######## trace_nibble_capture ########
==> config.mk <==
export PLATFORM = sky130hd
export DESIGN_NAME = trace_nibble_capture
export DESIGN_NICKNAME = d
export VERILOG_FILES = /design/src/rtl/trace_nibble_capture.sv
export SDC_FILE = /design/constraint.sdc
export NUM_CORES = 1
export LEC_CHECK = 0
export ABC_AREA = 0
export CORE_ASPECT_RATIO = 0.6
export CORE_MARGIN = 2
export CORE_UTILIZATION = 33
export CTS_CLUSTER_DIAMETER = 80
export CTS_CLUSTER_SIZE = 40
export DETAILED_ROUTE_END_ITERATION = 8
export DONT_BUFFER_PORTS = 1
export GPL_TIMING_DRIVEN = 0
export PLACE_DENSITY = 0.51
export REMOVE_ABC_BUFFERS = 1
export SLEW_MARGIN = 10
export SYNTH_ARGS = -nofsm -noshare
export SYNTH_HDL_FRONTEND = slang
export SYNTH_SLANG_ARGS = --single-unit
==> constraint.sdc <==
create_clock -name clk -period 3.3 [get_ports clk]
set_input_delay 0.495 -clock clk [delete_from_list [all_inputs] [get_ports clk]]
set_output_delay 0.495 -clock clk [all_outputs]
set_load 0.03 [all_outputs]
==> src/rtl/trace_nibble_capture.sv <==
// Trace-port receiver: finds full-sync (F,F,F,F,F,F,F,7), packs nibble pairs into bytes, buffers them in a FWFT FIFO.
// Optional TRACE_CAP_TIMESTAMP_EN stores a free-running timestamp with each byte and exposes it on m_tstamp.
module trace_nibble_capture #(
  parameter int FIFO_DEPTH = 16,
  parameter int TS_WIDTH   = 16
) (
  input  logic                clk,
  input  logic                reset_n,
  input  logic [3:0]          TRACEDATA,
  input  logic                capture_en,
  output logic [7:0]          m_data,
  output logic                m_valid,
  input  logic                m_ready,
`ifdef TRACE_CAP_TIMESTAMP_EN
  output logic [TS_WIDTH-1:0] m_tstamp,
`endif
  output logic                locked,
  output logic                overflow,
  input  logic                ovf_clear
);

  localparam int AW = $clog2(FIFO_DEPTH);
`ifdef TRACE_CAP_TIMESTAMP_EN
  localparam int TSW = TS_WIDTH;
`else
  localparam int TSW = 0;
`endif
  localparam int EW = 8 + TSW;

  if (FIFO_DEPTH < 4 || (FIFO_DEPTH & (FIFO_DEPTH - 1)) != 0 || TS_WIDTH < 1) begin : g_bad_param
    $error("trace_nibble_capture: FIFO_DEPTH must be a power of 2 >= 4 and TS_WIDTH >= 1");
  end

  typedef enum logic {HUNT, LOCKED} state_t;

  state_t          state_reg;
  logic            phase_reg;   // 0 = expecting low nibble, 1 = expecting high nibble
  logic [3:0]      nib_q;
  logic [3:0]      lo_reg;
  logic [2:0]      ones_cnt;
  logic            sync_hit;
  logic            push, pop, push_ok, full, empty;
  logic [AW:0]     wr_ptr, rd_ptr, wr_ptr_next, rd_ptr_next;
  logic [EW-1:0]   mem [FIFO_DEPTH];
  logic [EW-1:0]   wr_entry;
  logic [EW-1:0]   head_reg;

  always_ff @(posedge clk or negedge reset_n) begin
    if (!reset_n) begin
      nib_q    <= 4'h0;
      ones_cnt <= 3'd0;
    end else begin
      nib_q <= TRACEDATA;
      if (nib_q == 4'hF) begin
        if (ones_cnt != 3'd7) ones_cnt <= ones_cnt + 3'd1;
      end else begin
        ones_cnt <= 3'd0;
      end
    end
  end

  assign sync_hit = (nib_q == 4'h7) && (ones_cnt == 3'd7);

  // A sync landing on the high phase completes a normal byte; on the low phase the held nibble is dropped.
  always_ff @(posedge clk or negedge reset_n) begin
    if (!reset_n) begin
      state_reg <= HUNT;
      phase_reg <= 1'b0;
      lo_reg    <= 4'h0;
    end else if (!capture_en) begin
      state_reg <= HUNT;
      phase_reg <= 1'b0;
    end else begin
      case (state_reg)
        HUNT: begin
          if (sync_hit) begin
            state_reg <= LOCKED;
            phase_reg <= 1'b0;
          end
        end
        LOCKED: begin
          if (phase_reg) begin
            phase_reg <= 1'b0;
          end else if (!sync_hit) begin
            lo_reg    <= nib_q;
            phase_reg <= 1'b1;
          end
        end
        default: state_reg <= HUNT;
      endcase
    end
  end

  assign locked = (state_reg == LOCKED);
  assign push   = capture_en && (state_reg == LOCKED) && phase_reg;

`ifdef TRACE_CAP_TIMESTAMP_EN
  logic [TS_WIDTH-1:0] ts_cnt;

  always_ff @(posedge clk or negedge reset_n) begin
    if (!reset_n) ts_cnt <= '0;
    else          ts_cnt <= ts_cnt + 1'b1;
  end

  assign wr_entry = {ts_cnt, nib_q, lo_reg};
  assign m_tstamp = head_reg[EW-1:8];
`else
  assign wr_entry = {nib_q, lo_reg};
`endif

  assign empty       = (wr_ptr == rd_ptr);
  assign full        = (wr_ptr[AW] != rd_ptr[AW]) && (wr_ptr[AW-1:0] == rd_ptr[AW-1:0]);
  assign m_valid     = !empty;
  assign pop         = m_valid && m_ready;
  assign push_ok     = push && (!full || pop);
  assign wr_ptr_next = wr_ptr + {{AW{1'b0}}, push_ok};
  assign rd_ptr_next = rd_ptr + {{AW{1'b0}}, pop};
  assign m_data      = head_reg[7:0];

  always_ff @(posedge clk) begin
    if (push_ok) mem[wr_ptr[AW-1:0]] <= wr_entry;
  end

  // head_reg is the registered FIFO head; it bypasses the array when the new head is the entry being written.
  always_ff @(posedge clk or negedge reset_n) begin
    if (!reset_n) begin
      wr_ptr   <= '0;
      rd_ptr   <= '0;
      head_reg <= '0;
      overflow <= 1'b0;
    end else begin
      wr_ptr <= wr_ptr_next;
      rd_ptr <= rd_ptr_next;
      if (rd_ptr_next != wr_ptr_next) begin
        if (rd_ptr_next == wr_ptr) head_reg <= wr_entry;
        else                       head_reg <= mem[rd_ptr_next[AW-1:0]];
      end
      if (push && full && !pop) overflow <= 1'b1;
      else if (ovf_clear)       overflow <= 1'b0;
    end
  end

endmodule

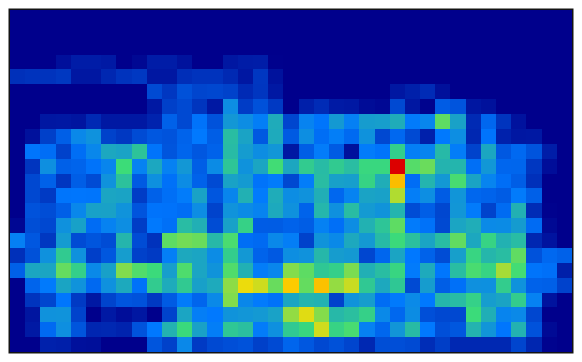
trace_nibble_capture: signal metal coverage by tile
Drawn at 3 px/um. The die is cut into 37 by 23 equal tiles; dark blue is low, red is high, scaled to the fullest tile. Values are wire area over tile area, all layers added.
The densest ninth of the die: bottom centre. 4.9% of the tiles are over half the peak. The mean over all tiles is 0.11. 28% of the tiles are nearly empty. The fullest tile reaches 0.57. The emptiest ninth of the die: upper right.
overall fraction of global-route tracks in use: 0.146
Routed Wire Length: 14700 um
total number of vias: 3318
average detailed-routed wire length per instance: 21.8 um

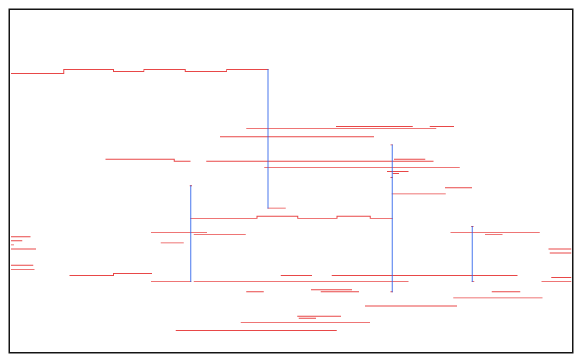
trace_nibble_capture: routed metal, one colour a layer
Drawn at 3 px/um. Only two layers are drawn.
Key: metal 3 = red [wire length 1070 um]; metal 4 = blue [wire length 146 um]

==> flow_summary.yaml <==
# generated from flow reports
run_status:
  outcome: "complete, no violations"
sta:
  slew_viol_final: 0
  worst_slew_margin_rel: 0.343
cts:
  cts_hold_buffers: 2
  ctsResizeCount: 20
power_and_ir_drop:
  fin_total_pwr_mw: 7.81
  leakage_nw: 2.83
detailed_routing:
  met3RoutedLength_um: 1070
  vias_per_cell: 4.92
  drt-initial-drc-count: 238
global_route:
  number_of_global_route_vias_before_repair: 3433
  grt_antenna_before_repair: 0
  met1_usage: 0.223
hold_path:
  endpoint_of_the_worst_hold_path: "nib_q[0]"
  hold_path_startpoint: "TRACEDATA[0]"
cells_and_area:
  final_layout_top_logic_cell: "sky130_fd_sc_hd__edfxtp_1"
yosys:
  yosys.area_share.adder: 0.0113
  ys_sh_mux: 0.163
  ys_sh_xor: 0.0451
place:
  place_hpwl_um: 9060
floorplan:
  core.rowCount: 40
  floorplan.die_area_mm2: 0.0214
run:
  stage_log_warnings: 26
==> where the power goes <==
| part | switching (mW) | internal (mW) | leakage (nW) |
|---|---|---|---|
| combinational | 1.52 | 1.71 | 1.00 |
| sequential | 0.245 | 2.30 | 1.55 |
| clock | 0.835 | 1.20 | 0.281 |
| total | 2.60 | 5.21 | 2.83 |
==> layout make-up <==
class	instances	area, um^2
Tap cell	273	342
Clock inverter	14	180
Sequential cell	160	4650
Timing Repair Buffer	38	420
Multi-Input combinational cell	167	2090
Fill cell	1797	11700
Clock buffer	18	429
Inverter	5	31.3

######## ladybird_fetch_flat ########
==> src/rtl/ladybird_fetch_if.sv <==
// ladybird_fetch_if: ladybird_bus word-access bus between a primary and the RAM secondary
//   req/addr/wstrb : primary -> secondary request; accepted when req && gnt
//   gnt            : secondary accepts the request this cycle
//   data/data_gnt  : read data returned in order, valid while data_gnt is high
interface ladybird_bus;
  logic        req;
  logic [31:0] addr;
  logic [3:0]  wstrb;
  logic [31:0] data;
  logic        gnt;
  logic        data_gnt;
  modport primary (output req, addr, wstrb, input data, gnt, data_gnt);
  modport secondary (input req, addr, wstrb, output data, gnt, data_gnt);
endinterface

==> src/rtl/ladybird_fetch.sv <==
// ladybird_fetch: sequential instruction fetch with credit-limited bus reads, PC-tagged FIFO and redirect flush
//   clk, anrst                  : clock, asynchronous active-low reset
//   bus                         : ladybird_bus primary (read-only)
//   fetch_en                    : enables issue; low only pauses requests
//   redirect_valid, redirect_pc : flush everything and restart at the word-aligned redirect_pc
//   inst_valid/ready/data/pc    : registered FIFO head towards decode
module ladybird_fetch #(
  parameter logic [31:0] RESET_PC        = 32'h0000_0000,
  parameter int          DEPTH           = 4,
  parameter int          MAX_OUTSTANDING = 2
) (
  input  logic         clk,
  input  logic         anrst,
  ladybird_bus.primary bus,
  input  logic         fetch_en,
  input  logic         redirect_valid,
  input  logic [31:0]  redirect_pc,
  output logic         inst_valid,
  input  logic         inst_ready,
  output logic [31:0]  inst_data,
  output logic [31:0]  inst_pc
);
  localparam int AW = $clog2(DEPTH);
  localparam int OW = $clog2(MAX_OUTSTANDING + 1);
  localparam int QW = MAX_OUTSTANDING > 1 ? $clog2(MAX_OUTSTANDING) : 1;
  typedef enum logic {IDLE, RUN} state_t;
  state_t        state;
  logic [31:0]   pc;
  logic [31:0]   fifo_data [DEPTH];
  logic [31:0]   fifo_pc [DEPTH];
  logic [AW-1:0] rd_ptr, wr_ptr, nxt_rd;
  logic [AW:0]   count, nxt_count;
  logic [31:0]   pcq [MAX_OUTSTANDING];
  logic [QW-1:0] q_rd, q_wr;
  logic [OW-1:0] outstanding, discard;
  logic          accept, live, pop;
  function automatic logic [QW-1:0] qnext(input logic [QW-1:0] p);
    return p == QW'(MAX_OUTSTANDING - 1) ? '0 : p + QW'(1);
  endfunction
  // Credit counts words already buffered plus every read still on the bus (kept or to be dropped),
  // so a response always finds a free FIFO slot.
  assign bus.req = state == RUN && fetch_en && !redirect_valid &&
                   32'(count) + 32'(outstanding) + 32'(discard) < DEPTH &&
                   32'(outstanding) + 32'(discard) < MAX_OUTSTANDING;
  assign bus.addr  = pc;
  assign bus.wstrb = '0;
  assign accept    = bus.req && bus.gnt;
  // Responses are in order, so stale (pre-redirect) words always arrive before any kept one.
  assign live      = bus.data_gnt && discard == '0 && outstanding != '0;
  assign pop       = inst_valid && inst_ready;
  assign nxt_rd    = rd_ptr + AW'(pop);
  assign nxt_count = count + (AW+1)'(live) - (AW+1)'(pop);
  always_ff @(posedge clk) begin
    if (live && !redirect_valid) begin
      fifo_data[wr_ptr] <= bus.data;
      fifo_pc[wr_ptr]   <= pcq[q_rd];
    end
    if (accept) pcq[q_wr] <= pc;
  end
  always_ff @(posedge clk or negedge anrst) begin
    if (!anrst) begin
      state       <= IDLE;
      pc          <= RESET_PC;
      rd_ptr      <= '0;
      wr_ptr      <= '0;
      count       <= '0;
      q_rd        <= '0;
      q_wr        <= '0;
      outstanding <= '0;
      discard     <= '0;
      inst_valid  <= 1'b0;
      inst_data   <= '0;
      inst_pc     <= '0;
    end else if (redirect_valid) begin
      state       <= (state == RUN || fetch_en) ? RUN : IDLE;
      pc          <= redirect_pc & ~32'd3;
      rd_ptr      <= '0;
      wr_ptr      <= '0;
      count       <= '0;
      inst_valid  <= 1'b0;
      q_rd        <= '0;
      q_wr        <= '0;
      outstanding <= '0;
      // Everything still in flight becomes stale; a response arriving now is already dropped.
      discard     <= discard + outstanding - OW'(bus.data_gnt && (discard != '0 || outstanding != '0));
    end else begin
      if (state == IDLE && fetch_en) state <= RUN;
      if (accept) pc <= pc + 32'd4;
      if (accept) q_wr <= qnext(q_wr);
      if (live) q_rd <= qnext(q_rd);
      outstanding <= outstanding + OW'(accept) - OW'(live);
      if (bus.data_gnt && discard != '0) discard <= discard - OW'(1);
      if (live) wr_ptr <= wr_ptr + AW'(1);
      rd_ptr     <= nxt_rd;
      count      <= nxt_count;
      inst_valid <= nxt_count != '0;
      // The new head is the word written this cycle when it lands straight on the read slot.
      if (nxt_count != '0) begin
        inst_data <= live && wr_ptr == nxt_rd ? bus.data : fifo_data[nxt_rd];
        inst_pc   <= live && wr_ptr == nxt_rd ? pcq[q_rd] : fifo_pc[nxt_rd];
      end
    end
  end
endmodule

==> src/flat_wrapper.sv <==
// flat-port wrapper written by rule: the top's interface ports become plain ports
module ladybird_fetch_flat 
#(
  parameter logic [31:0] RESET_PC        = 32'h0000_0000,
  parameter int          DEPTH           = 4,
  parameter int          MAX_OUTSTANDING = 2
)
  (clk, anrst, fetch_en, redirect_valid, redirect_pc, inst_valid, inst_ready, inst_data, inst_pc, bus_req, bus_addr, bus_wstrb, bus_data, bus_gnt, bus_data_gnt);
  ladybird_bus bus_i ();
  input  logic clk;
  input  logic anrst;
  input  logic fetch_en;
  input  logic redirect_valid;
  input  logic [31:0] redirect_pc;
  output logic inst_valid;
  input  logic inst_ready;
  output logic [31:0] inst_data;
  output logic [31:0] inst_pc;
  output wire logic [$bits(bus_i.req)-1:0] bus_req;
  output wire logic [$bits(bus_i.addr)-1:0] bus_addr;
  output wire logic [$bits(bus_i.wstrb)-1:0] bus_wstrb;
  input wire logic [$bits(bus_i.data)-1:0] bus_data;
  input wire logic [$bits(bus_i.gnt)-1:0] bus_gnt;
  input wire logic [$bits(bus_i.data_gnt)-1:0] bus_data_gnt;
  assign bus_req = bus_i.req;
  assign bus_addr = bus_i.addr;
  assign bus_wstrb = bus_i.wstrb;
  assign bus_i.data = bus_data;
  assign bus_i.gnt = bus_gnt;
  assign bus_i.data_gnt = bus_data_gnt;
  ladybird_fetch #(.RESET_PC(RESET_PC), .DEPTH(DEPTH), .MAX_OUTSTANDING(MAX_OUTSTANDING)) u_core (.clk(clk), .anrst(anrst), .bus(bus_i), .fetch_en(fetch_en), .redirect_valid(redirect_valid), .redirect_pc(redirect_pc), .inst_valid(inst_valid), .inst_ready(inst_ready), .inst_data(inst_data), .inst_pc(inst_pc));
endmodule
==> config.mk <==
export PLATFORM = sky130hd
export DESIGN_NAME = ladybird_fetch_flat
export DESIGN_NICKNAME = d
export VERILOG_FILES = /design/src/rtl/ladybird_fetch_if.sv /design/src/rtl/ladybird_fetch.sv /design/src/flat_wrapper.sv
export SDC_FILE = /design/constraint.sdc
export NUM_CORES = 1
export LEC_CHECK = 0
export CORE_MARGIN = 5
export CORE_UTILIZATION = 46
export CTS_BUF_LIST = sky130_fd_sc_hd__clkbuf_16
export DETAILED_ROUTE_END_ITERATION = 10
export GPL_ROUTABILITY_DRIVEN = 0
export PLACE_DENSITY_LB_ADDON = 0.08
export SLEW_MARGIN = 5
export SYNTH_ARGS = -nofsm -noshare
export SYNTH_HDL_FRONTEND = slang
export SYNTH_SLANG_ARGS = --single-unit
==> constraint.sdc <==
create_clock -name clk -period 11.1 [get_ports clk]
set_clock_uncertainty 0.2 [all_clocks]
set_input_delay 1.665 -clock clk [delete_from_list [all_inputs] [get_ports clk]]
set_output_delay 1.665 -clock clk [all_outputs]
set_load 0.05 [all_outputs]
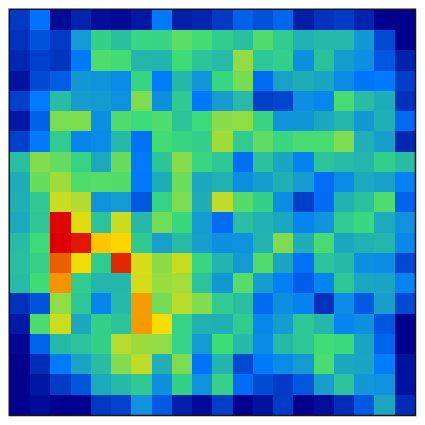
ladybird_fetch_flat: signal metal coverage by tile
Drawn at 2 px/um. The die is cut into 20 by 20 equal tiles; dark blue is low, red is high, scaled to the fullest tile. Values are wire area over tile area, all layers added.
The mean over all tiles is 0.14. The densest ninth of the die: middle left. 20% of the tiles are over half the peak. The fullest tile reaches 0.40.
average detailed-routed wire length per instance: 21.1 um
overall fraction of global-route tracks in use: 0.185
Routed Wire Length: 37600 um
total number of vias: 9701

==> flow_summary.yaml <==
# generated from flow reports
run_status:
  outcome: "complete, no violations"
place:
  numPlacedInstances: 1696
  placement.cell_area_mm2: 0.0191
yosys:
  netlist_area_mm2: 0.0170
  synthFlopType: "sky130_fd_sc_hd__edfxtp_1"
  ys_top_cells_by_count: "sky130_fd_sc_hd__edfxtp_1, sky130_fd_sc_hd__nand2_1, sky130_fd_sc_hd__dfrtp_1, sky130_fd_sc_hd__nor2_1, sky130_fd_sc_hd__a31oi_1"
  netlist.top_cell.by_area: "sky130_fd_sc_hd__edfxtp_1"
sta:
  tns_ns: 0
  worst_slack_ns: 5.69
  worst_slew_margin_rel: 0.294
cts:
  htreeDepth: 2
  clk_root_buffer_cell: "sky130_fd_sc_hd__clkbuf_16"
  post-cts-setup-buffer-count: 0
cells_and_area:
  flip_flop_and_latch_share_of_the_layout_cell_area: 0.582
  final_layout_top_logic_cell: "sky130_fd_sc_hd__edfxtp_1"
  n_all_buffers: 175
  num-multi-input-gates: 612
  comb_share: 0.233
global_route:
  met1_usage: 0.270
  grt_remaining_overflow: 0
  number_of_global_route_vias_before_repair: 10100
  grt_first_pass_wirelength_um: 59800
detailed_routing:
  route.layer.met1.wl_um: 17400
power_and_ir_drop:
  fin_total_pwr_mw: 4.93
  clockPowerShare: 0.280
  internal-power_mw: 3.25
hold_path:
  endpoint_of_the_worst_hold_path: "u_core.state"
floorplan:
  initial_core_util: 0.466
  core.rowCount: 70
setup_path:
  stages_on_worst_setup_path: 5
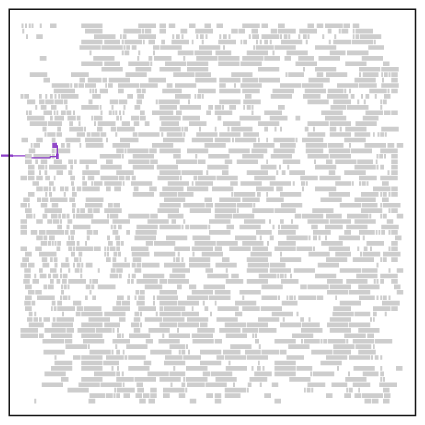
ladybird_fetch_flat: wires at chosen ports, followed through buffers
Drawn at 2 px/um.
Key: bus_gnt = purple [direction input, edge left, end cells 2, buffers 1, wire 26.8 um]
number of buffers added on ports: 162
number of placed I/O pins: 173

-- kinds of logic (layout without fill, tap and decap cells) --
group / after synthesis / after routing / share of synthesized area
other: 1 / 8 / 0.000220
xor gates and xnor gates: 13 / 13 / 0.00669
DFF: 415 / 415 / 0.701
AOI/OAI and AO/OA: 150 / 150 / 0.0638
adders and majority gates: 20 / 20 / 0.0160
muxes: 93 / 93 / 0.102
buffers and inverters: 90 / 285 / 0.0242
and+or+nand+nor: 328 / 328 / 0.0857

######## tick_slot_scheduler_flat ########
`src/rtl/tick_slot_scheduler_if.sv`:
```
// ============================================================================
//  Module      : tick_slot_scheduler_if
//  Description : Requester/config bundle between the requester logic and the
//                tick slot scheduler.
//  Revision    : 1.0 - initial release
// ============================================================================
`default_nettype none

interface tick_slot_scheduler_if #(
   parameter int N_REQ = 4,
   parameter int CNT_W = 32
);
   logic [N_REQ-1:0] req;
   logic [N_REQ-1:0] grant;
   logic             tick;
   logic [CNT_W-1:0] count;
   logic             busy;
   logic             cfg_valid;
   logic [CNT_W-1:0] cfg_term;
   logic             cfg_ready;

   modport master (
      output req, cfg_valid, cfg_term,
      input  grant, tick, count, busy, cfg_ready
   );

   modport slave (
      input  req, cfg_valid, cfg_term,
      output grant, tick, count, busy, cfg_ready
   );
endinterface

`default_nettype wire

```
`src/rtl/tick_slot_scheduler.sv`:
```
// ============================================================================
//  Module      : tick_slot_scheduler
//  Description : Round-robin time-slice owner of the shared periodic tick
//                counter, with a deferred terminal-count config port.
//  Revision    : 1.0 - initial release
// ============================================================================
`default_nettype none

module tick_slot_scheduler #(
   parameter int N_REQ        = 4,
   parameter int CNT_W        = 32,
   parameter int DEFAULT_TERM = 21
) (
   input  wire logic         clk,
   input  wire logic         rst,
   tick_slot_scheduler_if.slave bus
);

   localparam int                  c_IDX_W    = (N_REQ > 1) ? $clog2(N_REQ) : 1;
   localparam logic [c_IDX_W-1:0]  c_LAST_IDX = c_IDX_W'(N_REQ - 1);
   localparam logic [N_REQ-1:0]    c_ONE      = N_REQ'(1);
   localparam logic [CNT_W-1:0]    c_DEF_TERM = CNT_W'(DEFAULT_TERM);

   typedef enum logic [0:0] {
      IDLE = 1'b0,
      RUN  = 1'b1
   } state_t;

   state_t             r_state,  w_state_n;
   logic [CNT_W-1:0]   r_count,  w_count_n;
   logic [N_REQ-1:0]   r_grant,  w_grant_n;
   logic [c_IDX_W-1:0] r_idx,    w_idx_n;
   logic [c_IDX_W-1:0] r_ptr,    w_ptr_n;
   logic [CNT_W-1:0]   r_term,   w_term_n;
   logic               r_pend_v, w_pend_v_n;
   logic [CNT_W-1:0]   r_pend_t, w_pend_t_n;

   logic               w_tick;
   logic               w_xfer;
   logic [c_IDX_W-1:0] w_ptr_adv;
   logic [c_IDX_W:0]   w_pick_idle;
   logic [c_IDX_W:0]   w_pick_run;

   // Returns {found, index} of the first set request at or after p, wrapping.
   function automatic logic [c_IDX_W:0] f_pick(input logic [N_REQ-1:0]   r,
                                                input logic [c_IDX_W-1:0] p);
      logic [c_IDX_W:0] res;
      int               j;
      res = '0;
      for (int i = N_REQ - 1; i >= 0; i--) begin
         j = (int'(p) + i) % N_REQ;
         if (r[c_IDX_W'(j)]) res = {1'b1, c_IDX_W'(j)};
      end
      return res;
   endfunction

   assign w_tick      = (r_state == RUN) && (r_count >= r_term);
   assign w_xfer      = bus.cfg_valid && !r_pend_v;
   assign w_ptr_adv   = (r_idx == c_LAST_IDX) ? '0 : r_idx + 1'b1;
   assign w_pick_idle = f_pick(bus.req, r_ptr);
   assign w_pick_run  = f_pick(bus.req, w_ptr_adv);

   assign bus.tick      = w_tick;
   assign bus.grant     = r_grant;
   assign bus.count     = r_count;
   assign bus.busy      = (r_state == RUN);
   assign bus.cfg_ready = !r_pend_v;

   always_comb begin
      w_state_n  = r_state;
      w_count_n  = r_count;
      w_grant_n  = r_grant;
      w_idx_n    = r_idx;
      w_ptr_n    = r_ptr;
      w_term_n   = r_term;
      w_pend_v_n = r_pend_v;
      w_pend_t_n = r_pend_t;

      case (r_state)
         IDLE: begin
            w_count_n = '0;
            w_grant_n = '0;
            if (w_xfer) w_term_n = bus.cfg_term;
            if (w_pick_idle[c_IDX_W]) begin
               w_state_n = RUN;
               w_idx_n   = w_pick_idle[c_IDX_W-1:0];
               w_grant_n = c_ONE << w_pick_idle[c_IDX_W-1:0];
            end
         end
         RUN: begin
            if (w_tick) begin
               w_count_n = '0;
               w_ptr_n   = w_ptr_adv;
               // A value accepted during the tick cycle waits for the next boundary.
               if (r_pend_v) begin
                  w_term_n   = r_pend_t;
                  w_pend_v_n = 1'b0;
               end else if (w_xfer) begin
                  w_pend_t_n = bus.cfg_term;
                  w_pend_v_n = 1'b1;
               end
               if (w_pick_run[c_IDX_W]) begin
                  w_idx_n   = w_pick_run[c_IDX_W-1:0];
                  w_grant_n = c_ONE << w_pick_run[c_IDX_W-1:0];
               end else begin
                  w_state_n = IDLE;
                  w_grant_n = '0;
               end
            end else begin
               w_count_n = r_count + 1'b1;
               if (w_xfer) begin
                  w_pend_t_n = bus.cfg_term;
                  w_pend_v_n = 1'b1;
               end
            end
         end
         default: begin
            w_state_n = IDLE;
            w_grant_n = '0;
            w_count_n = '0;
         end
      endcase
   end

   always_ff @(posedge clk) begin
      if (rst) begin
         r_state  <= IDLE;
         r_count  <= '0;
         r_grant  <= '0;
         r_idx    <= '0;
         r_ptr    <= '0;
         r_term   <= c_DEF_TERM;
         r_pend_v <= 1'b0;
         r_pend_t <= '0;
      end else begin
         r_state  <= w_state_n;
         r_count  <= w_count_n;
         r_grant  <= w_grant_n;
         r_idx    <= w_idx_n;
         r_ptr    <= w_ptr_n;
         r_term   <= w_term_n;
         r_pend_v <= w_pend_v_n;
         r_pend_t <= w_pend_t_n;
      end
   end

endmodule

`default_nettype wire

```
`src/flat_wrapper.sv`:
```
// flat-port wrapper written by rule: the top's interface ports become plain ports
module tick_slot_scheduler_flat 
#(
   parameter int N_REQ        = 4,
   parameter int CNT_W        = 32,
   parameter int DEFAULT_TERM = 21
)
  (clk, rst, bus_req, bus_cfg_valid, bus_cfg_term, bus_grant, bus_tick, bus_count, bus_busy, bus_cfg_ready);
  tick_slot_scheduler_if #(.N_REQ(N_REQ), .CNT_W(CNT_W)) bus_i ();
  input  wire logic clk;
  input  wire logic rst;
  input wire logic [$bits(bus_i.req)-1:0] bus_req;
  input wire logic [$bits(bus_i.cfg_valid)-1:0] bus_cfg_valid;
  input wire logic [$bits(bus_i.cfg_term)-1:0] bus_cfg_term;
  output wire logic [$bits(bus_i.grant)-1:0] bus_grant;
  output wire logic [$bits(bus_i.tick)-1:0] bus_tick;
  output wire logic [$bits(bus_i.count)-1:0] bus_count;
  output wire logic [$bits(bus_i.busy)-1:0] bus_busy;
  output wire logic [$bits(bus_i.cfg_ready)-1:0] bus_cfg_ready;
  assign bus_i.req = bus_req;
  assign bus_i.cfg_valid = bus_cfg_valid;
  assign bus_i.cfg_term = bus_cfg_term;
  assign bus_grant = bus_i.grant;
  assign bus_tick = bus_i.tick;
  assign bus_count = bus_i.count;
  assign bus_busy = bus_i.busy;
  assign bus_cfg_ready = bus_i.cfg_ready;
  tick_slot_scheduler #(.N_REQ(N_REQ), .CNT_W(CNT_W), .DEFAULT_TERM(DEFAULT_TERM)) u_core (.clk(clk), .rst(rst), .bus(bus_i));
endmodule
```
`config.mk`:
```
export PLATFORM = sky130hd
export DESIGN_NAME = tick_slot_scheduler_flat
export DESIGN_NICKNAME = d
export VERILOG_FILES = /design/src/rtl/tick_slot_scheduler_if.sv /design/src/rtl/tick_slot_scheduler.sv /design/src/flat_wrapper.sv
export SDC_FILE = /design/constraint.sdc
export NUM_CORES = 1
export LEC_CHECK = 0
export ABC_AREA = 1
export CAP_MARGIN = 10
export CORE_ASPECT_RATIO = 1.4
export CORE_MARGIN = 2
export CORE_UTILIZATION = 53
export CTS_BUF_LIST = sky130_fd_sc_hd__clkbuf_8
export DETAILED_ROUTE_END_ITERATION = 12
export GPL_ROUTABILITY_DRIVEN = 0
export PLACE_DENSITY = 0.77
export SLEW_MARGIN = 15
export SYNTH_ARGS = -nofsm -noshare
export SYNTH_HDL_FRONTEND = slang
export SYNTH_SLANG_ARGS = --single-unit
```
`constraint.sdc`:
```
create_clock -name clk -period 4.2 [get_ports clk]
set_input_delay 0.84 -clock clk [delete_from_list [all_inputs] [get_ports clk]]
set_output_delay 0.84 -clock clk [all_outputs]
set_load 0.03 [all_outputs]
```
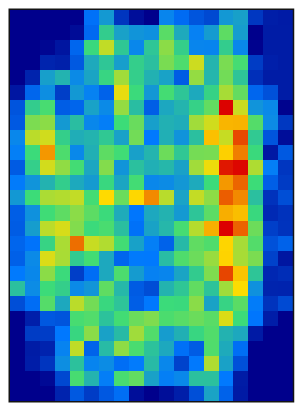
tick_slot_scheduler_flat: signal metal coverage by tile
Drawn at 3 px/um. The die is cut into 19 by 26 equal tiles; dark blue is low, red is high, scaled to the fullest tile. Values are wire area over tile area, all layers added.
29% of the tiles are over half the peak. 9.1% of the tiles are nearly empty. The emptiest ninth of the die: upper left. The densest ninth of the die: middle right. The fullest tile reaches 0.49.
average detailed-routed wire length per instance: 12.5 um
Routed Wire Length: 13900 um
overall fraction of global-route tracks in use: 0.237

==> flow_summary.yaml <==
# generated from flow reports
cells_and_area:
  multi_input_comb_area_mm2: 0.00331
  final_layout_size_suffix_gt1_frac: 0.0705
  final_layout_top_logic_cell: "sky130_fd_sc_hd__nand2_1"
  num-multi-input-gates: 646
floorplan:
  initial_core_util: 0.538
run_status:
  outcome: "complete, no violations"
setup_path:
  critical_path.max_stage_delay_ns: 0.67
  stages_on_worst_setup_path: 10
  critical-path-slowest-cell: "sky130_fd_sc_hd__clkdlybuf4s50_1"
yosys:
  postSynth.asyncResetShare: 0
  synth.logic.top_family: "simple AND/OR/NAND/NOR gates"
  netlist.top_cell.by_area: "sky130_fd_sc_hd__dfxtp_1"
  synth.yosys.seq_area_share: 0.351
  synth_flop_count: 106
hold_path:
  worst_hold_path_type: "reg2reg"
sta:
  worst_slack_ns: 0.629
power_and_ir_drop:
  clockPowerShare: 0.317
cts:
  cts.path.max_buffers: 2
  ctsResizeCount: 0
place:
  place_ws_ns: 1.04
global_route:
  use_met3: 0.0242
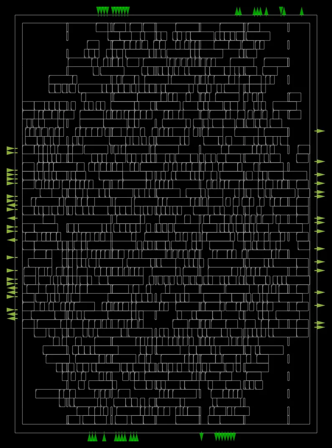
tick_slot_scheduler_flat: placement view
flip-flop and latch share of the layout cell area: 0.300
Taps Inserted: 144
fin util: 0.630

[power groups by stage]
stage / Clock, mW / Sequential (mW) / Combinational, mW
after floorplan: 0 / 1.12 / 0.334
after global placement: 0 / 1.11 / 0.453
after detailed placement: 0 / 1.12 / 0.458
after CTS: 0.728 / 1.09 / 0.461
after global routing: 0.769 / 1.10 / 0.535
final: 0.720 / 1.09 / 0.461
[path summary, 6_finish.rpt]
check,endpoint
setup / recovery,bus_tick
setup reg to reg,u_core.r_term[25]
hold / removal,u_core.r_pend_t[28]
hold reg to reg,u_core.r_pend_t[28]

######## mult_mem_if ########
File: src/rtl/mult_mem_if.sv
// Memory access unit for the multicycle core: launches fetch/load/store on a req/ack memory port,
// holds IR and MDR, and stalls the controller while an access is in flight. Option: MULT_MEM_TIMEOUT_EN.
module mult_mem_if #(
    parameter int AW      = 8,
    parameter int TIMEOUT = 16
) (
    input  logic          CLK,
    input  logic          RST,
    input  logic [31:0]   PC,
    input  logic [31:0]   ALU_OUT,
    input  logic          IR_WE,
    input  logic          DATA_RD,
    input  logic          IDMEM_WE,
    input  logic [31:0]   WDATA,
    output logic          STALL,
    output logic [31:0]   IR,
    output logic [5:0]    OP,
    output logic [5:0]    FUNCT,
    output logic [31:0]   MDR,
    output logic          ERR,
    output logic          M_REQ,
    output logic          M_WE,
    output logic [AW-1:0] M_ADDR,
    output logic [31:0]   M_WDATA,
    input  logic          M_ACK,
    input  logic [31:0]   M_RDATA,
    output logic [1:0]    DBG_STATE
);

    typedef enum logic [1:0] {
        S_IDLE   = 2'd0,
        S_ACCESS = 2'd1,
        S_DONE   = 2'd2
    } state_t;

    typedef enum logic [1:0] {
        K_FETCH = 2'd0,
        K_LOAD  = 2'd1,
        K_STORE = 2'd2
    } kind_t;

    state_t state;
    kind_t  kind;
    logic   start;
    logic   expired;

    assign start     = IR_WE | DATA_RD | IDMEM_WE;
    assign STALL     = ((state == S_IDLE) && start) || (state == S_ACCESS);
    assign OP        = IR[31:26];
    assign FUNCT     = IR[5:0];
    assign DBG_STATE = state;

    // Byte-lane bits and bits above the memory range never reach the memory port.
    logic unused_addr_bits;
    assign unused_addr_bits = ^{PC[31:AW+2], PC[1:0], ALU_OUT[31:AW+2], ALU_OUT[1:0]};

`ifdef MULT_MEM_TIMEOUT_EN
    localparam int CW = $clog2(TIMEOUT + 1);
    logic [CW-1:0] cnt;

    // cnt counts completed ACCESS cycles; expiry is the TIMEOUT-th ACCESS cycle.
    assign expired = (cnt == CW'(TIMEOUT - 1));

    always_ff @(posedge CLK) begin
        if (RST) begin
            cnt <= '0;
            ERR <= 1'b0;
        end else if (state == S_ACCESS) begin
            cnt <= cnt + 1'b1;
            if (!M_ACK && expired) ERR <= 1'b1;
        end else begin
            cnt <= '0;
        end
    end
`else
    assign expired = 1'b0;
    assign ERR     = 1'b0;
`endif

    always_ff @(posedge CLK) begin
        if (RST) begin
            state   <= S_IDLE;
            kind    <= K_FETCH;
            IR      <= '0;
            MDR     <= '0;
            M_REQ   <= 1'b0;
            M_WE    <= 1'b0;
            M_ADDR  <= '0;
            M_WDATA <= '0;
        end else begin
            case (state)
                S_IDLE: begin
                    if (start) begin
                        if (IR_WE) begin
                            kind   <= K_FETCH;
                            M_ADDR <= PC[AW+1:2];
                            M_WE   <= 1'b0;
                        end else if (IDMEM_WE) begin
                            kind   <= K_STORE;
                            M_ADDR <= ALU_OUT[AW+1:2];
                            M_WE   <= 1'b1;
                        end else begin
                            kind   <= K_LOAD;
                            M_ADDR <= ALU_OUT[AW+1:2];
                            M_WE   <= 1'b0;
                        end
                        M_WDATA <= WDATA;
                        M_REQ   <= 1'b1;
                        state   <= S_ACCESS;
                    end
                end
                S_ACCESS: begin
                    // An ack arriving in the expiry cycle still completes normally.
                    if (M_ACK) begin
                        if (kind == K_FETCH) IR  <= M_RDATA;
                        if (kind == K_LOAD)  MDR <= M_RDATA;
                        M_REQ <= 1'b0;
                        state <= S_DONE;
                    end else if (expired) begin
                        M_REQ <= 1'b0;
                        state <= S_DONE;
                    end
                end
                S_DONE:  state <= S_IDLE;
                default: state <= S_IDLE;
            endcase
        end
    end

endmodule

File: config.mk
export PLATFORM = sky130hd
export DESIGN_NAME = mult_mem_if
export DESIGN_NICKNAME = d
export VERILOG_FILES = /design/src/rtl/mult_mem_if.sv
export SDC_FILE = /design/constraint.sdc
export NUM_CORES = 1
export LEC_CHECK = 0
export ABC_AREA = 1
export ABC_CLOCK_PERIOD_IN_PS = 1100
export CORE_MARGIN = 1
export CORE_UTILIZATION = 35
export DETAILED_ROUTE_END_ITERATION = 8
export GPL_ROUTABILITY_DRIVEN = 1
export PLACE_DENSITY = 0.77
export SETUP_SLACK_MARGIN = 0.05
export SLEW_MARGIN = 20
export SYNTH_ARGS = -nofsm -noshare
export SYNTH_HDL_FRONTEND = slang
export SYNTH_SLANG_ARGS = --single-unit
File: constraint.sdc
create_clock -name CLK -period 1.1 [get_ports CLK]
set_input_delay 0.165 -clock CLK [delete_from_list [all_inputs] [get_ports CLK]]
set_output_delay 0.165 -clock CLK [all_outputs]
set_load 0.1 [all_outputs]
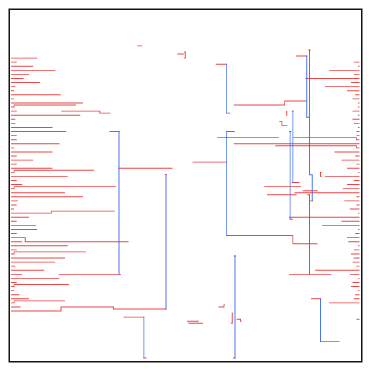
mult_mem_if: routed metal, one colour a layer
Drawn at 3 px/um. Only two layers are drawn.
Key: metal 3 = red [wire length 1250 um]; metal 4 = blue [wire length 357 um]
overall fraction of global-route tracks in use: 0.206
average detailed-routed wire length per instance: 15.4 um
total number of vias: 5029
Routed Wire Length: 16800 um

==> flow_summary.yaml <==
# generated from flow reports
run_status:
  outcome: "complete, but fails checks"
  failing_checks: "negative setup slack"
setup_path:
  critical-path-slowest-cell: "sky130_fd_sc_hd__dfxtp_4"
  timing.critical_path.from: "DBG_STATE[0]"
  crit-reg2reg-launch: "DBG_STATE[0]"
  crit_end: "MDR[10]"
  timing.critical_path.fanout_max: 11
  timing.critical_path.cells: "buf_6, nand3_4, nor2_8, buf_12, clkbuf_16, nand2_1, nand2_1, nor2_1"
global_route:
  grt_first_pass_wirelength_um: 21500
  gr-usage-met2: 0.362
detailed_routing:
  vias_per_cell: 4.61
sta:
  worst_slack_ns: -0.234
  setup_viol: 113
  fin_skew_ns: 0.00779
floorplan:
  core.rowCount: 41
cts:
  ctsResizeCount: 26
power_and_ir_drop:
  clockPowerShare: 0.223
cells_and_area:
  layout.cell_area.non_filler_mm2: 0.00972
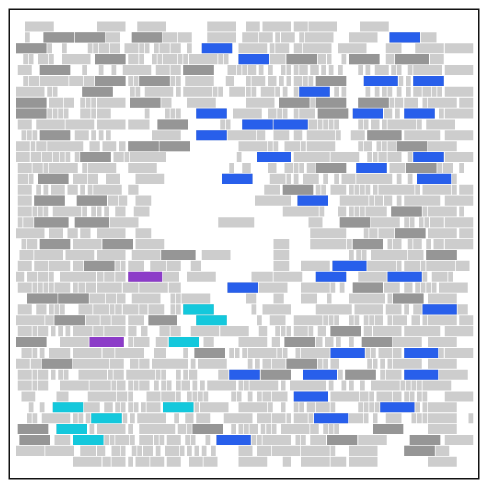
mult_mem_if: register map, names as in the netlist
Drawn at 4 px/um.
Key: DBG_STATE = purple [sequential cells 2]; M_ADDR = cyan [sequential cells 8]; IR = blue [sequential cells 32]
Another 67 sequential cells are not coloured.
sequential standard cell area: 0.00237 mm^2
fin util: 0.761

[flip-flops by register name, summed over array words and instances, names as in the netlist]
signal,flops
M_WDATA,32
kind,1
M_WE,1
DBG_STATE,2
MDR,32
M_ADDR,8
M_REQ,1
IR,32
[final cells by class]
type                       instances  area [um^2]
clock buffer                      12          246
clock inverter                     4         23.8
fill                             793         3050
inverter                          46          176
multi-input combinational        465         2330
sequential                       109         2370
tap                              172          215
timing repair buffer             283         4350

######## fsk_tx_scheduler_flat ########
fsk_tx_scheduler_flat, routed metal, one colour a layer:
Drawn at 3 px/um. Only two layers are drawn.
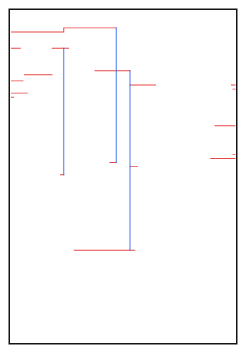
fsk_tx_scheduler_flat, wires at chosen ports, followed through buffers:
Drawn at 4 px/um.
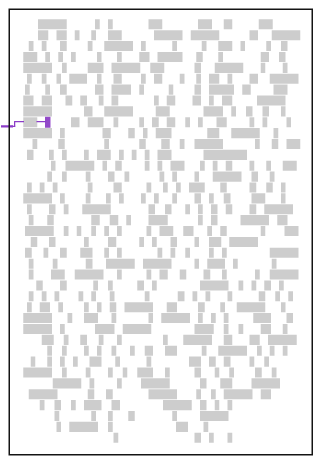
==> config.mk <==
export PLATFORM = sky130hd
export DESIGN_NAME = fsk_tx_scheduler_flat
export DESIGN_NICKNAME = d
export VERILOG_FILES = /design/src/rtl/fsk_tx_scheduler_if.sv /design/src/rtl/fsk_tx_scheduler.sv /design/src/flat_wrapper.sv
export SDC_FILE = /design/constraint.sdc
export NUM_CORES = 1
export LEC_CHECK = 0
export ABC_AREA = 1
export CELL_PAD_IN_SITES_DETAIL_PLACEMENT = 2
export CELL_PAD_IN_SITES_GLOBAL_PLACEMENT = 2
export CORE_ASPECT_RATIO = 1.5
export CORE_MARGIN = 2
export CORE_UTILIZATION = 34
export CTS_BUF_LIST = sky130_fd_sc_hd__clkbuf_8
export DETAILED_ROUTE_END_ITERATION = 7
export PLACE_DENSITY_LB_ADDON = 0.1
export SYNTH_ARGS = -nofsm -noshare
export SYNTH_HDL_FRONTEND = slang
export SYNTH_SLANG_ARGS = --single-unit
==> constraint.sdc <==
create_clock -name clk -period 2.5 [get_ports clk]
set_clock_uncertainty 0.2 [all_clocks]
set_input_delay 0.5 -clock clk [delete_from_list [all_inputs] [get_ports clk]]
set_output_delay 0.5 -clock clk [all_outputs]
set_load 0.1 [all_outputs]
==> src/rtl/fsk_tx_scheduler_if.sv <==
// Byte-source side of the FSK transmit scheduler: valid/ready byte handshake plus burst abort.
// The source (master) drives data/valid/abort and the scheduler (slave) answers with ready.
interface fsk_tx_scheduler_if;
  logic [7:0] tx_data;
  logic       tx_valid;
  logic       tx_ready;
  logic       tx_abort;

  modport master (output tx_data, output tx_valid, output tx_abort, input tx_ready);
  modport slave  (input tx_data, input tx_valid, input tx_abort, output tx_ready);
endinterface

==> src/rtl/fsk_tx_scheduler.sv <==
// FSK burst framer: preamble, start, 8 data bits LSB first, stop, then a carrier-off guard.
// Carrier on one cycle after handshake; tx_ready only in IDLE or on the last stop-bit cycle.
module fsk_tx_scheduler #(
  parameter int BIT_CYCLES    = 5000,
  parameter int PREAMBLE_BITS = 16,
  parameter int GUARD_CYCLES  = 2500
) (
  input  logic                clk,
  input  logic                rst_n,
  fsk_tx_scheduler_if.slave   tx,
  output logic                mod_enable,
  output logic                mod_data,
  output logic                busy,
  output logic                frame_done
);

  localparam int CW      = $clog2(BIT_CYCLES);
  localparam int IDX_MAX = (PREAMBLE_BITS > 8) ? PREAMBLE_BITS : 8;
  localparam int IW      = $clog2(IDX_MAX);
  localparam int GW      = $clog2(GUARD_CYCLES + 1);

  localparam logic [CW-1:0] C_LAST = CW'(BIT_CYCLES - 1);
  localparam logic [IW-1:0] P_LAST = IW'((PREAMBLE_BITS > 0) ? PREAMBLE_BITS - 1 : 0);
  localparam logic [IW-1:0] D_LAST = IW'(7);
  localparam logic [GW-1:0] G_LAST = GW'(GUARD_CYCLES - 1);

  typedef enum logic [2:0] {
    S_IDLE, S_PREAMBLE, S_START, S_DATA, S_STOP, S_GUARD
  } state_t;

  state_t        state, state_n;
  logic [CW-1:0] cyc, cyc_n;
  logic [IW-1:0] idx, idx_n;
  logic [GW-1:0] gcnt, gcnt_n;
  logic [7:0]    sh, sh_n;
  logic          done_n;
  logic          rdy_q, rdy_n;
  logic          en_n, data_n, busy_n;
  logic          bit_end, hs, on_air;

  assign tx.tx_ready = rdy_q;
  assign bit_end     = (cyc == C_LAST);
  assign hs          = tx.tx_valid && rdy_q;
  assign on_air      = (state inside {S_PREAMBLE, S_START, S_DATA, S_STOP});

  always_comb begin
    state_n = state;
    cyc_n   = bit_end ? '0 : cyc + 1'b1;
    idx_n   = idx;
    sh_n    = sh;
    gcnt_n  = '0;
    done_n  = 1'b0;
    unique case (state)
      S_IDLE: begin
        cyc_n = '0;
        idx_n = '0;
        if (hs) begin
          sh_n    = tx.tx_data;
          state_n = (PREAMBLE_BITS == 0) ? S_START : S_PREAMBLE;
        end
      end
      S_PREAMBLE: if (bit_end) begin
        if (idx == P_LAST) begin
          idx_n   = '0;
          state_n = S_START;
        end else begin
          idx_n = idx + 1'b1;
        end
      end
      S_START: if (bit_end) begin
        idx_n   = '0;
        state_n = S_DATA;
      end
      S_DATA: if (bit_end) begin
        sh_n = {1'b0, sh[7:1]};
        if (idx == D_LAST) begin
          idx_n   = '0;
          state_n = S_STOP;
        end else begin
          idx_n = idx + 1'b1;
        end
      end
      // ready is only high on the final stop cycle, so a handshake here is a chained byte
      S_STOP: if (bit_end) begin
        if (hs) begin
          sh_n    = tx.tx_data;
          state_n = S_START;
        end else begin
          done_n  = 1'b1;
          state_n = S_GUARD;
        end
      end
      S_GUARD: begin
        cyc_n = '0;
        if (gcnt == G_LAST) state_n = S_IDLE;
        else                gcnt_n  = gcnt + 1'b1;
      end
      default: state_n = S_IDLE;
    endcase

    if (tx.tx_abort && on_air) begin
      state_n = S_GUARD;
      cyc_n   = '0;
      idx_n   = '0;
      sh_n    = '0;
      gcnt_n  = '0;
      done_n  = 1'b0;
    end
  end

  // Outputs are registered from the next-state view so they line up with the state they describe
  always_comb begin
    en_n   = (state_n inside {S_PREAMBLE, S_START, S_DATA, S_STOP});
    busy_n = (state_n != S_IDLE);
    rdy_n  = (state_n == S_IDLE) || ((state_n == S_STOP) && (cyc_n == C_LAST));
    unique case (state_n)
      S_PREAMBLE: data_n = ~idx_n[0];
      S_START:    data_n = 1'b0;
      S_DATA:     data_n = sh_n[0];
      default:    data_n = 1'b1;
    endcase
  end

  always_ff @(posedge clk) begin
    if (!rst_n) begin
      state      <= S_IDLE;
      cyc        <= '0;
      idx        <= '0;
      gcnt       <= '0;
      sh         <= '0;
      rdy_q      <= 1'b1;
      mod_enable <= 1'b0;
      mod_data   <= 1'b1;
      busy       <= 1'b0;
      frame_done <= 1'b0;
    end else begin
      state      <= state_n;
      cyc        <= cyc_n;
      idx        <= idx_n;
      gcnt       <= gcnt_n;
      sh         <= sh_n;
      rdy_q      <= rdy_n;
      mod_enable <= en_n;
      mod_data   <= data_n;
      busy       <= busy_n;
      frame_done <= done_n;
    end
  end

endmodule

==> src/flat_wrapper.sv <==
// flat-port wrapper written by rule: the top's interface ports become plain ports
module fsk_tx_scheduler_flat 
#(
  parameter int BIT_CYCLES    = 5000,
  parameter int PREAMBLE_BITS = 16,
  parameter int GUARD_CYCLES  = 2500
)
  (clk, rst_n, mod_enable, mod_data, busy, frame_done, tx_tx_data, tx_tx_valid, tx_tx_abort, tx_tx_ready);
  fsk_tx_scheduler_if tx_i ();
  input  logic clk;
  input  logic rst_n;
  output logic mod_enable;
  output logic mod_data;
  output logic busy;
  output logic frame_done;
  input wire logic [$bits(tx_i.tx_data)-1:0] tx_tx_data;
  input wire logic [$bits(tx_i.tx_valid)-1:0] tx_tx_valid;
  input wire logic [$bits(tx_i.tx_abort)-1:0] tx_tx_abort;
  output wire logic [$bits(tx_i.tx_ready)-1:0] tx_tx_ready;
  assign tx_i.tx_data = tx_tx_data;
  assign tx_i.tx_valid = tx_tx_valid;
  assign tx_i.tx_abort = tx_tx_abort;
  assign tx_tx_ready = tx_i.tx_ready;
  fsk_tx_scheduler #(.BIT_CYCLES(BIT_CYCLES), .PREAMBLE_BITS(PREAMBLE_BITS), .GUARD_CYCLES(GUARD_CYCLES)) u_core (.clk(clk), .rst_n(rst_n), .tx(tx_i), .mod_enable(mod_enable), .mod_data(mod_data), .busy(busy), .frame_done(frame_done));
endmodule
==> flow_summary.yaml <==
# generated from flow reports
setup_path:
  reg_to_reg_end: "u_core.mod_data"
  worstSetupEndpointType: "flop"
  critical-path-slowest-cell: "sky130_fd_sc_hd__dfxtp_1"
  stages_on_worst_setup_path: 14
  cp_data_required_time_ns: 2.51
  cp-start-kind: "flop"
floorplan:
  die_w_um: 75.4
  floorplan.die_area_mm2: 0.00837
place:
  placement.cell_area_mm2: 0.00288
sta:
  final_min_period_over_clock_period: 0.896
  tightest_slew_ns: 0.479
  setup_repair_after_global_routing_missed_its_margin: "false"
  worst_slew_margin_rel: 0.680
power_and_ir_drop:
  clockPowerShare: 0.219
  internal-power_mw: 1.41
  power_frac_comb: 0.442
  ir_worst_vdd_v: 0.000813
  fin_total_pwr_mw: 2.55
cts:
  numCtsBuffers: 5
  ctsResizeCount: 0
  post-cts-setup-buffer-count: 0
yosys:
  synthesis.instances: 385
  synth.most_common_cell: "sky130_fd_sc_hd__nand2_1"
  synth.logic.top_family: "simple AND/OR/NAND/NOR gates"
  synthFlopType: "sky130_fd_sc_hd__dfxtp_1"
  ys_sh_xor: 0.0236
detailed_routing:
  drtPass1Iterations: 4
run_status:
  outcome: "complete, no violations"
cells_and_area:
  final_layout_top_logic_cell: "sky130_fd_sc_hd__nand2_1"
Notes on 'routed metal, one colour a layer' of fsk_tx_scheduler_flat above:
Key: metal 4 = blue [wire length 147 um]; metal 3 = red [wire length 127 um]
overall fraction of global-route tracks in use: 0.211
total number of vias: 2571
Routed Wire Length: 7940 um
average detailed-routed wire length per instance: 15.6 um

Notes on 'wires at chosen ports, followed through buffers' of fsk_tx_scheduler_flat above:
Key: tx_tx_valid = purple [direction input, edge left, end cells 1, buffers 1, wire 6.50 um]
number of buffers added on ports: 16
number of placed I/O pins: 17

routing by layer:
| metal | global-route usage | up-vias |
|---|---|---|
| li1 | - | 1265 |
| met1 | 0.218 | 1278 |
| met2 | 0.406 | 20 |
| met3 | 0.0345 | 8 |
| met4 | 0.0643 | 0 |
| met5 | 0 | - |
cell type report:
class                   count  share of cell area
multi-input cells         279               0.486
clock buffers               5              0.0231
well taps                 102              0.0428
inverters                  56              0.0718
clock inverters             2              0.0117
repair buffers             21              0.0621
flip-flops and latches     45               0.302

######## game_flow_ctrl ########
[src/rtl/game_flow_ctrl.sv]
// Flood-It game sequencer: setup menu, move-budget division, move counting and win/lose.
// Drives the 7-segment display configuration and pulses START_GAME to the board engine.
module game_flow_ctrl #(
    parameter int MIN_SIZE   = 2,
    parameter int MAX_SIZE   = 20,
    parameter int DEF_SIZE   = 14,
    parameter int MIN_COLORS = 3,
    parameter int MAX_COLORS = 9,
    parameter int DEF_COLORS = 6,
    parameter int BUDGET_NUM = 50,
    parameter int BUDGET_DEN = 168
) (
    input  logic       CLOCK,
    input  logic       RESET_N,
    input  logic       BTN_UP,
    input  logic       BTN_DOWN,
    input  logic       BTN_SEL,
    input  logic       MOVE_DONE,
    input  logic       SOLVED,
    output logic [4:0] SIZE,
    output logic [3:0] COLOR_NUM,
    output logic       selecting,
    output logic       sORc,
    output logic       MODE,
    output logic [7:0] TRIES,
    output logic [7:0] TOTAL_TRIES,
    output logic       START_GAME,
    output logic       GAME_WON,
    output logic       GAME_LOST
);

    // state     | meaning
    // SEL_SIZE  | menu: editing board edge
    // SEL_COLOR | menu: editing colour count
    // CALC      | load, then divide budget by repeated subtraction
    // PLAY      | counting moves
    // WON       | board solved within budget
    // LOST      | budget exhausted
    typedef enum logic [2:0] {
        SEL_SIZE, SEL_COLOR, CALC, PLAY, WON, LOST
    } state_t;

    localparam logic [4:0]  SZ_MIN  = 5'(MIN_SIZE);
    localparam logic [4:0]  SZ_MAX  = 5'(MAX_SIZE);
    localparam logic [4:0]  SZ_DEF  = 5'(DEF_SIZE);
    localparam logic [3:0]  CL_MIN  = 4'(MIN_COLORS);
    localparam logic [3:0]  CL_MAX  = 4'(MAX_COLORS);
    localparam logic [3:0]  CL_DEF  = 4'(DEF_COLORS);
    localparam logic [13:0] NUM     = 14'(BUDGET_NUM);
    localparam logic [13:0] DEN     = 14'(BUDGET_DEN);
    localparam logic [7:0]  TRY_MAX = 8'd99;

    state_t      state;
    logic [2:0]  btn_s1, btn_s2, btn_prev;
    logic [2:0]  btn_edge;
    logic        up_e, dn_e, sel_e;
    logic [13:0] calc_n;
    logic [7:0]  calc_q;
    logic        calc_load;
    logic [7:0]  tries_inc;

    always_ff @(posedge CLOCK or negedge RESET_N) begin
        if (!RESET_N) begin
            btn_s1   <= '0;
            btn_s2   <= '0;
            btn_prev <= '0;
        end else begin
            btn_s1   <= {BTN_SEL, BTN_DOWN, BTN_UP};
            btn_s2   <= btn_s1;
            btn_prev <= btn_s2;
        end
    end

    // Simultaneous UP and DOWN cancel each other out
    assign btn_edge  = btn_s2 & ~btn_prev;
    assign up_e      = btn_edge[0] & ~btn_edge[1];
    assign dn_e      = btn_edge[1] & ~btn_edge[0];
    assign sel_e     = btn_edge[2];
    assign tries_inc = (TRIES >= TRY_MAX) ? TRY_MAX : TRIES + 8'd1;

    always_ff @(posedge CLOCK or negedge RESET_N) begin
        if (!RESET_N) begin
            state       <= SEL_SIZE;
            SIZE        <= SZ_DEF;
            COLOR_NUM   <= CL_DEF;
            TRIES       <= '0;
            TOTAL_TRIES <= '0;
            selecting   <= 1'b1;
            sORc        <= 1'b1;
            MODE        <= 1'b0;
            START_GAME  <= 1'b0;
            GAME_WON    <= 1'b0;
            GAME_LOST   <= 1'b0;
            calc_n      <= '0;
            calc_q      <= '0;
            calc_load   <= 1'b0;
        end else begin
            START_GAME <= 1'b0;
            case (state)
                SEL_SIZE: begin
                    if (sel_e) begin
                        state <= SEL_COLOR;
                        sORc  <= 1'b0;
                    end else if (up_e) begin
                        SIZE <= (SIZE >= SZ_MAX) ? SZ_MIN : SIZE + 5'd1;
                    end else if (dn_e) begin
                        SIZE <= (SIZE <= SZ_MIN) ? SZ_MAX : SIZE - 5'd1;
                    end
                end
                SEL_COLOR: begin
                    if (sel_e) begin
                        state     <= CALC;
                        selecting <= 1'b0;
                        calc_load <= 1'b1;
                    end else if (up_e) begin
                        COLOR_NUM <= (COLOR_NUM >= CL_MAX) ? CL_MIN : COLOR_NUM + 4'd1;
                    end else if (dn_e) begin
                        COLOR_NUM <= (COLOR_NUM <= CL_MIN) ? CL_MAX : COLOR_NUM - 4'd1;
                    end
                end
                CALC: begin
                    if (calc_load) begin
                        calc_n    <= NUM * {9'd0, SIZE} * {10'd0, COLOR_NUM};
                        calc_q    <= '0;
                        calc_load <= 1'b0;
                    end else if (calc_n >= DEN) begin
                        calc_n <= calc_n - DEN;
                        calc_q <= calc_q + 8'd1;
                    end else begin
                        TOTAL_TRIES <= (calc_q > TRY_MAX) ? TRY_MAX : calc_q;
                        TRIES       <= '0;
                        START_GAME  <= 1'b1;
                        MODE        <= 1'b1;
                        state       <= PLAY;
                    end
                end
                PLAY: begin
                    // A solve on the budget-exhausting move still counts as a win
                    if (SOLVED) begin
                        if (MOVE_DONE) TRIES <= tries_inc;
                        state    <= WON;
                        GAME_WON <= 1'b1;
                    end else if (MOVE_DONE) begin
                        TRIES <= tries_inc;
                        if (tries_inc >= TOTAL_TRIES) begin
                            state     <= LOST;
                            GAME_LOST <= 1'b1;
                        end
                    end
                end
                WON, LOST: begin
                    if (sel_e) begin
                        state     <= SEL_SIZE;
                        TRIES     <= '0;
                        selecting <= 1'b1;
                        sORc      <= 1'b1;
                        MODE      <= 1'b0;
                        GAME_WON  <= 1'b0;
                        GAME_LOST <= 1'b0;
                    end
                end
                default: state <= SEL_SIZE;
            endcase
        end
    end

endmodule

[config.mk]
export PLATFORM = sky130hd
export DESIGN_NAME = game_flow_ctrl
export DESIGN_NICKNAME = d
export VERILOG_FILES = /design/src/rtl/game_flow_ctrl.sv
export SDC_FILE = /design/constraint.sdc
export NUM_CORES = 1
export LEC_CHECK = 0
export ABC_AREA = 1
export CAP_MARGIN = 20
export CORE_MARGIN = 2
export CORE_UTILIZATION = 30
export DETAILED_ROUTE_END_ITERATION = 7
export PLACE_DENSITY = 0.5
export SYNTH_ARGS = -nofsm -noshare
export SYNTH_HDL_FRONTEND = slang
export SYNTH_SLANG_ARGS = --single-unit
[constraint.sdc]
create_clock -name CLOCK -period 6.75 [get_ports CLOCK]
set_input_delay 1.0125 -clock CLOCK [delete_from_list [all_inputs] [get_ports CLOCK]]
set_output_delay 1.0125 -clock CLOCK [all_outputs]
set_load 0.01 [all_outputs]
==> flow_summary.yaml <==
# generated from flow reports
run_status:
  outcome: "complete, no violations"
sta:
  tns_ns: 0
  worst_slack_ns: 1.86
  setup_viol: 0
detailed_routing:
  routed_wl_um: 12200
  top_signal_layer_used: "met4"
  drt-initial-drc-count: 193
  wl_per_cell_um: 12.4
yosys:
  top_cell_area_share: 0.270
  yosysWarnings: 0
  yosys.area_share.aoi: 0.127
  ys_area_mm2: 0.00539
  ys_sh_mux: 0
  synthFlopType: "sky130_fd_sc_hd__dfrtp_1"
  netlist.top_cell.by_area: "sky130_fd_sc_hd__dfrtp_1"
setup_path:
  timing.critical_path.cells: "inv_1, ha_1, ha_1, fa_1, a21oi_1, o21bai_1, xnor2_1, nor2_1, fa_1, inv_1, fa_1, inv_1, ha_1, inv_1, o21ai_0, a21oi_1, nand2_1, nor2_1, inv_1, nand2_1, nand3_1, a21oi_1"
  cp_num_buf_inv: 5
place:
  globalplace.congestion: 0.889
cells_and_area:
  area_growth_pct: 16.5
  buffer_area_frac: 0.0594
global_route:
  met1_usage: 0.191
run:
  cap_viol_max_count: 0
floorplan:
  vert_die_dim_um: 138
cts:
  tritoncts: "yes"
## final timing paths
kind                            from          to  slack (ns)  depth (start not counted)
max                          SIZE[2]  calc_n[13]        1.86                         22
min                        btn_s1[0]   btn_s2[0]        0.35                          0
max reg2reg                  SIZE[2]  calc_n[13]        1.86                         22
min reg2reg                btn_s1[0]   btn_s2[0]        0.35                          0
max in group asynchronous    RESET_N    GAME_WON        5.31                          2
min in group asynchronous    RESET_N  START_GAME        0.87                          2
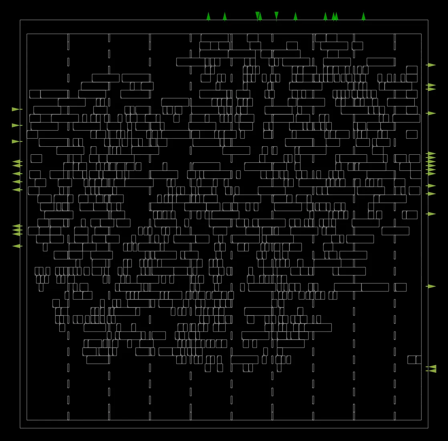
game_flow_ctrl: placement view
fin util: 0.360
Taps Inserted: 225

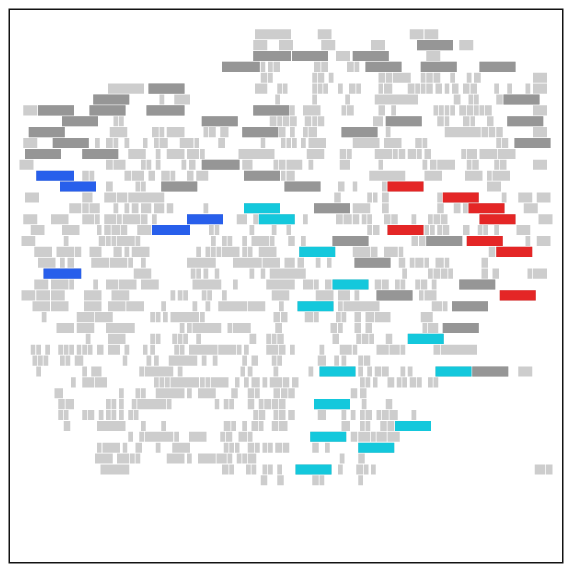
game_flow_ctrl: register map, names as in the netlist
Drawn at 4 px/um.
Key: SIZE = blue [sequential cells 5]; TOTAL_TRIES = red [sequential cells 8, where middle right]; calc_n = cyan [sequential cells 13]
flip-flop and latch share of the layout cell area: 0.261
sequential standard cell area: 0.00164 mm^2

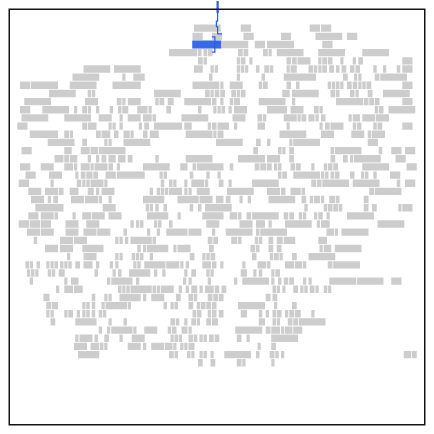
game_flow_ctrl: wires at chosen ports, followed through buffers
Drawn at 3 px/um.
Key: selecting = blue [direction output, edge top, end cells 1, buffers 1, wire 18.7 um]
number of buffers added on ports: 37
number of placed I/O pins: 38


######## store_buffer ########
===== config.mk =====
export PLATFORM = sky130hd
export DESIGN_NAME = store_buffer
export DESIGN_NICKNAME = d
export VERILOG_FILES = /design/src/rtl/store_buffer.sv
export SDC_FILE = /design/constraint.sdc
export NUM_CORES = 1
export LEC_CHECK = 0
export CAP_MARGIN = 10
export CORE_UTILIZATION = 55
export CTS_CLUSTER_SIZE = 16
export DETAILED_ROUTE_END_ITERATION = 12
export PLACE_DENSITY = 0.81
export SYNTH_ARGS = -nofsm -noshare
export SYNTH_HDL_FRONTEND = slang
export SYNTH_SLANG_ARGS = --single-unit

===== constraint.sdc =====
create_clock -name clk -period 5.6 [get_ports clk]
set_input_delay 1.4 -clock clk [delete_from_list [all_inputs] [get_ports clk]]
set_output_delay 1.4 -clock clk [all_outputs]
set_load 0.02 [all_outputs]

===== src/rtl/store_buffer.sv =====
// ============================================================================
// Module   : store_buffer
// Posted-write FIFO between the store path and data memory, with youngest-
// entry load forwarding and a flush/drain handshake.
// Revision : 1.0
// ============================================================================
`default_nettype none

module store_buffer #(
  parameter int DEPTH = 4,
  parameter int AW    = 32,
  parameter int DW    = 32
) (
  input  logic                     clk,
  input  logic                     rst_n,
  input  logic                     i_st_valid,
  input  logic [AW-1:0]            i_st_addr,
  input  logic [DW-1:0]            i_st_data,
  output logic                     o_st_ready,
  input  logic [AW-1:0]            i_ld_addr,
  output logic                     o_ld_hit,
  output logic [DW-1:0]            o_ld_data,
  input  logic                     i_mem_busy,
  output logic                     o_mem_we,
  output logic [AW-1:0]            o_mem_a,
  output logic [DW-1:0]            o_mem_wd,
  input  logic                     i_flush,
  output logic                     o_flush_done,
  output logic [$clog2(DEPTH):0]   o_count,
  output logic                     o_empty
);

  localparam int PW = $clog2(DEPTH);
  localparam int CW = PW + 1;

  typedef enum logic [1:0] {
    S_IDLE  = 2'd0,
    S_DRAIN = 2'd1,
    S_DONE  = 2'd2
  } state_t;

  logic [AW-1:0] r_addr [DEPTH];
  logic [DW-1:0] r_data [DEPTH];
  logic [PW-1:0] r_head;
  logic [PW-1:0] r_tail;
  logic [CW-1:0] r_count;
  state_t        r_state;
  logic          r_flush_done;

  logic          w_nonempty;
  logic          w_push;
  logic          w_pop;
  logic          w_ld_hit;
  logic [DW-1:0] w_ld_data;
  logic [PW-1:0] w_idx;

  assign w_nonempty = (r_count != '0);
  // A full buffer refuses a push even when the head drains this cycle.
  assign o_st_ready = (r_count < CW'(DEPTH)) && (r_state == S_IDLE);
  assign w_push     = i_st_valid & o_st_ready;
  assign w_pop      = w_nonempty & ~i_mem_busy;

  assign o_mem_we     = w_pop;
  assign o_mem_a      = w_nonempty ? r_addr[r_head] : '0;
  assign o_mem_wd     = w_nonempty ? r_data[r_head] : '0;
  assign o_count      = r_count;
  assign o_empty      = ~w_nonempty;
  assign o_flush_done = r_flush_done;
  assign o_ld_hit     = w_ld_hit;
  assign o_ld_data    = w_ld_data;

  // Scan oldest to youngest so the last match (youngest) wins.
  always_comb begin
    w_ld_hit  = 1'b0;
    w_ld_data = '0;
    w_idx     = '0;
    for (int i = 0; i < DEPTH; i++) begin
      w_idx = r_head + PW'(i);
      if ((CW'(i) < r_count) && (r_addr[w_idx] == i_ld_addr)) begin
        w_ld_hit  = 1'b1;
        w_ld_data = r_data[w_idx];
      end
    end
  end

  always_ff @(posedge clk) begin
    if (w_push) begin
      r_addr[r_tail] <= i_st_addr;
      r_data[r_tail] <= i_st_data;
    end
  end

  always_ff @(posedge clk or negedge rst_n) begin
    if (!rst_n) begin
      r_head       <= '0;
      r_tail       <= '0;
      r_count      <= '0;
      r_state      <= S_IDLE;
      r_flush_done <= 1'b0;
    end else begin
      if (w_push) r_tail <= r_tail + 1'b1;
      if (w_pop)  r_head <= r_head + 1'b1;
      r_count      <= r_count + CW'(w_push) - CW'(w_pop);
      r_flush_done <= 1'b0;
      case (r_state)
        S_IDLE:  if (i_flush) r_state <= S_DRAIN;
        S_DRAIN: begin
          if (r_count == '0) begin
            r_state      <= S_DONE;
            r_flush_done <= 1'b1;
          end
        end
        S_DONE:  r_state <= S_IDLE;
        default: r_state <= S_IDLE;
      endcase
    end
  end

endmodule

`default_nettype wire


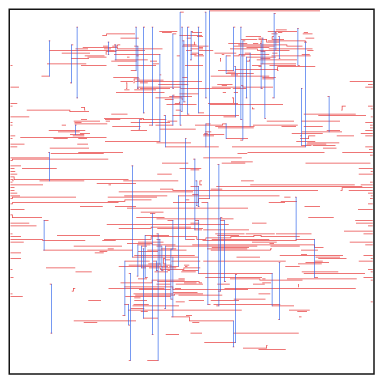
store_buffer: routed metal, one colour a layer
Drawn at 2 px/um. Only two layers are drawn.
Key: metal 4 = blue [wire length 2180 um]; metal 3 = red [wire length 5770 um]
overall fraction of global-route tracks in use: 0.326
total number of vias: 14400
average detailed-routed wire length per instance: 25.6 um
Routed Wire Length: 55700 um

==> flow_summary.yaml <==
# generated from flow reports
yosys:
  netlist-cell-type-count: 75
  edf_count: 256
  synth_simple_gate_area_share: 0.0880
  synth.logic.top_family: "multiplexers"
  area_leaders: "sky130_fd_sc_hd__edfxtp_1, sky130_fd_sc_hd__mux2i_1, sky130_fd_sc_hd__mux4_2"
  yosys.area_share.adder: 0.00677
cells_and_area:
  final_layout_size_suffix_gt1_frac: 0.277
  area_growth_pct: 29.2
  largestClassByArea: "multi-input combinational cells"
detailed_routing:
  vias_per_cell: 6.62
sta:
  setup_viol: 20
  final_min_period_over_clock_period: 1.02
  worst_slack_ns: -0.0938
global_route:
  gr-usage-met2: 0.530
  grt_start_max_net_pins: 98
  use_met3: 0.0680
  grt_first_pass_wirelength_um: 82400
cts:
  post-cts-setup-buffer-count: 10
setup_path:
  crit-reg2reg-launch: "o_count[2]"
  critical_path.max_stage_delay_ns: 0.67
power_and_ir_drop:
  power_frac_seq: 0.215
  power.switching_fraction: 0.411
  fin_total_pwr_mw: 11.4
place:
  place_hpwl_um: 37300
run_status:
  failing_checks: "negative setup slack"
  outcome: "complete, but fails checks"
hold_path:
  worst_hold_path_type: "reg2reg"
logic make-up (layout without fill, tap and decap cells):
| group | Yosys count | after routing |
|---|---|---|
| mux | 357 | 357 |
| flops | 266 | 266 |
| simple gates | 300 | 300 |
| xor+xnor | 122 | 122 |
| buf+inv | 149 | 473 |
| fa+ha+maj | 9 | 9 |
| compound gates | 241 | 241 |
| other cells | 0 | 6 |
flip-flops by register name, summed over array words and instances, names as in the netlist:
signal,count
r_tail,2
o_count,3
r_state,2
r_data,128
o_flush_done,1
r_addr,128
r_head,2

######## unidade_controle_jogo ########
<file path="src/rtl/unidade_controle_jogo.sv">
// Match sequencer for the PoliLobinho datapath (fluxo_dados).
// Walks one complete match: seed load, role reveal, night actions, night
// elimination, timed discussion, vote/execution and win detection. Every
// datapath strobe comes from here; the only inputs are datapath status flags
// and two already debounced, edge-detected button pulses.
module unidade_controle_jogo (
  input  logic       clock,
  input  logic       reset,        // async, active-low
  input  logic       iniciar,
  input  logic       confirmar,
  input  logic       CJ_fim,
  input  logic       jogador_vivo,
  input  logic       jogou,
  input  logic       votou,
  input  logic       timeout,
  input  logic       sinal_lobo_ganhou,
  input  logic       acertou,
  output logic       rst_global,
  output logic       zera_CS,
  output logic       zera_CJ,
  output logic       zera_CT,
  output logic       inc_seed,
  output logic       e_seed_reg,
  output logic       inc_jogador,
  output logic       mostra_classe,
  output logic       processar_acao,
  output logic       avaliar_eliminacao,
  output logic       discussao,
  output logic       voto,
  output logic       morra,
  output logic       reset_Pular,
  output logic       lobo_ganhou,
  output logic       aldeia_ganhou,
  output logic [4:0] db_estado
);

  typedef enum logic [4:0] {
    INICIAL      = 5'd0,
    CARREGA_SEED = 5'd1,
    MOSTRA       = 5'd2,
    PROX_MOSTRA  = 5'd3,
    NOITE        = 5'd4,
    ACAO         = 5'd5,
    CHECA_ACAO   = 5'd6,
    PROX_NOITE   = 5'd7,
    ELIMINA      = 5'd8,
    CHECA_NOITE  = 5'd9,
    DISCUSSAO    = 5'd10,
    VOTACAO      = 5'd11,
    VOTA         = 5'd12,
    CHECA_VOTO   = 5'd13,
    EXECUTA      = 5'd14,
    RESULTADO    = 5'd15,
    LOBO_VENCE   = 5'd16,
    ALDEIA_VENCE = 5'd17
  } estado_t;

  estado_t estado_q, estado_d;

  // State register; reset drops straight back to INICIAL, abandoning any match.
  always_ff @(posedge clock or negedge reset) begin
    if (!reset) estado_q <= INICIAL;
    else        estado_q <= estado_d;
  end

  // Next-state and strobe decode. Strobes are Moore except where a flag
  // qualifies them (PROX_*, RESULTADO); the datapath only samples on clock,
  // so combinational glitches are harmless.
  always_comb begin
    estado_d           = estado_q;
    rst_global         = 1'b0;
    zera_CS            = 1'b0;
    zera_CJ            = 1'b0;
    zera_CT            = 1'b0;
    inc_seed           = 1'b0;
    e_seed_reg         = 1'b0;
    inc_jogador        = 1'b0;
    mostra_classe      = 1'b0;
    processar_acao     = 1'b0;
    avaliar_eliminacao = 1'b0;
    discussao          = 1'b0;
    voto               = 1'b0;
    morra              = 1'b0;
    reset_Pular        = 1'b0;
    lobo_ganhou        = 1'b0;
    aldeia_ganhou      = 1'b0;

    case (estado_q)
      INICIAL: begin
        // Seed counter free-runs while idle so the match seed depends on
        // when the player presses start.
        rst_global = 1'b1;
        zera_CJ    = 1'b1;
        zera_CT    = 1'b1;
        inc_seed   = 1'b1;
        if (iniciar) estado_d = CARREGA_SEED;
      end

      CARREGA_SEED: begin
        e_seed_reg = 1'b1;
        estado_d   = MOSTRA;
      end

      MOSTRA: begin
        mostra_classe = 1'b1;
        if (confirmar) estado_d = PROX_MOSTRA;
      end

      PROX_MOSTRA: begin
        // Counter wrap is done by zera_CJ alone; never increment at the last player.
        if (CJ_fim) begin
          zera_CJ  = 1'b1;
          estado_d = NOITE;
        end else begin
          inc_jogador = 1'b1;
          estado_d    = MOSTRA;
        end
      end

      NOITE: begin
        // Dead players are skipped without waiting for a button press.
        if (!jogador_vivo)  estado_d = PROX_NOITE;
        else if (confirmar) estado_d = ACAO;
      end

      ACAO: begin
        processar_acao = 1'b1;
        estado_d       = CHECA_ACAO;
      end

      CHECA_ACAO: begin
        // jogou is registered by the datapath on the processar_acao edge;
        // an invalid target sends the same player back to choose again.
        estado_d = jogou ? PROX_NOITE : NOITE;
      end

      PROX_NOITE: begin
        if (CJ_fim) begin
          zera_CJ  = 1'b1;
          estado_d = ELIMINA;
        end else begin
          inc_jogador = 1'b1;
          estado_d    = NOITE;
        end
      end

      ELIMINA: begin
        avaliar_eliminacao = 1'b1;
        estado_d           = CHECA_NOITE;
      end

      CHECA_NOITE: begin
        // Clear the discussion timer here so DISCUSSAO starts from zero.
        zera_CT  = 1'b1;
        estado_d = sinal_lobo_ganhou ? LOBO_VENCE : DISCUSSAO;
      end

      DISCUSSAO: begin
        discussao = 1'b1;
        if (confirmar || timeout) estado_d = VOTACAO;
      end

      VOTACAO: begin
        if (confirmar) estado_d = VOTA;
      end

      VOTA: begin
        voto     = 1'b1;
        estado_d = CHECA_VOTO;
      end

      CHECA_VOTO: begin
        // Vote on an invalid target (e.g. a dead player) is simply retaken.
        estado_d = votou ? EXECUTA : VOTACAO;
      end

      EXECUTA: begin
        morra    = 1'b1;
        estado_d = RESULTADO;
      end

      RESULTADO: begin
        // Village win takes priority over a simultaneous wolf death count.
        if (acertou) begin
          estado_d = ALDEIA_VENCE;
        end else if (sinal_lobo_ganhou) begin
          estado_d = LOBO_VENCE;
        end else begin
          reset_Pular = 1'b1;
          zera_CJ     = 1'b1;
          zera_CT     = 1'b1;
          estado_d    = NOITE;
        end
      end

      LOBO_VENCE: begin
        lobo_ganhou = 1'b1;
        if (confirmar) estado_d = INICIAL;
      end

      ALDEIA_VENCE: begin
        aldeia_ganhou = 1'b1;
        if (confirmar) estado_d = INICIAL;
      end

      // Codes 18..31: recover to idle on the next edge with all strobes low.
      default: estado_d = INICIAL;
    endcase
  end

  assign db_estado = estado_q;

endmodule

</file>
<file path="config.mk">
export PLATFORM = sky130hd
export DESIGN_NAME = unidade_controle_jogo
export DESIGN_NICKNAME = d
export VERILOG_FILES = /design/src/rtl/unidade_controle_jogo.sv
export SDC_FILE = /design/constraint.sdc
export NUM_CORES = 1
export LEC_CHECK = 0
export ABC_AREA = 0
export CAP_MARGIN = 25
export CORE_MARGIN = 2
export CORE_UTILIZATION = 44
export DETAILED_ROUTE_END_ITERATION = 12
export GPL_TIMING_DRIVEN = 0
export PLACE_DENSITY = 0.85
export SETUP_SLACK_MARGIN = 0.5
export SLEW_MARGIN = 20
export SYNTH_ARGS = -nofsm -noshare
export SYNTH_HDL_FRONTEND = slang
export SYNTH_SLANG_ARGS = --single-unit
</file>
<file path="constraint.sdc">
create_clock -name clock -period 3.1 [get_ports clock]
set_clock_uncertainty 0.2 [all_clocks]
set_input_delay 0.465 -clock clock [delete_from_list [all_inputs] [get_ports clock]]
set_output_delay 0.465 -clock clock [all_outputs]
set_load 0.05 [all_outputs]
</file>
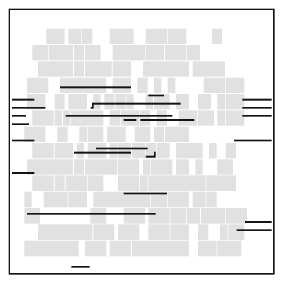
unidade_controle_jogo: metal 3
Drawn at 6 px/um.
The longest straight run is 21.2 um. The layer carries 157 um of wire. The wires run mostly horizontal. 23 nets have wire on it.
total number of vias: 828
global routing met3 resource utilization: 0.0500

==> flow_summary.yaml <==
# generated from flow reports
run_status:
  outcome: "complete, no violations"
power_and_ir_drop:
  leakage_nw: 0.450
  power_sequential_mw: 0.151
  power.switching_fraction: 0.587
  clk-power_mw: 0.0739
place:
  numPlacedInstances: 132
floorplan:
  floorplan.die_area_mm2: 0.00192
  core.rowCount: 14
cells_and_area:
  layoutNonFillerInstCount: 137
  final_layout_top_logic_cell: "sky130_fd_sc_hd__clkdlybuf4s50_1"
run:
  cap_viol_max_count: 0
yosys:
  postSynth.asyncResetShare: 1.00
setup_path:
  timing.reg2reg.worst_path_depth: 4
  worst-endpoint-arrival_ns: 1.88
  crit-reg2reg-launch: "db_estado[2]"
  crit_end: "inc_seed"
sta:
  worst_hold_slack_ns: 0.252
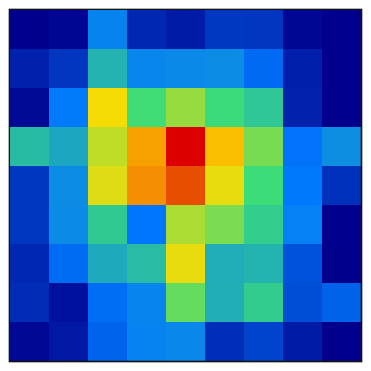
unidade_controle_jogo: signal metal coverage by tile
Drawn at 8 px/um. The die is cut into 9 by 9 equal tiles; dark blue is low, red is high, scaled to the fullest tile. Values are wire area over tile area, all layers added.
The fullest tile reaches 0.57. The mean over all tiles is 0.17. 21% of the tiles are over half the peak. The emptiest ninth of the die: upper right. The densest ninth of the die: centre.
average detailed-routed wire length per instance: 15.2 um
overall fraction of global-route tracks in use: 0.233
Routed Wire Length: 2080 um

## layout make-up
| class | count | area [um^2] |
|---|---|---|
| fillers | 113 | 403 |
| plain buffers | 9 | 66.3 |
| inverters | 3 | 11.3 |
| well taps | 16 | 20.0 |
| repair buffers | 31 | 282 |
| multi-input cells | 69 | 552 |
| clock buffers | 4 | 26.3 |
| flip-flops and latches | 5 | 129 |
## cells by family after synthesis
kind of cell,share of synthesized area
AND/OR/NAND/NOR,0.459
other,0.00537
AND-OR/OR-AND,0.181
buffers and inverters,0.111
XOR/XNOR,0.0125
multiplexers,0.0520
flip-flops,0.179

######## regfile_sb ########
### src/rtl/regfile_sb.sv
// regfile_sb: 2-read/1-write integer register file with a per-register
// scoreboard (busy bits), same-cycle write-to-read bypass, a selectable
// reset image and a committed-write counter.
//
// Interface timing: there is no valid/ready handshake on this block.
// Reads are purely combinational. A write is a single-cycle command that
// commits at the posedge on which wr_en is sampled high. An issue is a
// single-cycle command that marks issue_reg busy at that same posedge.
// ID drives the read and issue ports; WB drives the write port.
module regfile_sb #(
   parameter int WORD_LEN   = 32,
   parameter int ADDR_LEN   = 5,
   parameter int RESET_MODE = 1,
   parameter int CNT_LEN    = 16
) (
   input  logic                clk,
   input  logic                reset,
   input  logic [ADDR_LEN-1:0] rd_addr1,
   input  logic [ADDR_LEN-1:0] rd_addr2,
   output logic [WORD_LEN-1:0] rd_data1,
   output logic [WORD_LEN-1:0] rd_data2,
   output logic                hazard1,
   output logic                hazard2,
   input  logic                issue_en,
   input  logic [ADDR_LEN-1:0] issue_reg,
   input  logic                wr_en,
   input  logic [ADDR_LEN-1:0] wr_addr,
   input  logic [WORD_LEN-1:0] wr_data,
   output logic                busy_any,
   output logic [CNT_LEN-1:0]  wr_count
);

   localparam int DEPTH = 2 ** ADDR_LEN;

   logic [WORD_LEN-1:0] mem [DEPTH];
   logic [DEPTH-1:0]    busy_q;
   logic [DEPTH-1:0]    busy_d;
   logic [CNT_LEN-1:0]  wr_count_q;
   logic                wr_commit;
   logic                byp1;
   logic                byp2;

   // Reset image of register idx: either all zero or the register's own index.
   function automatic logic [WORD_LEN-1:0] reset_word(input int idx);
      if (RESET_MODE == 1) begin
         return WORD_LEN'(idx);
      end
      return '0;
   endfunction

   // Writes to register 0 are discarded and never counted.
   assign wr_commit = wr_en && (wr_addr != '0);

   // A write-back in flight to the addressed register supplies the read data.
   assign byp1 = wr_en && (wr_addr == rd_addr1);
   assign byp2 = wr_en && (wr_addr == rd_addr2);

   // Register array: reset image on reset, otherwise commit the write-back.
   always_ff @(posedge clk or posedge reset) begin
      if (reset) begin
         for (int i = 0; i < DEPTH; i++) begin
            mem[i] <= reset_word(i);
         end
      end else if (wr_commit) begin
         mem[wr_addr] <= wr_data;
      end
   end

   // Read port 1: register 0 reads zero, then bypass, then stored value.
   always_comb begin
      rd_data1 = '0;
      if (rd_addr1 != '0) begin
         if (byp1) begin
            rd_data1 = wr_data;
         end else begin
            rd_data1 = mem[rd_addr1];
         end
      end
   end

   // Read port 2: register 0 reads zero, then bypass, then stored value.
   always_comb begin
      rd_data2 = '0;
      if (rd_addr2 != '0) begin
         if (byp2) begin
            rd_data2 = wr_data;
         end else begin
            rd_data2 = mem[rd_addr2];
         end
      end
   end

   // Next scoreboard state: issue sets (and beats a same-cycle write-back,
   // since a newer writer is now pending), write-back clears, else hold.
   always_comb begin
      busy_d = busy_q;
      for (int r = 1; r < DEPTH; r++) begin
         if (issue_en && (issue_reg == ADDR_LEN'(r))) begin
            busy_d[r] = 1'b1;
         end else if (wr_en && (wr_addr == ADDR_LEN'(r))) begin
            busy_d[r] = 1'b0;
         end
      end
      busy_d[0] = 1'b0;
   end

   // Scoreboard register: all pending writers are forgotten on reset.
   always_ff @(posedge clk or posedge reset) begin
      if (reset) begin
         busy_q <= '0;
      end else begin
         busy_q <= busy_d;
      end
   end

   // Committed-write counter, wrapping modulo 2**CNT_LEN.
   always_ff @(posedge clk or posedge reset) begin
      if (reset) begin
         wr_count_q <= '0;
      end else if (wr_commit) begin
         wr_count_q <= wr_count_q + CNT_LEN'(1);
      end
   end

   // A same-cycle write-back resolves the hazard; this cycle's issue does not
   // show until the busy bit is registered.
   assign hazard1  = busy_q[rd_addr1] && !byp1;
   assign hazard2  = busy_q[rd_addr2] && !byp2;
   assign busy_any = |busy_q;
   assign wr_count = wr_count_q;

endmodule

### config.mk
export PLATFORM = sky130hd
export DESIGN_NAME = regfile_sb
export DESIGN_NICKNAME = d
export VERILOG_FILES = /design/src/rtl/regfile_sb.sv
export SDC_FILE = /design/constraint.sdc
export NUM_CORES = 2
export LEC_CHECK = 0
export CAP_MARGIN = 20
export CELL_PAD_IN_SITES_DETAIL_PLACEMENT = 1
export CELL_PAD_IN_SITES_GLOBAL_PLACEMENT = 2
export CORE_AREA = 5 5 363 365
export DETAILED_ROUTE_END_ITERATION = 12
export DIE_AREA = 0 0 368 370
export PLACE_DENSITY_LB_ADDON = 0.25
export SLEW_MARGIN = 30
export SYNTH_ARGS = -nofsm -noshare
export SYNTH_HDL_FRONTEND = slang
export SYNTH_SLANG_ARGS = --single-unit
### constraint.sdc
create_clock -name clk -period 45.4 [get_ports clk]
set_input_delay 9.08 -clock clk [delete_from_list [all_inputs] [get_ports clk]]
set_output_delay 9.08 -clock clk [all_outputs]
set_load 0.01 [all_outputs]
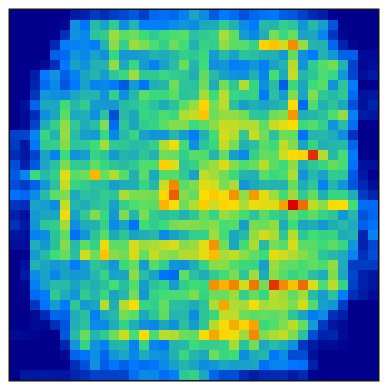
regfile_sb: signal metal coverage by tile
Drawn at 1 px/um. The die is cut into 37 by 37 equal tiles; dark blue is low, red is high, scaled to the fullest tile. Values are wire area over tile area, all layers added.
10% of the tiles are nearly empty. The mean over all tiles is 0.24. The densest ninth of the die: centre. 29% of the tiles are over half the peak. The fullest tile reaches 0.64.
overall fraction of global-route tracks in use: 0.296
total number of vias: 36800
average detailed-routed wire length per instance: 36.0 um
Routed Wire Length: 201000 um

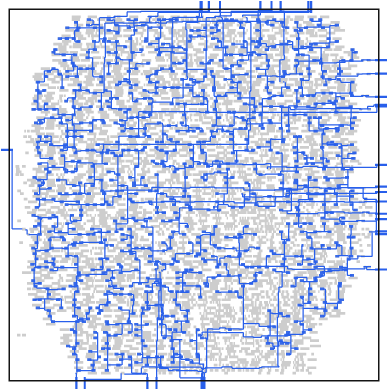
regfile_sb: wires at chosen ports, followed through buffers
Drawn at 1 px/um.
Key: wr_data = blue [direction input, edge 14 right, 9 top, 8 bottom, 1 left, end cells 1026, buffers 56, wire 14100 um]
number of placed I/O pins: 139
number of buffers added on ports: 138

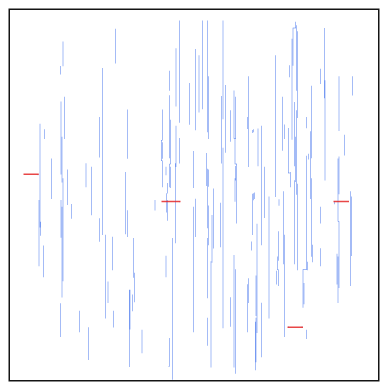
regfile_sb: routed metal, one colour a layer
Drawn at 1 px/um. Only two layers are drawn.
Key: metal 4 = blue [wire length 7780 um]; metal 5 = red [wire length 58.9 um]

==> flow_summary.yaml <==
# generated from flow reports
run:
  cap_viol_max_count: 0
power_and_ir_drop:
  maxPowerGroup: "sequential cells"
  clk-power_mw: 1.02
  leakage_nw: 27.0
  ir_worst_vdd_v: 0.0000363
run_status:
  outcome: "complete, no violations"
yosys:
  area_leaders: "sky130_fd_sc_hd__dfrtp_1, sky130_fd_sc_hd__mux4_2, sky130_fd_sc_hd__mux2_2"
  netlist-cell-type-count: 56
  fp_nets: 3895
  yosysWarnings: 0
  netlist_area_mm2: 0.0573
  synth_flop_count: 1071
  synthFlopType: "sky130_fd_sc_hd__dfrtp_1"
  synthesis.instances: 3838
sta:
  slew_viol_final: 0
  tns_ns: 0
cts:
  post-cts-setup-buffer-count: 0
  ctsResizeCount: 0
cells_and_area:
  layout.area.seq_mm2: 0.0269
  comb_share: 0.447
  multi_input_comb_area_mm2: 0.0288
  layout_top_cells: "sky130_fd_sc_hd__dfrtp_1, sky130_fd_sc_hd__mux2_2, sky130_fd_sc_hd__mux4_2"
  clk_share: 0.0635
detailed_routing:
  drc: 0
  ant_nets: 0
place:
  globalplace.congestion: 0.793
global_route:
  number_of_global_route_vias_before_repair: 39300
setup_path:
  cell_repeated_most_along_the_worst_path: "sky130_fd_sc_hd__buf_4"
floorplan:
  initial_core_util: 0.446
hold_path:
  endpoint_of_the_worst_hold_path: "mem[1022]"
## routing by layer
metal  GRT usage  part of all wire  vias up
met5           0           0.00029        -
met2       0.460              0.46     1309
li1            -                 -    14800
met3      0.0750             0.079      372
met1       0.408              0.42    20300
met4       0.105             0.039        8
## kinds of logic after synthesis
group	Yosys count
simple gates	318
xor+xnor	25
fa+ha+maj	1
buf+inv	452
flops	1071
mux	1620
compound gates	351
## sequential cells by signal, summed over array words and instances, names as in the netlist
| register | cells |
|---|---|
| wr_count | 16 |
| busy_q | 31 |
| mem | 1024 |

######## alu_pipe ########
alu_pipe, placement view:
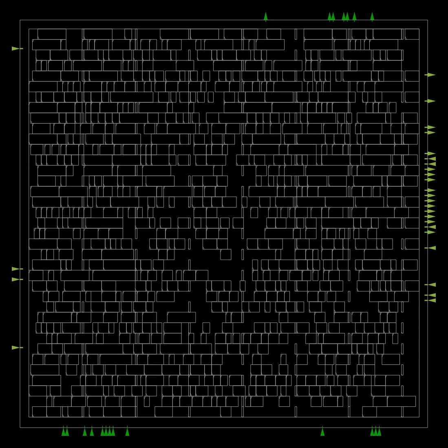
`src/rtl/alu_pkg.sv`:
```
`default_nettype none
// ============================================================================
// Module      : alu_pkg
// Description : Shared definitions for the pipelined ALU: opcode encodings,
//               status-flag bit positions and handshake FSM state encoding.
// Revision    : 1.0 - initial release
// ============================================================================
package alu_pkg;

    // Opcodes 0-7 keep the legacy 8-bit ALU encoding.
    localparam logic [3:0] OP_ADD  = 4'd0;
    localparam logic [3:0] OP_SUB  = 4'd1;
    localparam logic [3:0] OP_AND  = 4'd2;
    localparam logic [3:0] OP_OR   = 4'd3;
    localparam logic [3:0] OP_XOR  = 4'd4;
    localparam logic [3:0] OP_NAND = 4'd5;
    localparam logic [3:0] OP_XNOR = 4'd6;
    localparam logic [3:0] OP_CMP  = 4'd7;
    localparam logic [3:0] OP_SHL  = 4'd8;
    localparam logic [3:0] OP_SHR  = 4'd9;
    localparam logic [3:0] OP_MUL  = 4'd10;

    // Bit positions inside the flags bus {N,V,C,Z}.
    localparam int F_Z = 0;
    localparam int F_C = 1;
    localparam int F_V = 2;
    localparam int F_N = 3;

    // Handshake FSM: IDLE accepts work, MUL waits on the iterative
    // multiplier, FIN holds a finished product until the output slot frees.
    typedef enum logic [1:0] {
        IDLE = 2'd0,
        MUL  = 2'd1,
        FIN  = 2'd2
    } state_t;

endpackage
`default_nettype wire

```
`src/rtl/alu_pipe_mul.sv`:
```
`default_nettype none
// ============================================================================
// Module      : alu_mul_iter
// Description : Unsigned shift-add multiplier, one multiplier bit per cycle.
//               A start pulse while idle loads the operands; WIDTH cycles
//               later product holds a*b and stays there until the next start.
// Ports       : clk, rst_n (sync, active low)
//               start   - load a/b and begin (ignored while busy)
//               a, b    - multiplicand / multiplier
//               busy    - iterations in progress
//               done    - high during the final iteration; product is
//                         complete after the coming clock edge
//               product - 2*WIDTH-bit accumulator
// Revision    : 1.0 - initial release
// ============================================================================
module alu_mul_iter #(
    parameter int WIDTH = 8
) (
    input  logic                 clk,
    input  logic                 rst_n,
    input  logic                 start,
    input  logic [WIDTH-1:0]     a,
    input  logic [WIDTH-1:0]     b,
    output logic                 busy,
    output logic                 done,
    output logic [2*WIDTH-1:0]   product
);

    localparam int             CW     = $clog2(WIDTH);
    localparam logic [CW-1:0]  c_last = CW'(WIDTH - 1);

    logic [2*WIDTH-1:0] r_acc;
    logic [2*WIDTH-1:0] r_mcand;
    logic [WIDTH-1:0]   r_mplier;
    logic [CW-1:0]      r_cnt;
    logic               r_busy;

    always_ff @(posedge clk) begin
        if (!rst_n) begin
            r_acc    <= '0;
            r_mcand  <= '0;
            r_mplier <= '0;
            r_cnt    <= '0;
            r_busy   <= 1'b0;
        end else if (start && !r_busy) begin
            r_acc    <= '0;
            r_mcand  <= {{WIDTH{1'b0}}, a};
            r_mplier <= b;
            r_cnt    <= '0;
            r_busy   <= 1'b1;
        end else if (r_busy) begin
            // Add the shifted multiplicand for each set multiplier bit,
            // consuming the multiplier LSB-first.
            if (r_mplier[0]) begin
                r_acc <= r_acc + r_mcand;
            end
            r_mcand  <= r_mcand << 1;
            r_mplier <= r_mplier >> 1;
            r_cnt    <= r_cnt + 1'b1;
            if (r_cnt == c_last) begin
                r_busy <= 1'b0;
            end
        end
    end

    assign busy    = r_busy;
    // Flagged one cycle early so the controlling FSM can advance on the
    // same edge that retires the last partial product.
    assign done    = r_busy && (r_cnt == c_last);
    assign product = r_acc;

endmodule
`default_nettype wire

```
`src/rtl/alu_pipe.sv`:
```
`default_nettype none
// ============================================================================
// Module      : alu_pipe
// Description : Parametrised ALU with registered output, valid/ready
//               handshakes, {N,V,C,Z} status flags, shifts and an iterative
//               double-width multiply.
// Ports       : clk, rst_n (sync, active low)
//               in_valid/in_ready   - operation handshake (a, b, opcode)
//               out_valid/out_ready - result handshake
//               result, result_hi   - result (MUL: low / high product halves)
//               flags               - {N,V,C,Z}
//               err                 - reserved opcode issued
// Revision    : 1.0 - initial release
// ============================================================================
module alu_pipe
    import alu_pkg::*;
#(
    parameter int WIDTH = 8,
    parameter int SHW   = $clog2(WIDTH)
) (
    input  logic             clk,
    input  logic             rst_n,
    input  logic             in_valid,
    output logic             in_ready,
    input  logic [WIDTH-1:0] a,
    input  logic [WIDTH-1:0] b,
    input  logic [3:0]       opcode,
    output logic             out_valid,
    input  logic             out_ready,
    output logic [WIDTH-1:0] result,
    output logic [WIDTH-1:0] result_hi,
    output logic [3:0]       flags,
    output logic             err
);

    localparam int c_msb = WIDTH - 1;

    state_t             r_state;
    state_t             w_state_nxt;

    logic               r_out_valid;
    logic [WIDTH-1:0]   r_result;
    logic [WIDTH-1:0]   r_result_hi;
    logic [3:0]         r_flags;
    logic               r_err;

    logic               w_slot_free;
    logic               w_accept;
    logic               w_mul_start;
    logic               w_load_single;
    logic               w_load_mul;

    logic [WIDTH:0]     w_sum;
    logic [WIDTH:0]     w_diff;
    logic [WIDTH-1:0]   w_res;
    logic               w_c;
    logic               w_v;
    logic               w_err;
    logic [3:0]         w_flags;

    logic               w_mul_busy;
    logic               w_mul_done;
    logic [2*WIDTH-1:0] w_prod;
    logic [3:0]         w_mul_flags;

    // ------------------------------------------------------------------
    // Handshake
    // ------------------------------------------------------------------
    assign w_slot_free   = !r_out_valid || out_ready;
    assign in_ready      = (r_state == IDLE) && w_slot_free;
    assign w_accept      = in_valid && in_ready;
    assign w_mul_start   = w_accept && (opcode == OP_MUL);
    assign w_load_single = w_accept && (opcode != OP_MUL);
    assign w_load_mul    = (r_state == FIN) && w_slot_free && !w_mul_busy;

    // ------------------------------------------------------------------
    // Single-cycle datapath
    // ------------------------------------------------------------------
    // Extra MSB gives carry for ADD and borrow (a<b unsigned) for SUB.
    assign w_sum  = {1'b0, a} + {1'b0, b};
    assign w_diff = {1'b0, a} - {1'b0, b};

    always_comb begin
        w_res = '0;
        w_c   = 1'b0;
        w_v   = 1'b0;
        w_err = 1'b0;
        case (opcode)
            OP_ADD: begin
                w_res = w_sum[WIDTH-1:0];
                w_c   = w_sum[WIDTH];
                w_v   = (a[c_msb] == b[c_msb]) && (w_sum[c_msb] != a[c_msb]);
            end
            OP_SUB: begin
                w_res = w_diff[WIDTH-1:0];
                w_c   = w_diff[WIDTH];
                w_v   = (a[c_msb] != b[c_msb]) && (w_diff[c_msb] != a[c_msb]);
            end
            OP_AND:  w_res = a & b;
            OP_OR:   w_res = a | b;
            OP_XOR:  w_res = a ^ b;
            OP_NAND: w_res = ~(a & b);
            OP_XNOR: w_res = ~(a ^ b);
            OP_CMP: begin
                w_res[0] = (a == b);
                w_res[1] = (a > b);
                w_res[2] = (a < b);
            end
            OP_SHL:  w_res = a << b[SHW-1:0];
            OP_SHR:  w_res = a >> b[SHW-1:0];
            OP_MUL:  w_res = '0;   // handled by the iterative multiplier
            default: w_err = 1'b1; // reserved: all-zero result and flags
        endcase
    end

    always_comb begin
        w_flags        = '0;
        w_flags[F_Z]   = !w_err && (w_res == '0);
        w_flags[F_C]   = w_c;
        w_flags[F_V]   = w_v;
        w_flags[F_N]   = w_res[c_msb];
    end

    // ------------------------------------------------------------------
    // Multiplier
    // ------------------------------------------------------------------
    alu_mul_iter #(
        .WIDTH (WIDTH)
    ) u_mul (
        .clk     (clk),
        .rst_n   (rst_n),
        .start   (w_mul_start),
        .a       (a),
        .b       (b),
        .busy    (w_mul_busy),
        .done    (w_mul_done),
        .product (w_prod)
    );

    always_comb begin
        w_mul_flags      = '0;
        w_mul_flags[F_Z] = (w_prod == '0);
        w_mul_flags[F_C] = (w_prod[2*WIDTH-1:WIDTH] != '0);
        w_mul_flags[F_N] = w_prod[2*WIDTH-1];
    end

    // ------------------------------------------------------------------
    // Handshake FSM
    // ------------------------------------------------------------------
    always_ff @(posedge clk) begin
        if (!rst_n) begin
            r_state <= IDLE;
        end else begin
            r_state <= w_state_nxt;
        end
    end

    always_comb begin
        w_state_nxt = r_state;
        case (r_state)
            IDLE:    if (w_mul_start) w_state_nxt = MUL;
            MUL:     if (w_mul_done)  w_state_nxt = FIN;
            FIN:     if (w_load_mul)  w_state_nxt = IDLE;
            default: w_state_nxt = IDLE;
        endcase
    end

    // ------------------------------------------------------------------
    // Output register: loads on a new result, otherwise holds; valid
    // drops only when the consumer takes the result.
    // ------------------------------------------------------------------
    always_ff @(posedge clk) begin
        if (!rst_n) begin
            r_out_valid <= 1'b0;
            r_result    <= '0;
            r_result_hi <= '0;
            r_flags     <= '0;
            r_err       <= 1'b0;
        end else if (w_load_single) begin
            r_out_valid <= 1'b1;
            r_result    <= w_res;
            r_result_hi <= '0;
            r_flags     <= w_flags;
            r_err       <= w_err;
        end else if (w_load_mul) begin
            r_out_valid <= 1'b1;
            r_result    <= w_prod[WIDTH-1:0];
            r_result_hi <= w_prod[2*WIDTH-1:WIDTH];
            r_flags     <= w_mul_flags;
            r_err       <= 1'b0;
        end else if (out_ready) begin
            r_out_valid <= 1'b0;
        end
    end

    assign out_valid = r_out_valid;
    assign result    = r_result;
    assign result_hi = r_result_hi;
    assign flags     = r_flags;
    assign err       = r_err;

endmodule
`default_nettype wire

```
`config.mk`:
```
export PLATFORM = sky130hd
export DESIGN_NAME = alu_pipe
export DESIGN_NICKNAME = d
export VERILOG_FILES = /design/src/rtl/alu_pkg.sv /design/src/rtl/alu_pipe_mul.sv /design/src/rtl/alu_pipe.sv
export SDC_FILE = /design/constraint.sdc
export NUM_CORES = 1
export LEC_CHECK = 0
export ABC_CLOCK_PERIOD_IN_PS = 3100
export CAP_MARGIN = 15
export CORE_MARGIN = 2
export CORE_UTILIZATION = 54
export DETAILED_ROUTE_END_ITERATION = 7
export HOLD_SLACK_MARGIN = 0.1
export PLACE_DENSITY_LB_ADDON = 0.1
export SKIP_CTS_REPAIR_TIMING = 1
export SLEW_MARGIN = 20
export SYNTH_ARGS = -nofsm -noshare
export SYNTH_HDL_FRONTEND = slang
export SYNTH_SLANG_ARGS = --single-unit
```
`constraint.sdc`:
```
create_clock -name clk -period 3.1 [get_ports clk]
set_clock_uncertainty 0.15 [all_clocks]
set_input_delay 0.31 -clock clk [delete_from_list [all_inputs] [get_ports clk]]
set_output_delay 0.31 -clock clk [all_outputs]
set_load 0.01 [all_outputs]
```
==> flow_summary.yaml <==
# generated from flow reports
cells_and_area:
  multi_input_comb_area_mm2: 0.00393
  layout.cell_area.non_filler_mm2: 0.00707
  largestClassByArea: "multi-input combinational cells"
  nets: 908
hold_path:
  hold-path-cell-count: 2
power_and_ir_drop:
  clk-power_mw: 0.890
  pwr.group.combinational_mw: 0.617
yosys:
  synth_flop_count: 68
  postSynth.asyncResetShare: 0
  ys_sh_xor: 0.0126
setup_path:
  cp_num_buf_inv: 3
  timing.critical_path.cells: "clkdlybuf4s50_1, inv_1, ha_1, or2_2, a31oi_1, a2111oi_0, buf_4, or4_1, nor4_1, nand4_1, o31ai_2"
run_status:
  outcome: "complete, no violations"
floorplan:
  die_w_um: 106
sta:
  layout_min_cycle_time_ns: 2.99
About 'placement view' of alu_pipe:
placeable core area: 0.0102 mm^2
flip-flop and latch share of the layout cell area: 0.193
standard-cell row count: 37

==> metal layers <==
layer / GRT usage / share of wire / vias up
met5: 0 / 0 / -
met4: 0.0799 / 0.017 / 0
met3: 0.0804 / 0.087 / 28
met2: 0.527 / 0.44 / 249
met1: 0.479 / 0.46 / 2772
li1: - / - / 2862

######## freq_bcd_conv_flat ########
[src/rtl/freq_bcd_conv_pkg.sv]
// Shared constants and state encoding for the frequency-to-BCD converter.
package freq_pkg;

    localparam int unsigned DEF_FREQ_W    = 32;
    localparam int unsigned DEF_DIGITS    = 8;
    localparam int unsigned DEF_SAT_VALUE = 99999999;

    // One extra bit so the counter can hold FREQ_W itself.
    function automatic int unsigned cnt_width(input int unsigned w);
        return $clog2(w) + 1;
    endfunction

    localparam int unsigned CNT_W = cnt_width(DEF_FREQ_W);

    typedef enum logic [1:0] {
        IDLE  = 2'd0,
        SHIFT = 2'd1,
        DONE  = 2'd2
    } state_t;

endpackage

[src/rtl/freq_bcd_conv_if.sv]
// Measurement-stage to display-driver bundle; master drives frequency, slave converts.
interface freq_bcd_conv_if #(
    parameter int unsigned FREQ_W = freq_pkg::DEF_FREQ_W,
    parameter int unsigned DIGITS = freq_pkg::DEF_DIGITS
);
    logic [FREQ_W-1:0]   frequency;
    logic                freq_valid;
    logic [4*DIGITS-1:0] bcd_out;
    logic                bcd_valid;
    logic                overflow;
    logic                busy;
    logic [DIGITS-1:0]   blank_mask;

    modport master (
        output frequency, freq_valid,
        input  bcd_out, bcd_valid, overflow, busy, blank_mask
    );

    modport slave (
        input  frequency, freq_valid,
        output bcd_out, bcd_valid, overflow, busy, blank_mask
    );
endinterface

[src/rtl/freq_bcd_conv_bcd_digit_adj.sv]
// Double-dabble digit corrector: add 3 to a BCD digit of 5 or more before the shift.
module bcd_digit_adj (
    input  logic [3:0] digit,
    output logic [3:0] adj
);
    assign adj = (digit >= 4'd5) ? digit + 4'd3 : digit;
endmodule

[src/rtl/freq_bcd_conv.sv]
// Sequential double-dabble binary-to-BCD converter, one bit per clk_10m cycle.
// Leading-zero blanking is built only when FREQ_BCD_BLANK_EN is defined.
module freq_bcd_conv
    import freq_pkg::*;
#(
    parameter int unsigned FREQ_W    = DEF_FREQ_W,
    parameter int unsigned DIGITS    = DEF_DIGITS,
    parameter int unsigned SAT_VALUE = DEF_SAT_VALUE
) (
    input logic            clk_10m,
    input logic            rst,
    freq_bcd_conv_if.slave bus
);
    localparam int unsigned         CW    = cnt_width(FREQ_W);
    localparam int unsigned         ACC_W = 4 * DIGITS;
    localparam logic [FREQ_W-1:0]   SAT   = FREQ_W'(SAT_VALUE);

    state_t             state, state_nxt;
    logic               fv_d1;
    logic               start;
    logic [FREQ_W-1:0]  bin, bin_nxt;
    logic [ACC_W-1:0]   acc, acc_nxt, acc_adj;
    logic [CW-1:0]      cnt, cnt_nxt;
    logic               clamp, clamp_nxt;
    logic [ACC_W-1:0]   bcd_q, bcd_nxt;
    logic               ovf_q, ovf_nxt;
    logic               vld_q, vld_nxt;

    assign start = bus.freq_valid & ~fv_d1;

    for (genvar g = 0; g < DIGITS; g++) begin : g_adj
        bcd_digit_adj u_adj (
            .digit (acc[4*g +: 4]),
            .adj   (acc_adj[4*g +: 4])
        );
    end

    always_ff @(posedge clk_10m) begin
        if (rst) begin
            state <= IDLE;
            fv_d1 <= 1'b0;
            bin   <= '0;
            acc   <= '0;
            cnt   <= '0;
            clamp <= 1'b0;
            bcd_q <= '0;
            ovf_q <= 1'b0;
            vld_q <= 1'b0;
        end else begin
            state <= state_nxt;
            fv_d1 <= bus.freq_valid;
            bin   <= bin_nxt;
            acc   <= acc_nxt;
            cnt   <= cnt_nxt;
            clamp <= clamp_nxt;
            bcd_q <= bcd_nxt;
            ovf_q <= ovf_nxt;
            vld_q <= vld_nxt;
        end
    end

    always_comb begin
        state_nxt = state;
        bin_nxt   = bin;
        acc_nxt   = acc;
        cnt_nxt   = cnt;
        clamp_nxt = clamp;
        bcd_nxt   = bcd_q;
        ovf_nxt   = ovf_q;
        vld_nxt   = 1'b0;
        case (state)
            IDLE: begin
                if (start) begin
                    clamp_nxt = (bus.frequency > SAT);
                    bin_nxt   = clamp_nxt ? SAT : bus.frequency;
                    acc_nxt   = '0;
                    cnt_nxt   = '0;
                    state_nxt = SHIFT;
                end
            end
            SHIFT: begin
                // Correction touches only the BCD half; the binary half shifts raw.
                {acc_nxt, bin_nxt} = {acc_adj, bin} << 1;
                cnt_nxt            = cnt + 1'b1;
                if (cnt == CW'(FREQ_W - 1)) state_nxt = DONE;
            end
            DONE: begin
                bcd_nxt   = acc;
                ovf_nxt   = clamp;
                vld_nxt   = 1'b1;
                state_nxt = IDLE;
            end
            default: state_nxt = IDLE;
        endcase
    end

    assign bus.bcd_out   = bcd_q;
    assign bus.overflow  = ovf_q;
    assign bus.bcd_valid = vld_q;
    assign bus.busy      = (state != IDLE);

`ifdef FREQ_BCD_BLANK_EN
    logic [DIGITS-1:0] blank_q, blank_calc;
    logic              zero_run;

    // Digit 0 is never blanked so a zero reading still shows "0".
    always_comb begin
        blank_calc = '0;
        zero_run   = 1'b1;
        for (int i = DIGITS - 1; i >= 1; i--) begin
            zero_run      = zero_run & (acc[4*i +: 4] == 4'd0);
            blank_calc[i] = zero_run;
        end
    end

    always_ff @(posedge clk_10m) begin
        if (rst)                blank_q <= '0;
        else if (state == DONE) blank_q <= blank_calc;
    end

    assign bus.blank_mask = blank_q;
`else
    assign bus.blank_mask = '0;
`endif

endmodule

[src/flat_wrapper.sv]
// flat-port wrapper written by rule: the top's interface ports become plain ports
module freq_bcd_conv_flat import freq_pkg::*;
#(
    parameter int unsigned FREQ_W    = DEF_FREQ_W,
    parameter int unsigned DIGITS    = DEF_DIGITS,
    parameter int unsigned SAT_VALUE = DEF_SAT_VALUE
)
  (clk_10m, rst, bus_frequency, bus_freq_valid, bus_bcd_out, bus_bcd_valid, bus_overflow, bus_busy, bus_blank_mask);
  freq_bcd_conv_if #(.FREQ_W(FREQ_W), .DIGITS(DIGITS)) bus_i ();
  input logic clk_10m;
  input logic rst;
  input wire logic [$bits(bus_i.frequency)-1:0] bus_frequency;
  input wire logic [$bits(bus_i.freq_valid)-1:0] bus_freq_valid;
  output wire logic [$bits(bus_i.bcd_out)-1:0] bus_bcd_out;
  output wire logic [$bits(bus_i.bcd_valid)-1:0] bus_bcd_valid;
  output wire logic [$bits(bus_i.overflow)-1:0] bus_overflow;
  output wire logic [$bits(bus_i.busy)-1:0] bus_busy;
  output wire logic [$bits(bus_i.blank_mask)-1:0] bus_blank_mask;
  assign bus_i.frequency = bus_frequency;
  assign bus_i.freq_valid = bus_freq_valid;
  assign bus_bcd_out = bus_i.bcd_out;
  assign bus_bcd_valid = bus_i.bcd_valid;
  assign bus_overflow = bus_i.overflow;
  assign bus_busy = bus_i.busy;
  assign bus_blank_mask = bus_i.blank_mask;
  freq_bcd_conv #(.FREQ_W(FREQ_W), .DIGITS(DIGITS), .SAT_VALUE(SAT_VALUE)) u_core (.clk_10m(clk_10m), .rst(rst), .bus(bus_i));
endmodule
[config.mk]
export PLATFORM = sky130hd
export DESIGN_NAME = freq_bcd_conv_flat
export DESIGN_NICKNAME = d
export VERILOG_FILES = /design/src/rtl/freq_bcd_conv_pkg.sv /design/src/rtl/freq_bcd_conv_if.sv /design/src/rtl/freq_bcd_conv_bcd_digit_adj.sv /design/src/rtl/freq_bcd_conv.sv /design/src/flat_wrapper.sv
export SDC_FILE = /design/constraint.sdc
export NUM_CORES = 1
export LEC_CHECK = 0
export CELL_PAD_IN_SITES_DETAIL_PLACEMENT = 1
export CELL_PAD_IN_SITES_GLOBAL_PLACEMENT = 1
export CORE_UTILIZATION = 40
export DETAILED_ROUTE_END_ITERATION = 6
export PLACE_DENSITY = 0.77
export SLEW_MARGIN = 10
export SYNTH_ARGS = -nofsm -noshare
export SYNTH_HDL_FRONTEND = slang
export SYNTH_HIERARCHICAL = 1
export SYNTH_SLANG_ARGS = --single-unit
[constraint.sdc]
create_clock -name clk_10m -period 2.05 [get_ports clk_10m]
set_input_delay 0.3075 -clock clk_10m [delete_from_list [all_inputs] [get_ports clk_10m]]
set_output_delay 0.3075 -clock clk_10m [all_outputs]
set_load 0.05 [all_outputs]
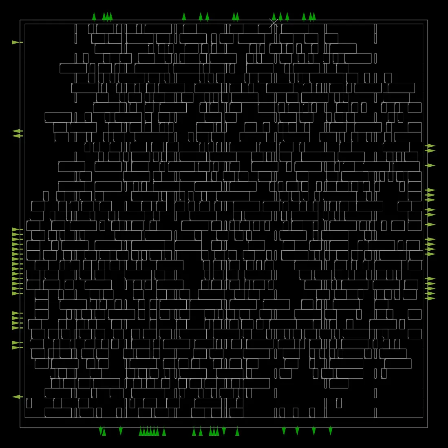
freq_bcd_conv_flat: placement view
fin util: 0.506
Taps Inserted: 147
total of fill cells in the finished design: 1397

==> flow_summary.yaml <==
# generated from flow reports
place:
  place_ws_ns: 0.110
  numPlacedInstances: 772
power_and_ir_drop:
  power_frac_seq: 0.515
  pwr.group.combinational_mw: 0.363
  internal-power_mw: 3.25
  fin_total_pwr_mw: 4.24
  clk-power_mw: 1.69
  ir_worst_vdd_v: 0.000324
cells_and_area:
  diodes: 0
  area_growth_pct: 23.8
setup_path:
  timing.reg2reg.setup_slack_ns: 0.45
  crit-reg2reg-launch: "u_core/state[1]"
  timing.reg2reg.worst_path_depth: 4
  cp_num_buf_inv: 1
cts:
  ctsResizeCount: 0
  htreeDepth: 3
global_route:
  grt_remaining_overflow: 0
  gr-usage-met2: 0.380
  grt_start_max_net_pins: 56
  grt.busiest_layer: "met2"
run_status:
  failing_checks: "design-rule violations"
  outcome: "complete, but fails checks"
sta:
  setup_repair_after_global_routing_missed_its_margin: "false"
  maximum_operating_frequency_mhz: 544
  slew_viol_final: 0
detailed_routing:
  route.layer.met1.wl_um: 5440
  drc: 1
hold_path:
  hold-path-cell-count: 3
  worst_hold_path_type: "in2reg"
yosys:
  netlist_area_mm2: 0.00489
[final cells by class]
class / count / area, um^2
clock buffer: 14 / 284
tap: 147 / 184
fill: 1397 / 5900
multi-input combinational: 392 / 2420
inverter: 37 / 139
timing repair buffer: 88 / 863
clock inverter: 1 / 5.00
sequential: 108 / 2160
[registers in the layout, summed over array words and instances (netlist names)]
name and count:
u_core/cnt 6, u_core/bin 32, u_core/bus.bcd_valid 1, u_core/clamp 1, u_core/fv_d1 1, u_core/bus.overflow 1, u_core/acc 32, u_core/state 2
u_core/bus.bcd_out 32

######## inst_queue ########
File: config.mk
export PLATFORM = sky130hd
export DESIGN_NAME = inst_queue
export DESIGN_NICKNAME = d
export VERILOG_FILES = /design/src/rtl/inst_queue.sv
export SDC_FILE = /design/constraint.sdc
export NUM_CORES = 1
export LEC_CHECK = 0
export ABC_AREA = 1
export CAP_MARGIN = 10
export CORE_MARGIN = 2
export CORE_UTILIZATION = 58
export CTS_CLUSTER_DIAMETER = 40
export CTS_CLUSTER_SIZE = 14
export DETAILED_ROUTE_END_ITERATION = 10
export PLACE_DENSITY = 0.86
export RECOVER_POWER = 100
export SYNTH_ARGS = -nofsm -noshare
export SYNTH_HDL_FRONTEND = slang
export SYNTH_SLANG_ARGS = --single-unit
File: constraint.sdc
create_clock -name clk -period 3.04 [get_ports clk]
set_clock_uncertainty 0.2 [all_clocks]
set_input_delay 0.608 -clock clk [delete_from_list [all_inputs] [get_ports clk]]
set_output_delay 0.608 -clock clk [all_outputs]
set_load 0.005 [all_outputs]
File: src/rtl/inst_queue.sv
`default_nettype none
// +--------------------------------------------------------------------------+
// | Module   : inst_queue                                                    |
// | Brief    : Circular instruction queue between fetch and decode, with     |
// |            flush, NOP presentation when empty and sticky underflow flag. |
// | Revision : 1.0                                                           |
// +--------------------------------------------------------------------------+
module inst_queue #(
  parameter int               WIDTH    = 16,
  parameter int               DEPTH    = 4,
  parameter logic [WIDTH-1:0] NOP_WORD = 16'hF000
) (
  input  logic                       clk,
  input  logic                       reset_n,
  input  logic                       push_valid,
  input  logic [WIDTH-1:0]           push_data,
  output logic                       push_ready,
  input  logic                       pop,
  input  logic                       flush,
  output logic [WIDTH-1:0]           instruction,
  output logic                       inst_valid,
  output logic [$clog2(DEPTH+1)-1:0] count,
  output logic                       underflow_err
);

  localparam int c_aw = $clog2(DEPTH);
  localparam int c_cw = $clog2(DEPTH+1);
  localparam logic [c_cw-1:0] c_depth = c_cw'(DEPTH);

  logic [WIDTH-1:0] r_mem [DEPTH];
  logic [c_aw-1:0]  r_wr_ptr;
  logic [c_aw-1:0]  r_rd_ptr;
  logic [c_cw-1:0]  r_count;
  logic             r_underflow;

  logic w_empty;
  logic w_do_push;
  logic w_do_pop;

  assign w_empty   = (r_count == '0);
  assign w_do_push = push_valid && push_ready;
  assign w_do_pop  = pop && !w_empty;

  // Ready is derived from held count only, so a same-cycle pop never frees a slot.
  assign push_ready    = (r_count < c_depth);
  assign inst_valid    = !w_empty;
  assign instruction   = w_empty ? NOP_WORD : r_mem[r_rd_ptr];
  assign count         = r_count;
  assign underflow_err = r_underflow;

  always_ff @(posedge clk) begin
    if (!reset_n) begin
      r_wr_ptr    <= '0;
      r_rd_ptr    <= '0;
      r_count     <= '0;
      r_underflow <= 1'b0;
    end else if (flush) begin
      r_wr_ptr <= '0;
      r_rd_ptr <= '0;
      r_count  <= '0;
    end else begin
      if (w_do_push) r_wr_ptr <= r_wr_ptr + c_aw'(1);
      if (w_do_pop)  r_rd_ptr <= r_rd_ptr + c_aw'(1);
      if (pop && w_empty) r_underflow <= 1'b1;
      case ({w_do_push, w_do_pop})
        2'b10:   r_count <= r_count + c_cw'(1);
        2'b01:   r_count <= r_count - c_cw'(1);
        default: r_count <= r_count;
      endcase
    end
  end

  // Storage is not reset; occupancy alone decides which entries are visible.
  always_ff @(posedge clk) begin
    if (reset_n && !flush && w_do_push) begin
      r_mem[r_wr_ptr] <= push_data;
    end
  end

endmodule
`default_nettype wire

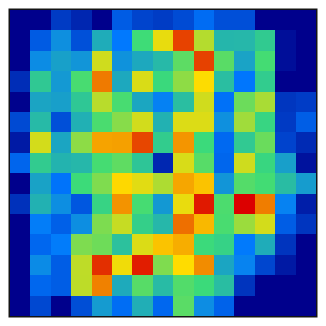
inst_queue: signal metal coverage by tile
Drawn at 4 px/um. The die is cut into 15 by 15 equal tiles; dark blue is low, red is high, scaled to the fullest tile. Values are wire area over tile area, all layers added.
The fullest tile reaches 0.43. The densest ninth of the die: centre. The emptiest ninth of the die: lower right. 34% of the tiles are over half the peak. 13% of the tiles are nearly empty.
average detailed-routed wire length per instance: 15.7 um
total number of vias: 1996
Routed Wire Length: 6060 um
overall fraction of global-route tracks in use: 0.221

power by group through the flow:
stage | logic [mW] | registers [mW] | clock network, mW
after floorplan | 0.0741 | 1.15 | 0
after global placement | 0.164 | 1.15 | 0
after global routing | 0.173 | 1.12 | 0.772
final | 0.157 | 1.12 | 0.716
after detailed placement | 0.169 | 1.15 | 0
after CTS | 0.171 | 1.12 | 0.727
tightest hold or removal path, delay by kind of cell, from the launching register on:
| family | cells | cell delay [ns] |
|---|---|---|
| simple gates | 1 | 0.05 |
| flops | 1 | 0.33 |
| compound gates | 1 | 0.05 |
==> flow_summary.yaml <==
# generated from flow reports
run_status:
  outcome: "complete, no violations"
cts:
  numCtsBuffers: 9
  clk_root_buffer_cell: "sky130_fd_sc_hd__clkbuf_8"
  htreeDepth: 3
  post-cts-setup-buffer-count: 0
  cts.path.max_buffers: 2
setup_path:
  stages_on_worst_setup_path: 5
  cp-start-kind: "flop"
  crit-reg2reg-launch: "count[2]"
  timing.critical_path.cells: "nor2_1, nand2_2, inv_1, a21oi_1, dlygate4sd3_1"
detailed_routing:
  met3RoutedLength_um: 280
  drtPass1Iterations: 4
  drc: 0
  route.layer.met1.wl_um: 2510
cells_and_area:
  final.fill_count: 369
  comb_share: 0.199
  num-clock-buffers: 10
  final_layout_top_logic_cell: "sky130_fd_sc_hd__edfxtp_1"
global_route:
  number_of_global_route_vias_before_repair: 2017
yosys:
  synth.yosys.seq_area_share: 0.696
  area_leaders: "sky130_fd_sc_hd__edfxtp_1, sky130_fd_sc_hd__nor2_1, sky130_fd_sc_hd__dfxtp_1"
place:
  place_hpwl_um: 3650
floorplan:
  core.rowCount: 26
  vert_die_dim_um: 76.5

######## mitchell_div_pipe ########
mitchell_div_pipe, signal metal coverage by tile:
Drawn at 3 px/um. The die is cut into 26 by 26 equal tiles; dark blue is low, red is high, scaled to the fullest tile. Values are wire area over tile area, all layers added.
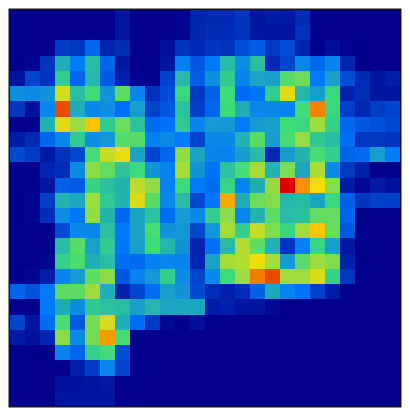
mitchell_div_pipe, wires at chosen ports, followed through buffers:
Drawn at 4 px/um.
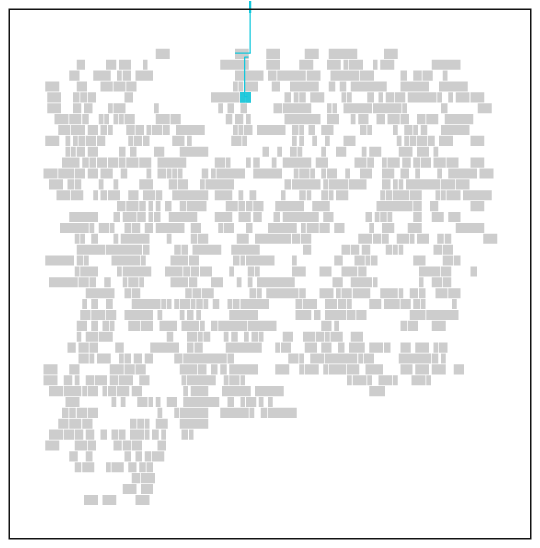
`src/rtl/mitchell_div_pipe.sv`:
```
// Signed Mitchell log divider: q = x/y approximated as antilog(log2|x| - log2|y|), Q8.8 result.
// Latency: 3 cycles accept-to-result, 1 result/cycle when downstream is ready.
// Backpressure: each stage loads when its successor is empty or advancing; in_ready_o=0 only when all 3 stages hold data and out_ready_i=0.
// Optional build macro MITCHELL_DIV_ROUND_EN: round half-up in the antilog right-shift branch (default truncates).
module mitchell_div_pipe (
    input  logic        clk_i,
    input  logic        rst_i,
    input  logic        in_valid_i,
    output logic        in_ready_o,
    input  logic [8:0]  x_i,
    input  logic [8:0]  y_i,
    output logic        out_valid_o,
    input  logic        out_ready_i,
    output logic [16:0] q_o,
    output logic        dz_o
);

    typedef struct packed {
        logic [9:0] la;     // {k, f} of |x|
        logic [9:0] lb;     // {k, f} of |y|
        logic       sign;
        logic       zx;
        logic       zy;
    } s1_t;

    typedef struct packed {
        logic [3:0] e;      // signed integer part of the log difference
        logic [6:0] f;      // fractional part of the log difference
        logic       sign;
        logic       zx;
        logic       zy;
    } s2_t;

    // 8-bit magnitude; -256 cannot be represented and saturates to 255
    function automatic logic [7:0] mag8(input logic [8:0] v);
        logic [8:0] a;
        a = v[8] ? (~v + 9'd1) : v;
        return a[8] ? 8'hFF : a[7:0];
    endfunction

    // Mitchell log2: leading-one index as integer part, bits below it as fraction
    function automatic logic [9:0] log_approx(input logic [7:0] m);
        logic [2:0] k;
        logic [7:0] n;
        k = 3'd0;
        for (int i = 0; i < 8; i++) begin
            if (m[i]) k = 3'(i);
        end
        n = m << (3'd7 - k);
        return {k, n[6:0]};
    endfunction

    logic        v1_q, v2_q, v3_q;
    s1_t         s1_q, s1_d;
    s2_t         s2_q, s2_d;
    logic [16:0] q_q, q_d;
    logic        dz_q, dz_d;
    logic        ld1, ld2, ld3;

    // Load enables ripple back from the output so a full pipe can still accept while retiring
    always_comb begin
        ld3        = ~v3_q | out_ready_i;
        ld2        = ~v2_q | ld3;
        ld1        = ~v1_q | ld2;
        in_ready_o = ld1;
    end

    // Stage 1 next state: operand magnitudes and their logs
    always_comb begin
        logic [7:0] ma, mb;
        ma      = mag8(x_i);
        mb      = mag8(y_i);
        s1_d    = '0;
        s1_d.la = log_approx(ma);
        s1_d.lb = log_approx(mb);
        s1_d.sign = x_i[8] ^ y_i[8];
        s1_d.zx = (ma == 8'd0);
        s1_d.zy = (mb == 8'd0);
    end

    // Stage 2 next state: log difference split into exponent and fraction
    always_comb begin
        logic [10:0] diff;
        diff      = {1'b0, s1_q.la} - {1'b0, s1_q.lb};
        s2_d      = '0;
        s2_d.e    = diff[10:7];
        s2_d.f    = diff[6:0];
        s2_d.sign = s1_q.sign;
        s2_d.zx   = s1_q.zx;
        s2_d.zy   = s1_q.zy;
    end

    // Stage 3 next state: antilog shift, special cases, sign application
    always_comb begin
        logic [7:0]  m;
        logic [15:0] mq;
        logic [3:0]  lsh;
        logic [2:0]  rsh;
        m    = {1'b1, s2_q.f};
        mq   = 16'd0;
        lsh  = s2_q.e + 4'd1;       // valid when e >= -1: 0..8
        rsh  = ~s2_q.e[2:0];        // -(e+1) when e <= -2: 1..7
        dz_d = 1'b0;
        if (!s2_q.e[3] || s2_q.e == 4'hF) begin
            mq = 16'(m) << lsh;
        end else begin
`ifdef MITCHELL_DIV_ROUND_EN
            mq = {8'h00, m >> rsh} + {15'd0, m[rsh - 3'd1]};
`else
            mq = {8'h00, m >> rsh};
`endif
        end
        if (s2_q.zy) begin
            mq   = 16'hFFFF;
            dz_d = 1'b1;
        end else if (s2_q.zx) begin
            mq   = 16'd0;
        end
        q_d = s2_q.sign ? (17'd0 - {1'b0, mq}) : {1'b0, mq};
    end

    // Pipeline registers; data only captured when a valid item moves in
    always_ff @(posedge clk_i) begin
        if (rst_i) begin
            v1_q <= 1'b0;
            v2_q <= 1'b0;
            v3_q <= 1'b0;
            s1_q <= '0;
            s2_q <= '0;
            q_q  <= 17'd0;
            dz_q <= 1'b0;
        end else begin
            if (ld1) begin
                v1_q <= in_valid_i;
                if (in_valid_i) s1_q <= s1_d;
            end
            if (ld2) begin
                v2_q <= v1_q;
                if (v1_q) s2_q <= s2_d;
            end
            if (ld3) begin
                v3_q <= v2_q;
                if (v2_q) begin
                    q_q  <= q_d;
                    dz_q <= dz_d;
                end
            end
        end
    end

    assign out_valid_o = v3_q;
    assign q_o         = q_q;
    assign dz_o        = dz_q;

endmodule
```
`config.mk`:
```
export PLATFORM = sky130hd
export DESIGN_NAME = mitchell_div_pipe
export DESIGN_NICKNAME = d
export VERILOG_FILES = /design/src/rtl/mitchell_div_pipe.sv
export SDC_FILE = /design/constraint.sdc
export NUM_CORES = 1
export LEC_CHECK = 0
export CAP_MARGIN = 20
export CORE_AREA = 8 8 122 124
export DETAILED_ROUTE_END_ITERATION = 7
export DIE_AREA = 0 0 130 132
export PLACE_DENSITY = 0.62
export SETUP_SLACK_MARGIN = 0.4
export SLEW_MARGIN = 5
export SYNTH_ARGS = -nofsm -noshare
export SYNTH_HDL_FRONTEND = slang
export SYNTH_SLANG_ARGS = --single-unit
```
`constraint.sdc`:
```
create_clock -name clk_i -period 6.9 [get_ports clk_i]
set_clock_uncertainty 0.2 [all_clocks]
set_input_delay 0.69 -clock clk_i [delete_from_list [all_inputs] [get_ports clk_i]]
set_output_delay 0.69 -clock clk_i [all_outputs]
set_load 0.05 [all_outputs]
```
==> flow_summary.yaml <==
# generated from flow reports
run_status:
  outcome: "complete, no violations"
detailed_routing:
  top_signal_layer_used: "met4"
  route.layer.met1.wl_um: 6180
  met3RoutedLength_um: 612
cells_and_area:
  regMostFlops: "s1_q"
  layout.area.seq_mm2: 0.00116
  diodes: 0
  multi_input_comb_area_mm2: 0.00362
hold_path:
  endpoint_of_the_worst_hold_path: "s2_q[0]"
floorplan:
  initial_core_util: 0.393
place:
  place_hpwl_um: 10500
  numPlacedInstances: 857
setup_path:
  timing.critical_path.from: "s2_q[11]"
  timing.reg2reg.setup_slack_ns: 2.34
  critical_path.max_stage_delay_ns: 0.74
global_route:
  grt_first_pass_wirelength_um: 23200
  number_of_global_route_vias_before_repair: 4822
yosys:
  yosys.area_share.adder: 0.0432
Notes on 'signal metal coverage by tile' of mitchell_div_pipe above:
The densest ninth of the die: centre. The emptiest ninth of the die: lower right. 13% of the tiles are over half the peak. 34% of the tiles are nearly empty.
Routed Wire Length: 14100 um
overall fraction of global-route tracks in use: 0.164
total number of vias: 5145
average detailed-routed wire length per instance: 16.1 um

Notes on 'wires at chosen ports, followed through buffers' of mitchell_div_pipe above:
Key: in_valid_i = cyan [direction input, edge top, end cells 2, buffers 1, wire 25.5 um]
number of buffers added on ports: 41
number of placed I/O pins: 42

-- power by group --
part / internal, mW / total, mW / switching [mW]
clock network: 0.287 / 0.441 / 0.153
registers: 0.357 / 0.387 / 0.0304
logic: 0.180 / 0.437 / 0.257
total: 0.825 / 1.26 / 0.440
-- cell type report --
type	count	share of cell area
clock buffer	11	0.0416
timing repair buffer	44	0.0732
multi-input combinational	548	0.620
inverter	31	0.0199
clock inverter	5	0.00921
sequential	58	0.199
tap	176	0.0377


==> screenshots <==
Register map, names as in the netlist.
panel A
Drawn at 8 px/um.
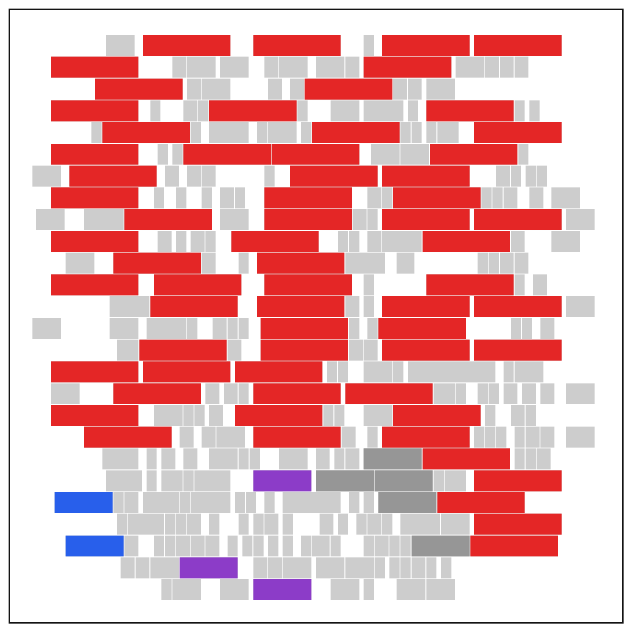
panel B
Drawn at 6 px/um.
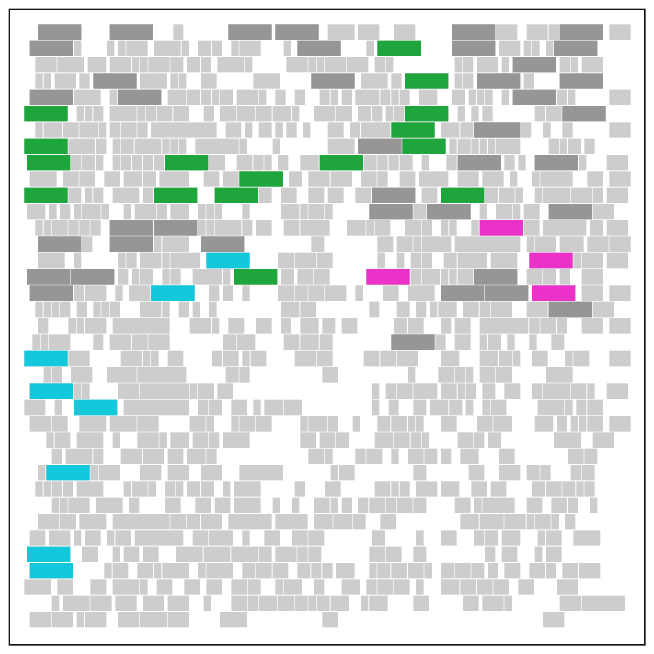
panel C
Drawn at 4 px/um.
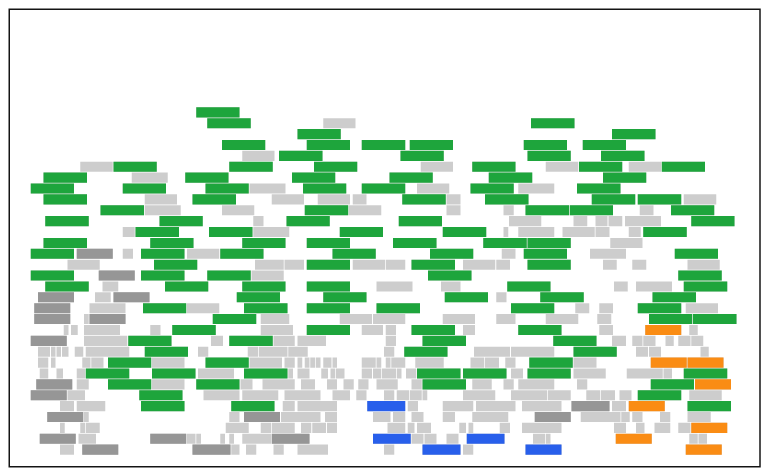
panel D
Drawn at 4 px/um.
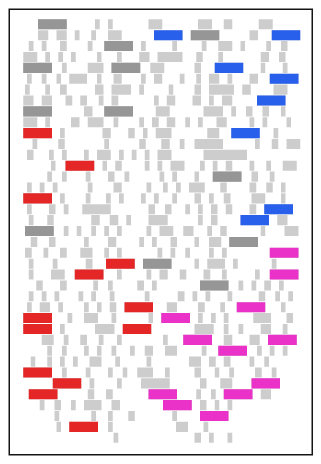
panel E
Drawn at 4 px/um.
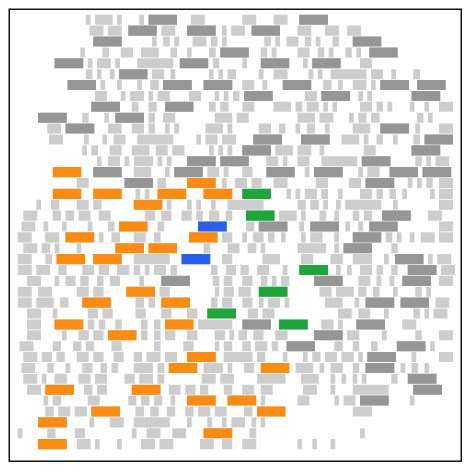
panel F
Drawn at 4 px/um.
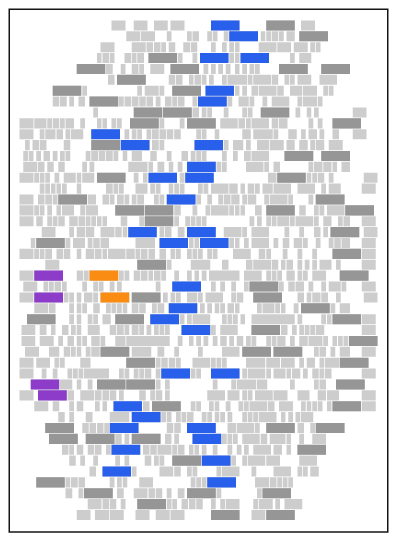
Panel B comes from alu_pipe.
Panel A comes from inst_queue.
Panel C comes from trace_nibble_capture.
Panel F comes from tick_slot_scheduler_flat.
Panel D comes from fsk_tx_scheduler_flat.
Panel E comes from freq_bcd_conv_flat.
Of these, fewest sequential cells: panel D
Of these, smallest die: panel A

Key to panel E:
Key: u_core/state = blue [sequential cells 2]; u_core/bin = orange [sequential cells 32]; u_core/cnt = green [sequential cells 6, where centre]
Another 68 sequential cells are not coloured.


==> notes/layouts.md <==
Pictures saved along the way, in no particular order.

Routed metal, one colour a layer.
(a)
Drawn at 3 px/um. Only two layers are drawn.
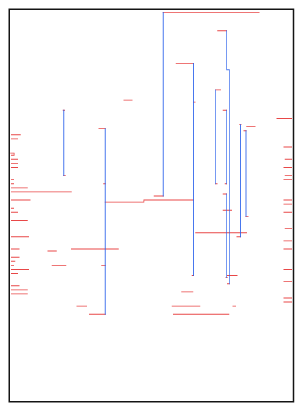
(b)
Drawn at 4 px/um. Only two layers are drawn.
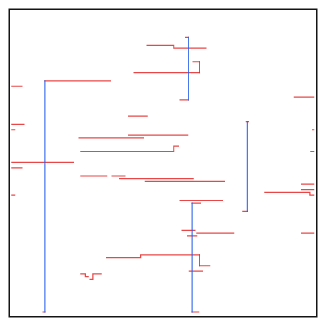
(c)
Drawn at 4 px/um. Only two layers are drawn.
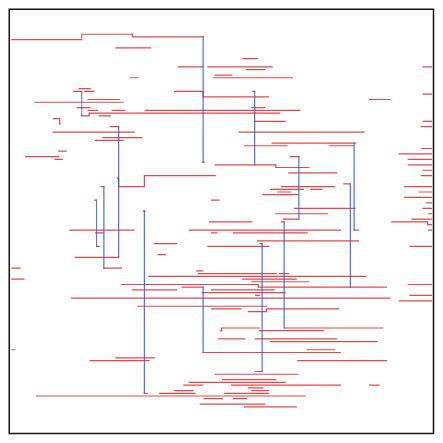
(d)
Drawn at 3 px/um. Only two layers are drawn.
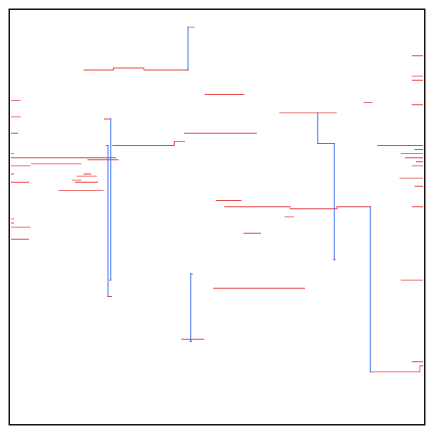
(e)
Drawn at 2 px/um. Only two layers are drawn.
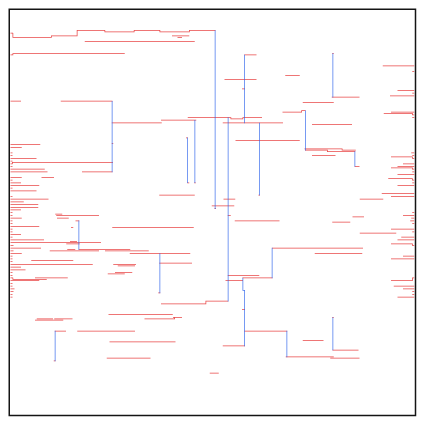
(f)
Drawn at 3 px/um. Only two layers are drawn.
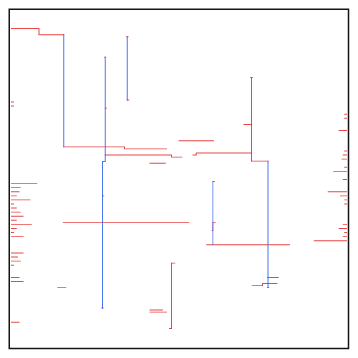
Of these, least wire: (b)
freq_bcd_conv_flat: (f)
game_flow_ctrl: (d)
tick_slot_scheduler_flat: (a)
alu_pipe: (c)
inst_queue: (b)
ladybird_fetch_flat: (e)

Key to (d):
Key: metal 3 = red [wire length 459 um]; metal 4 = blue [wire length 245 um]

Power is estimated from default activity; no workload was simulated.
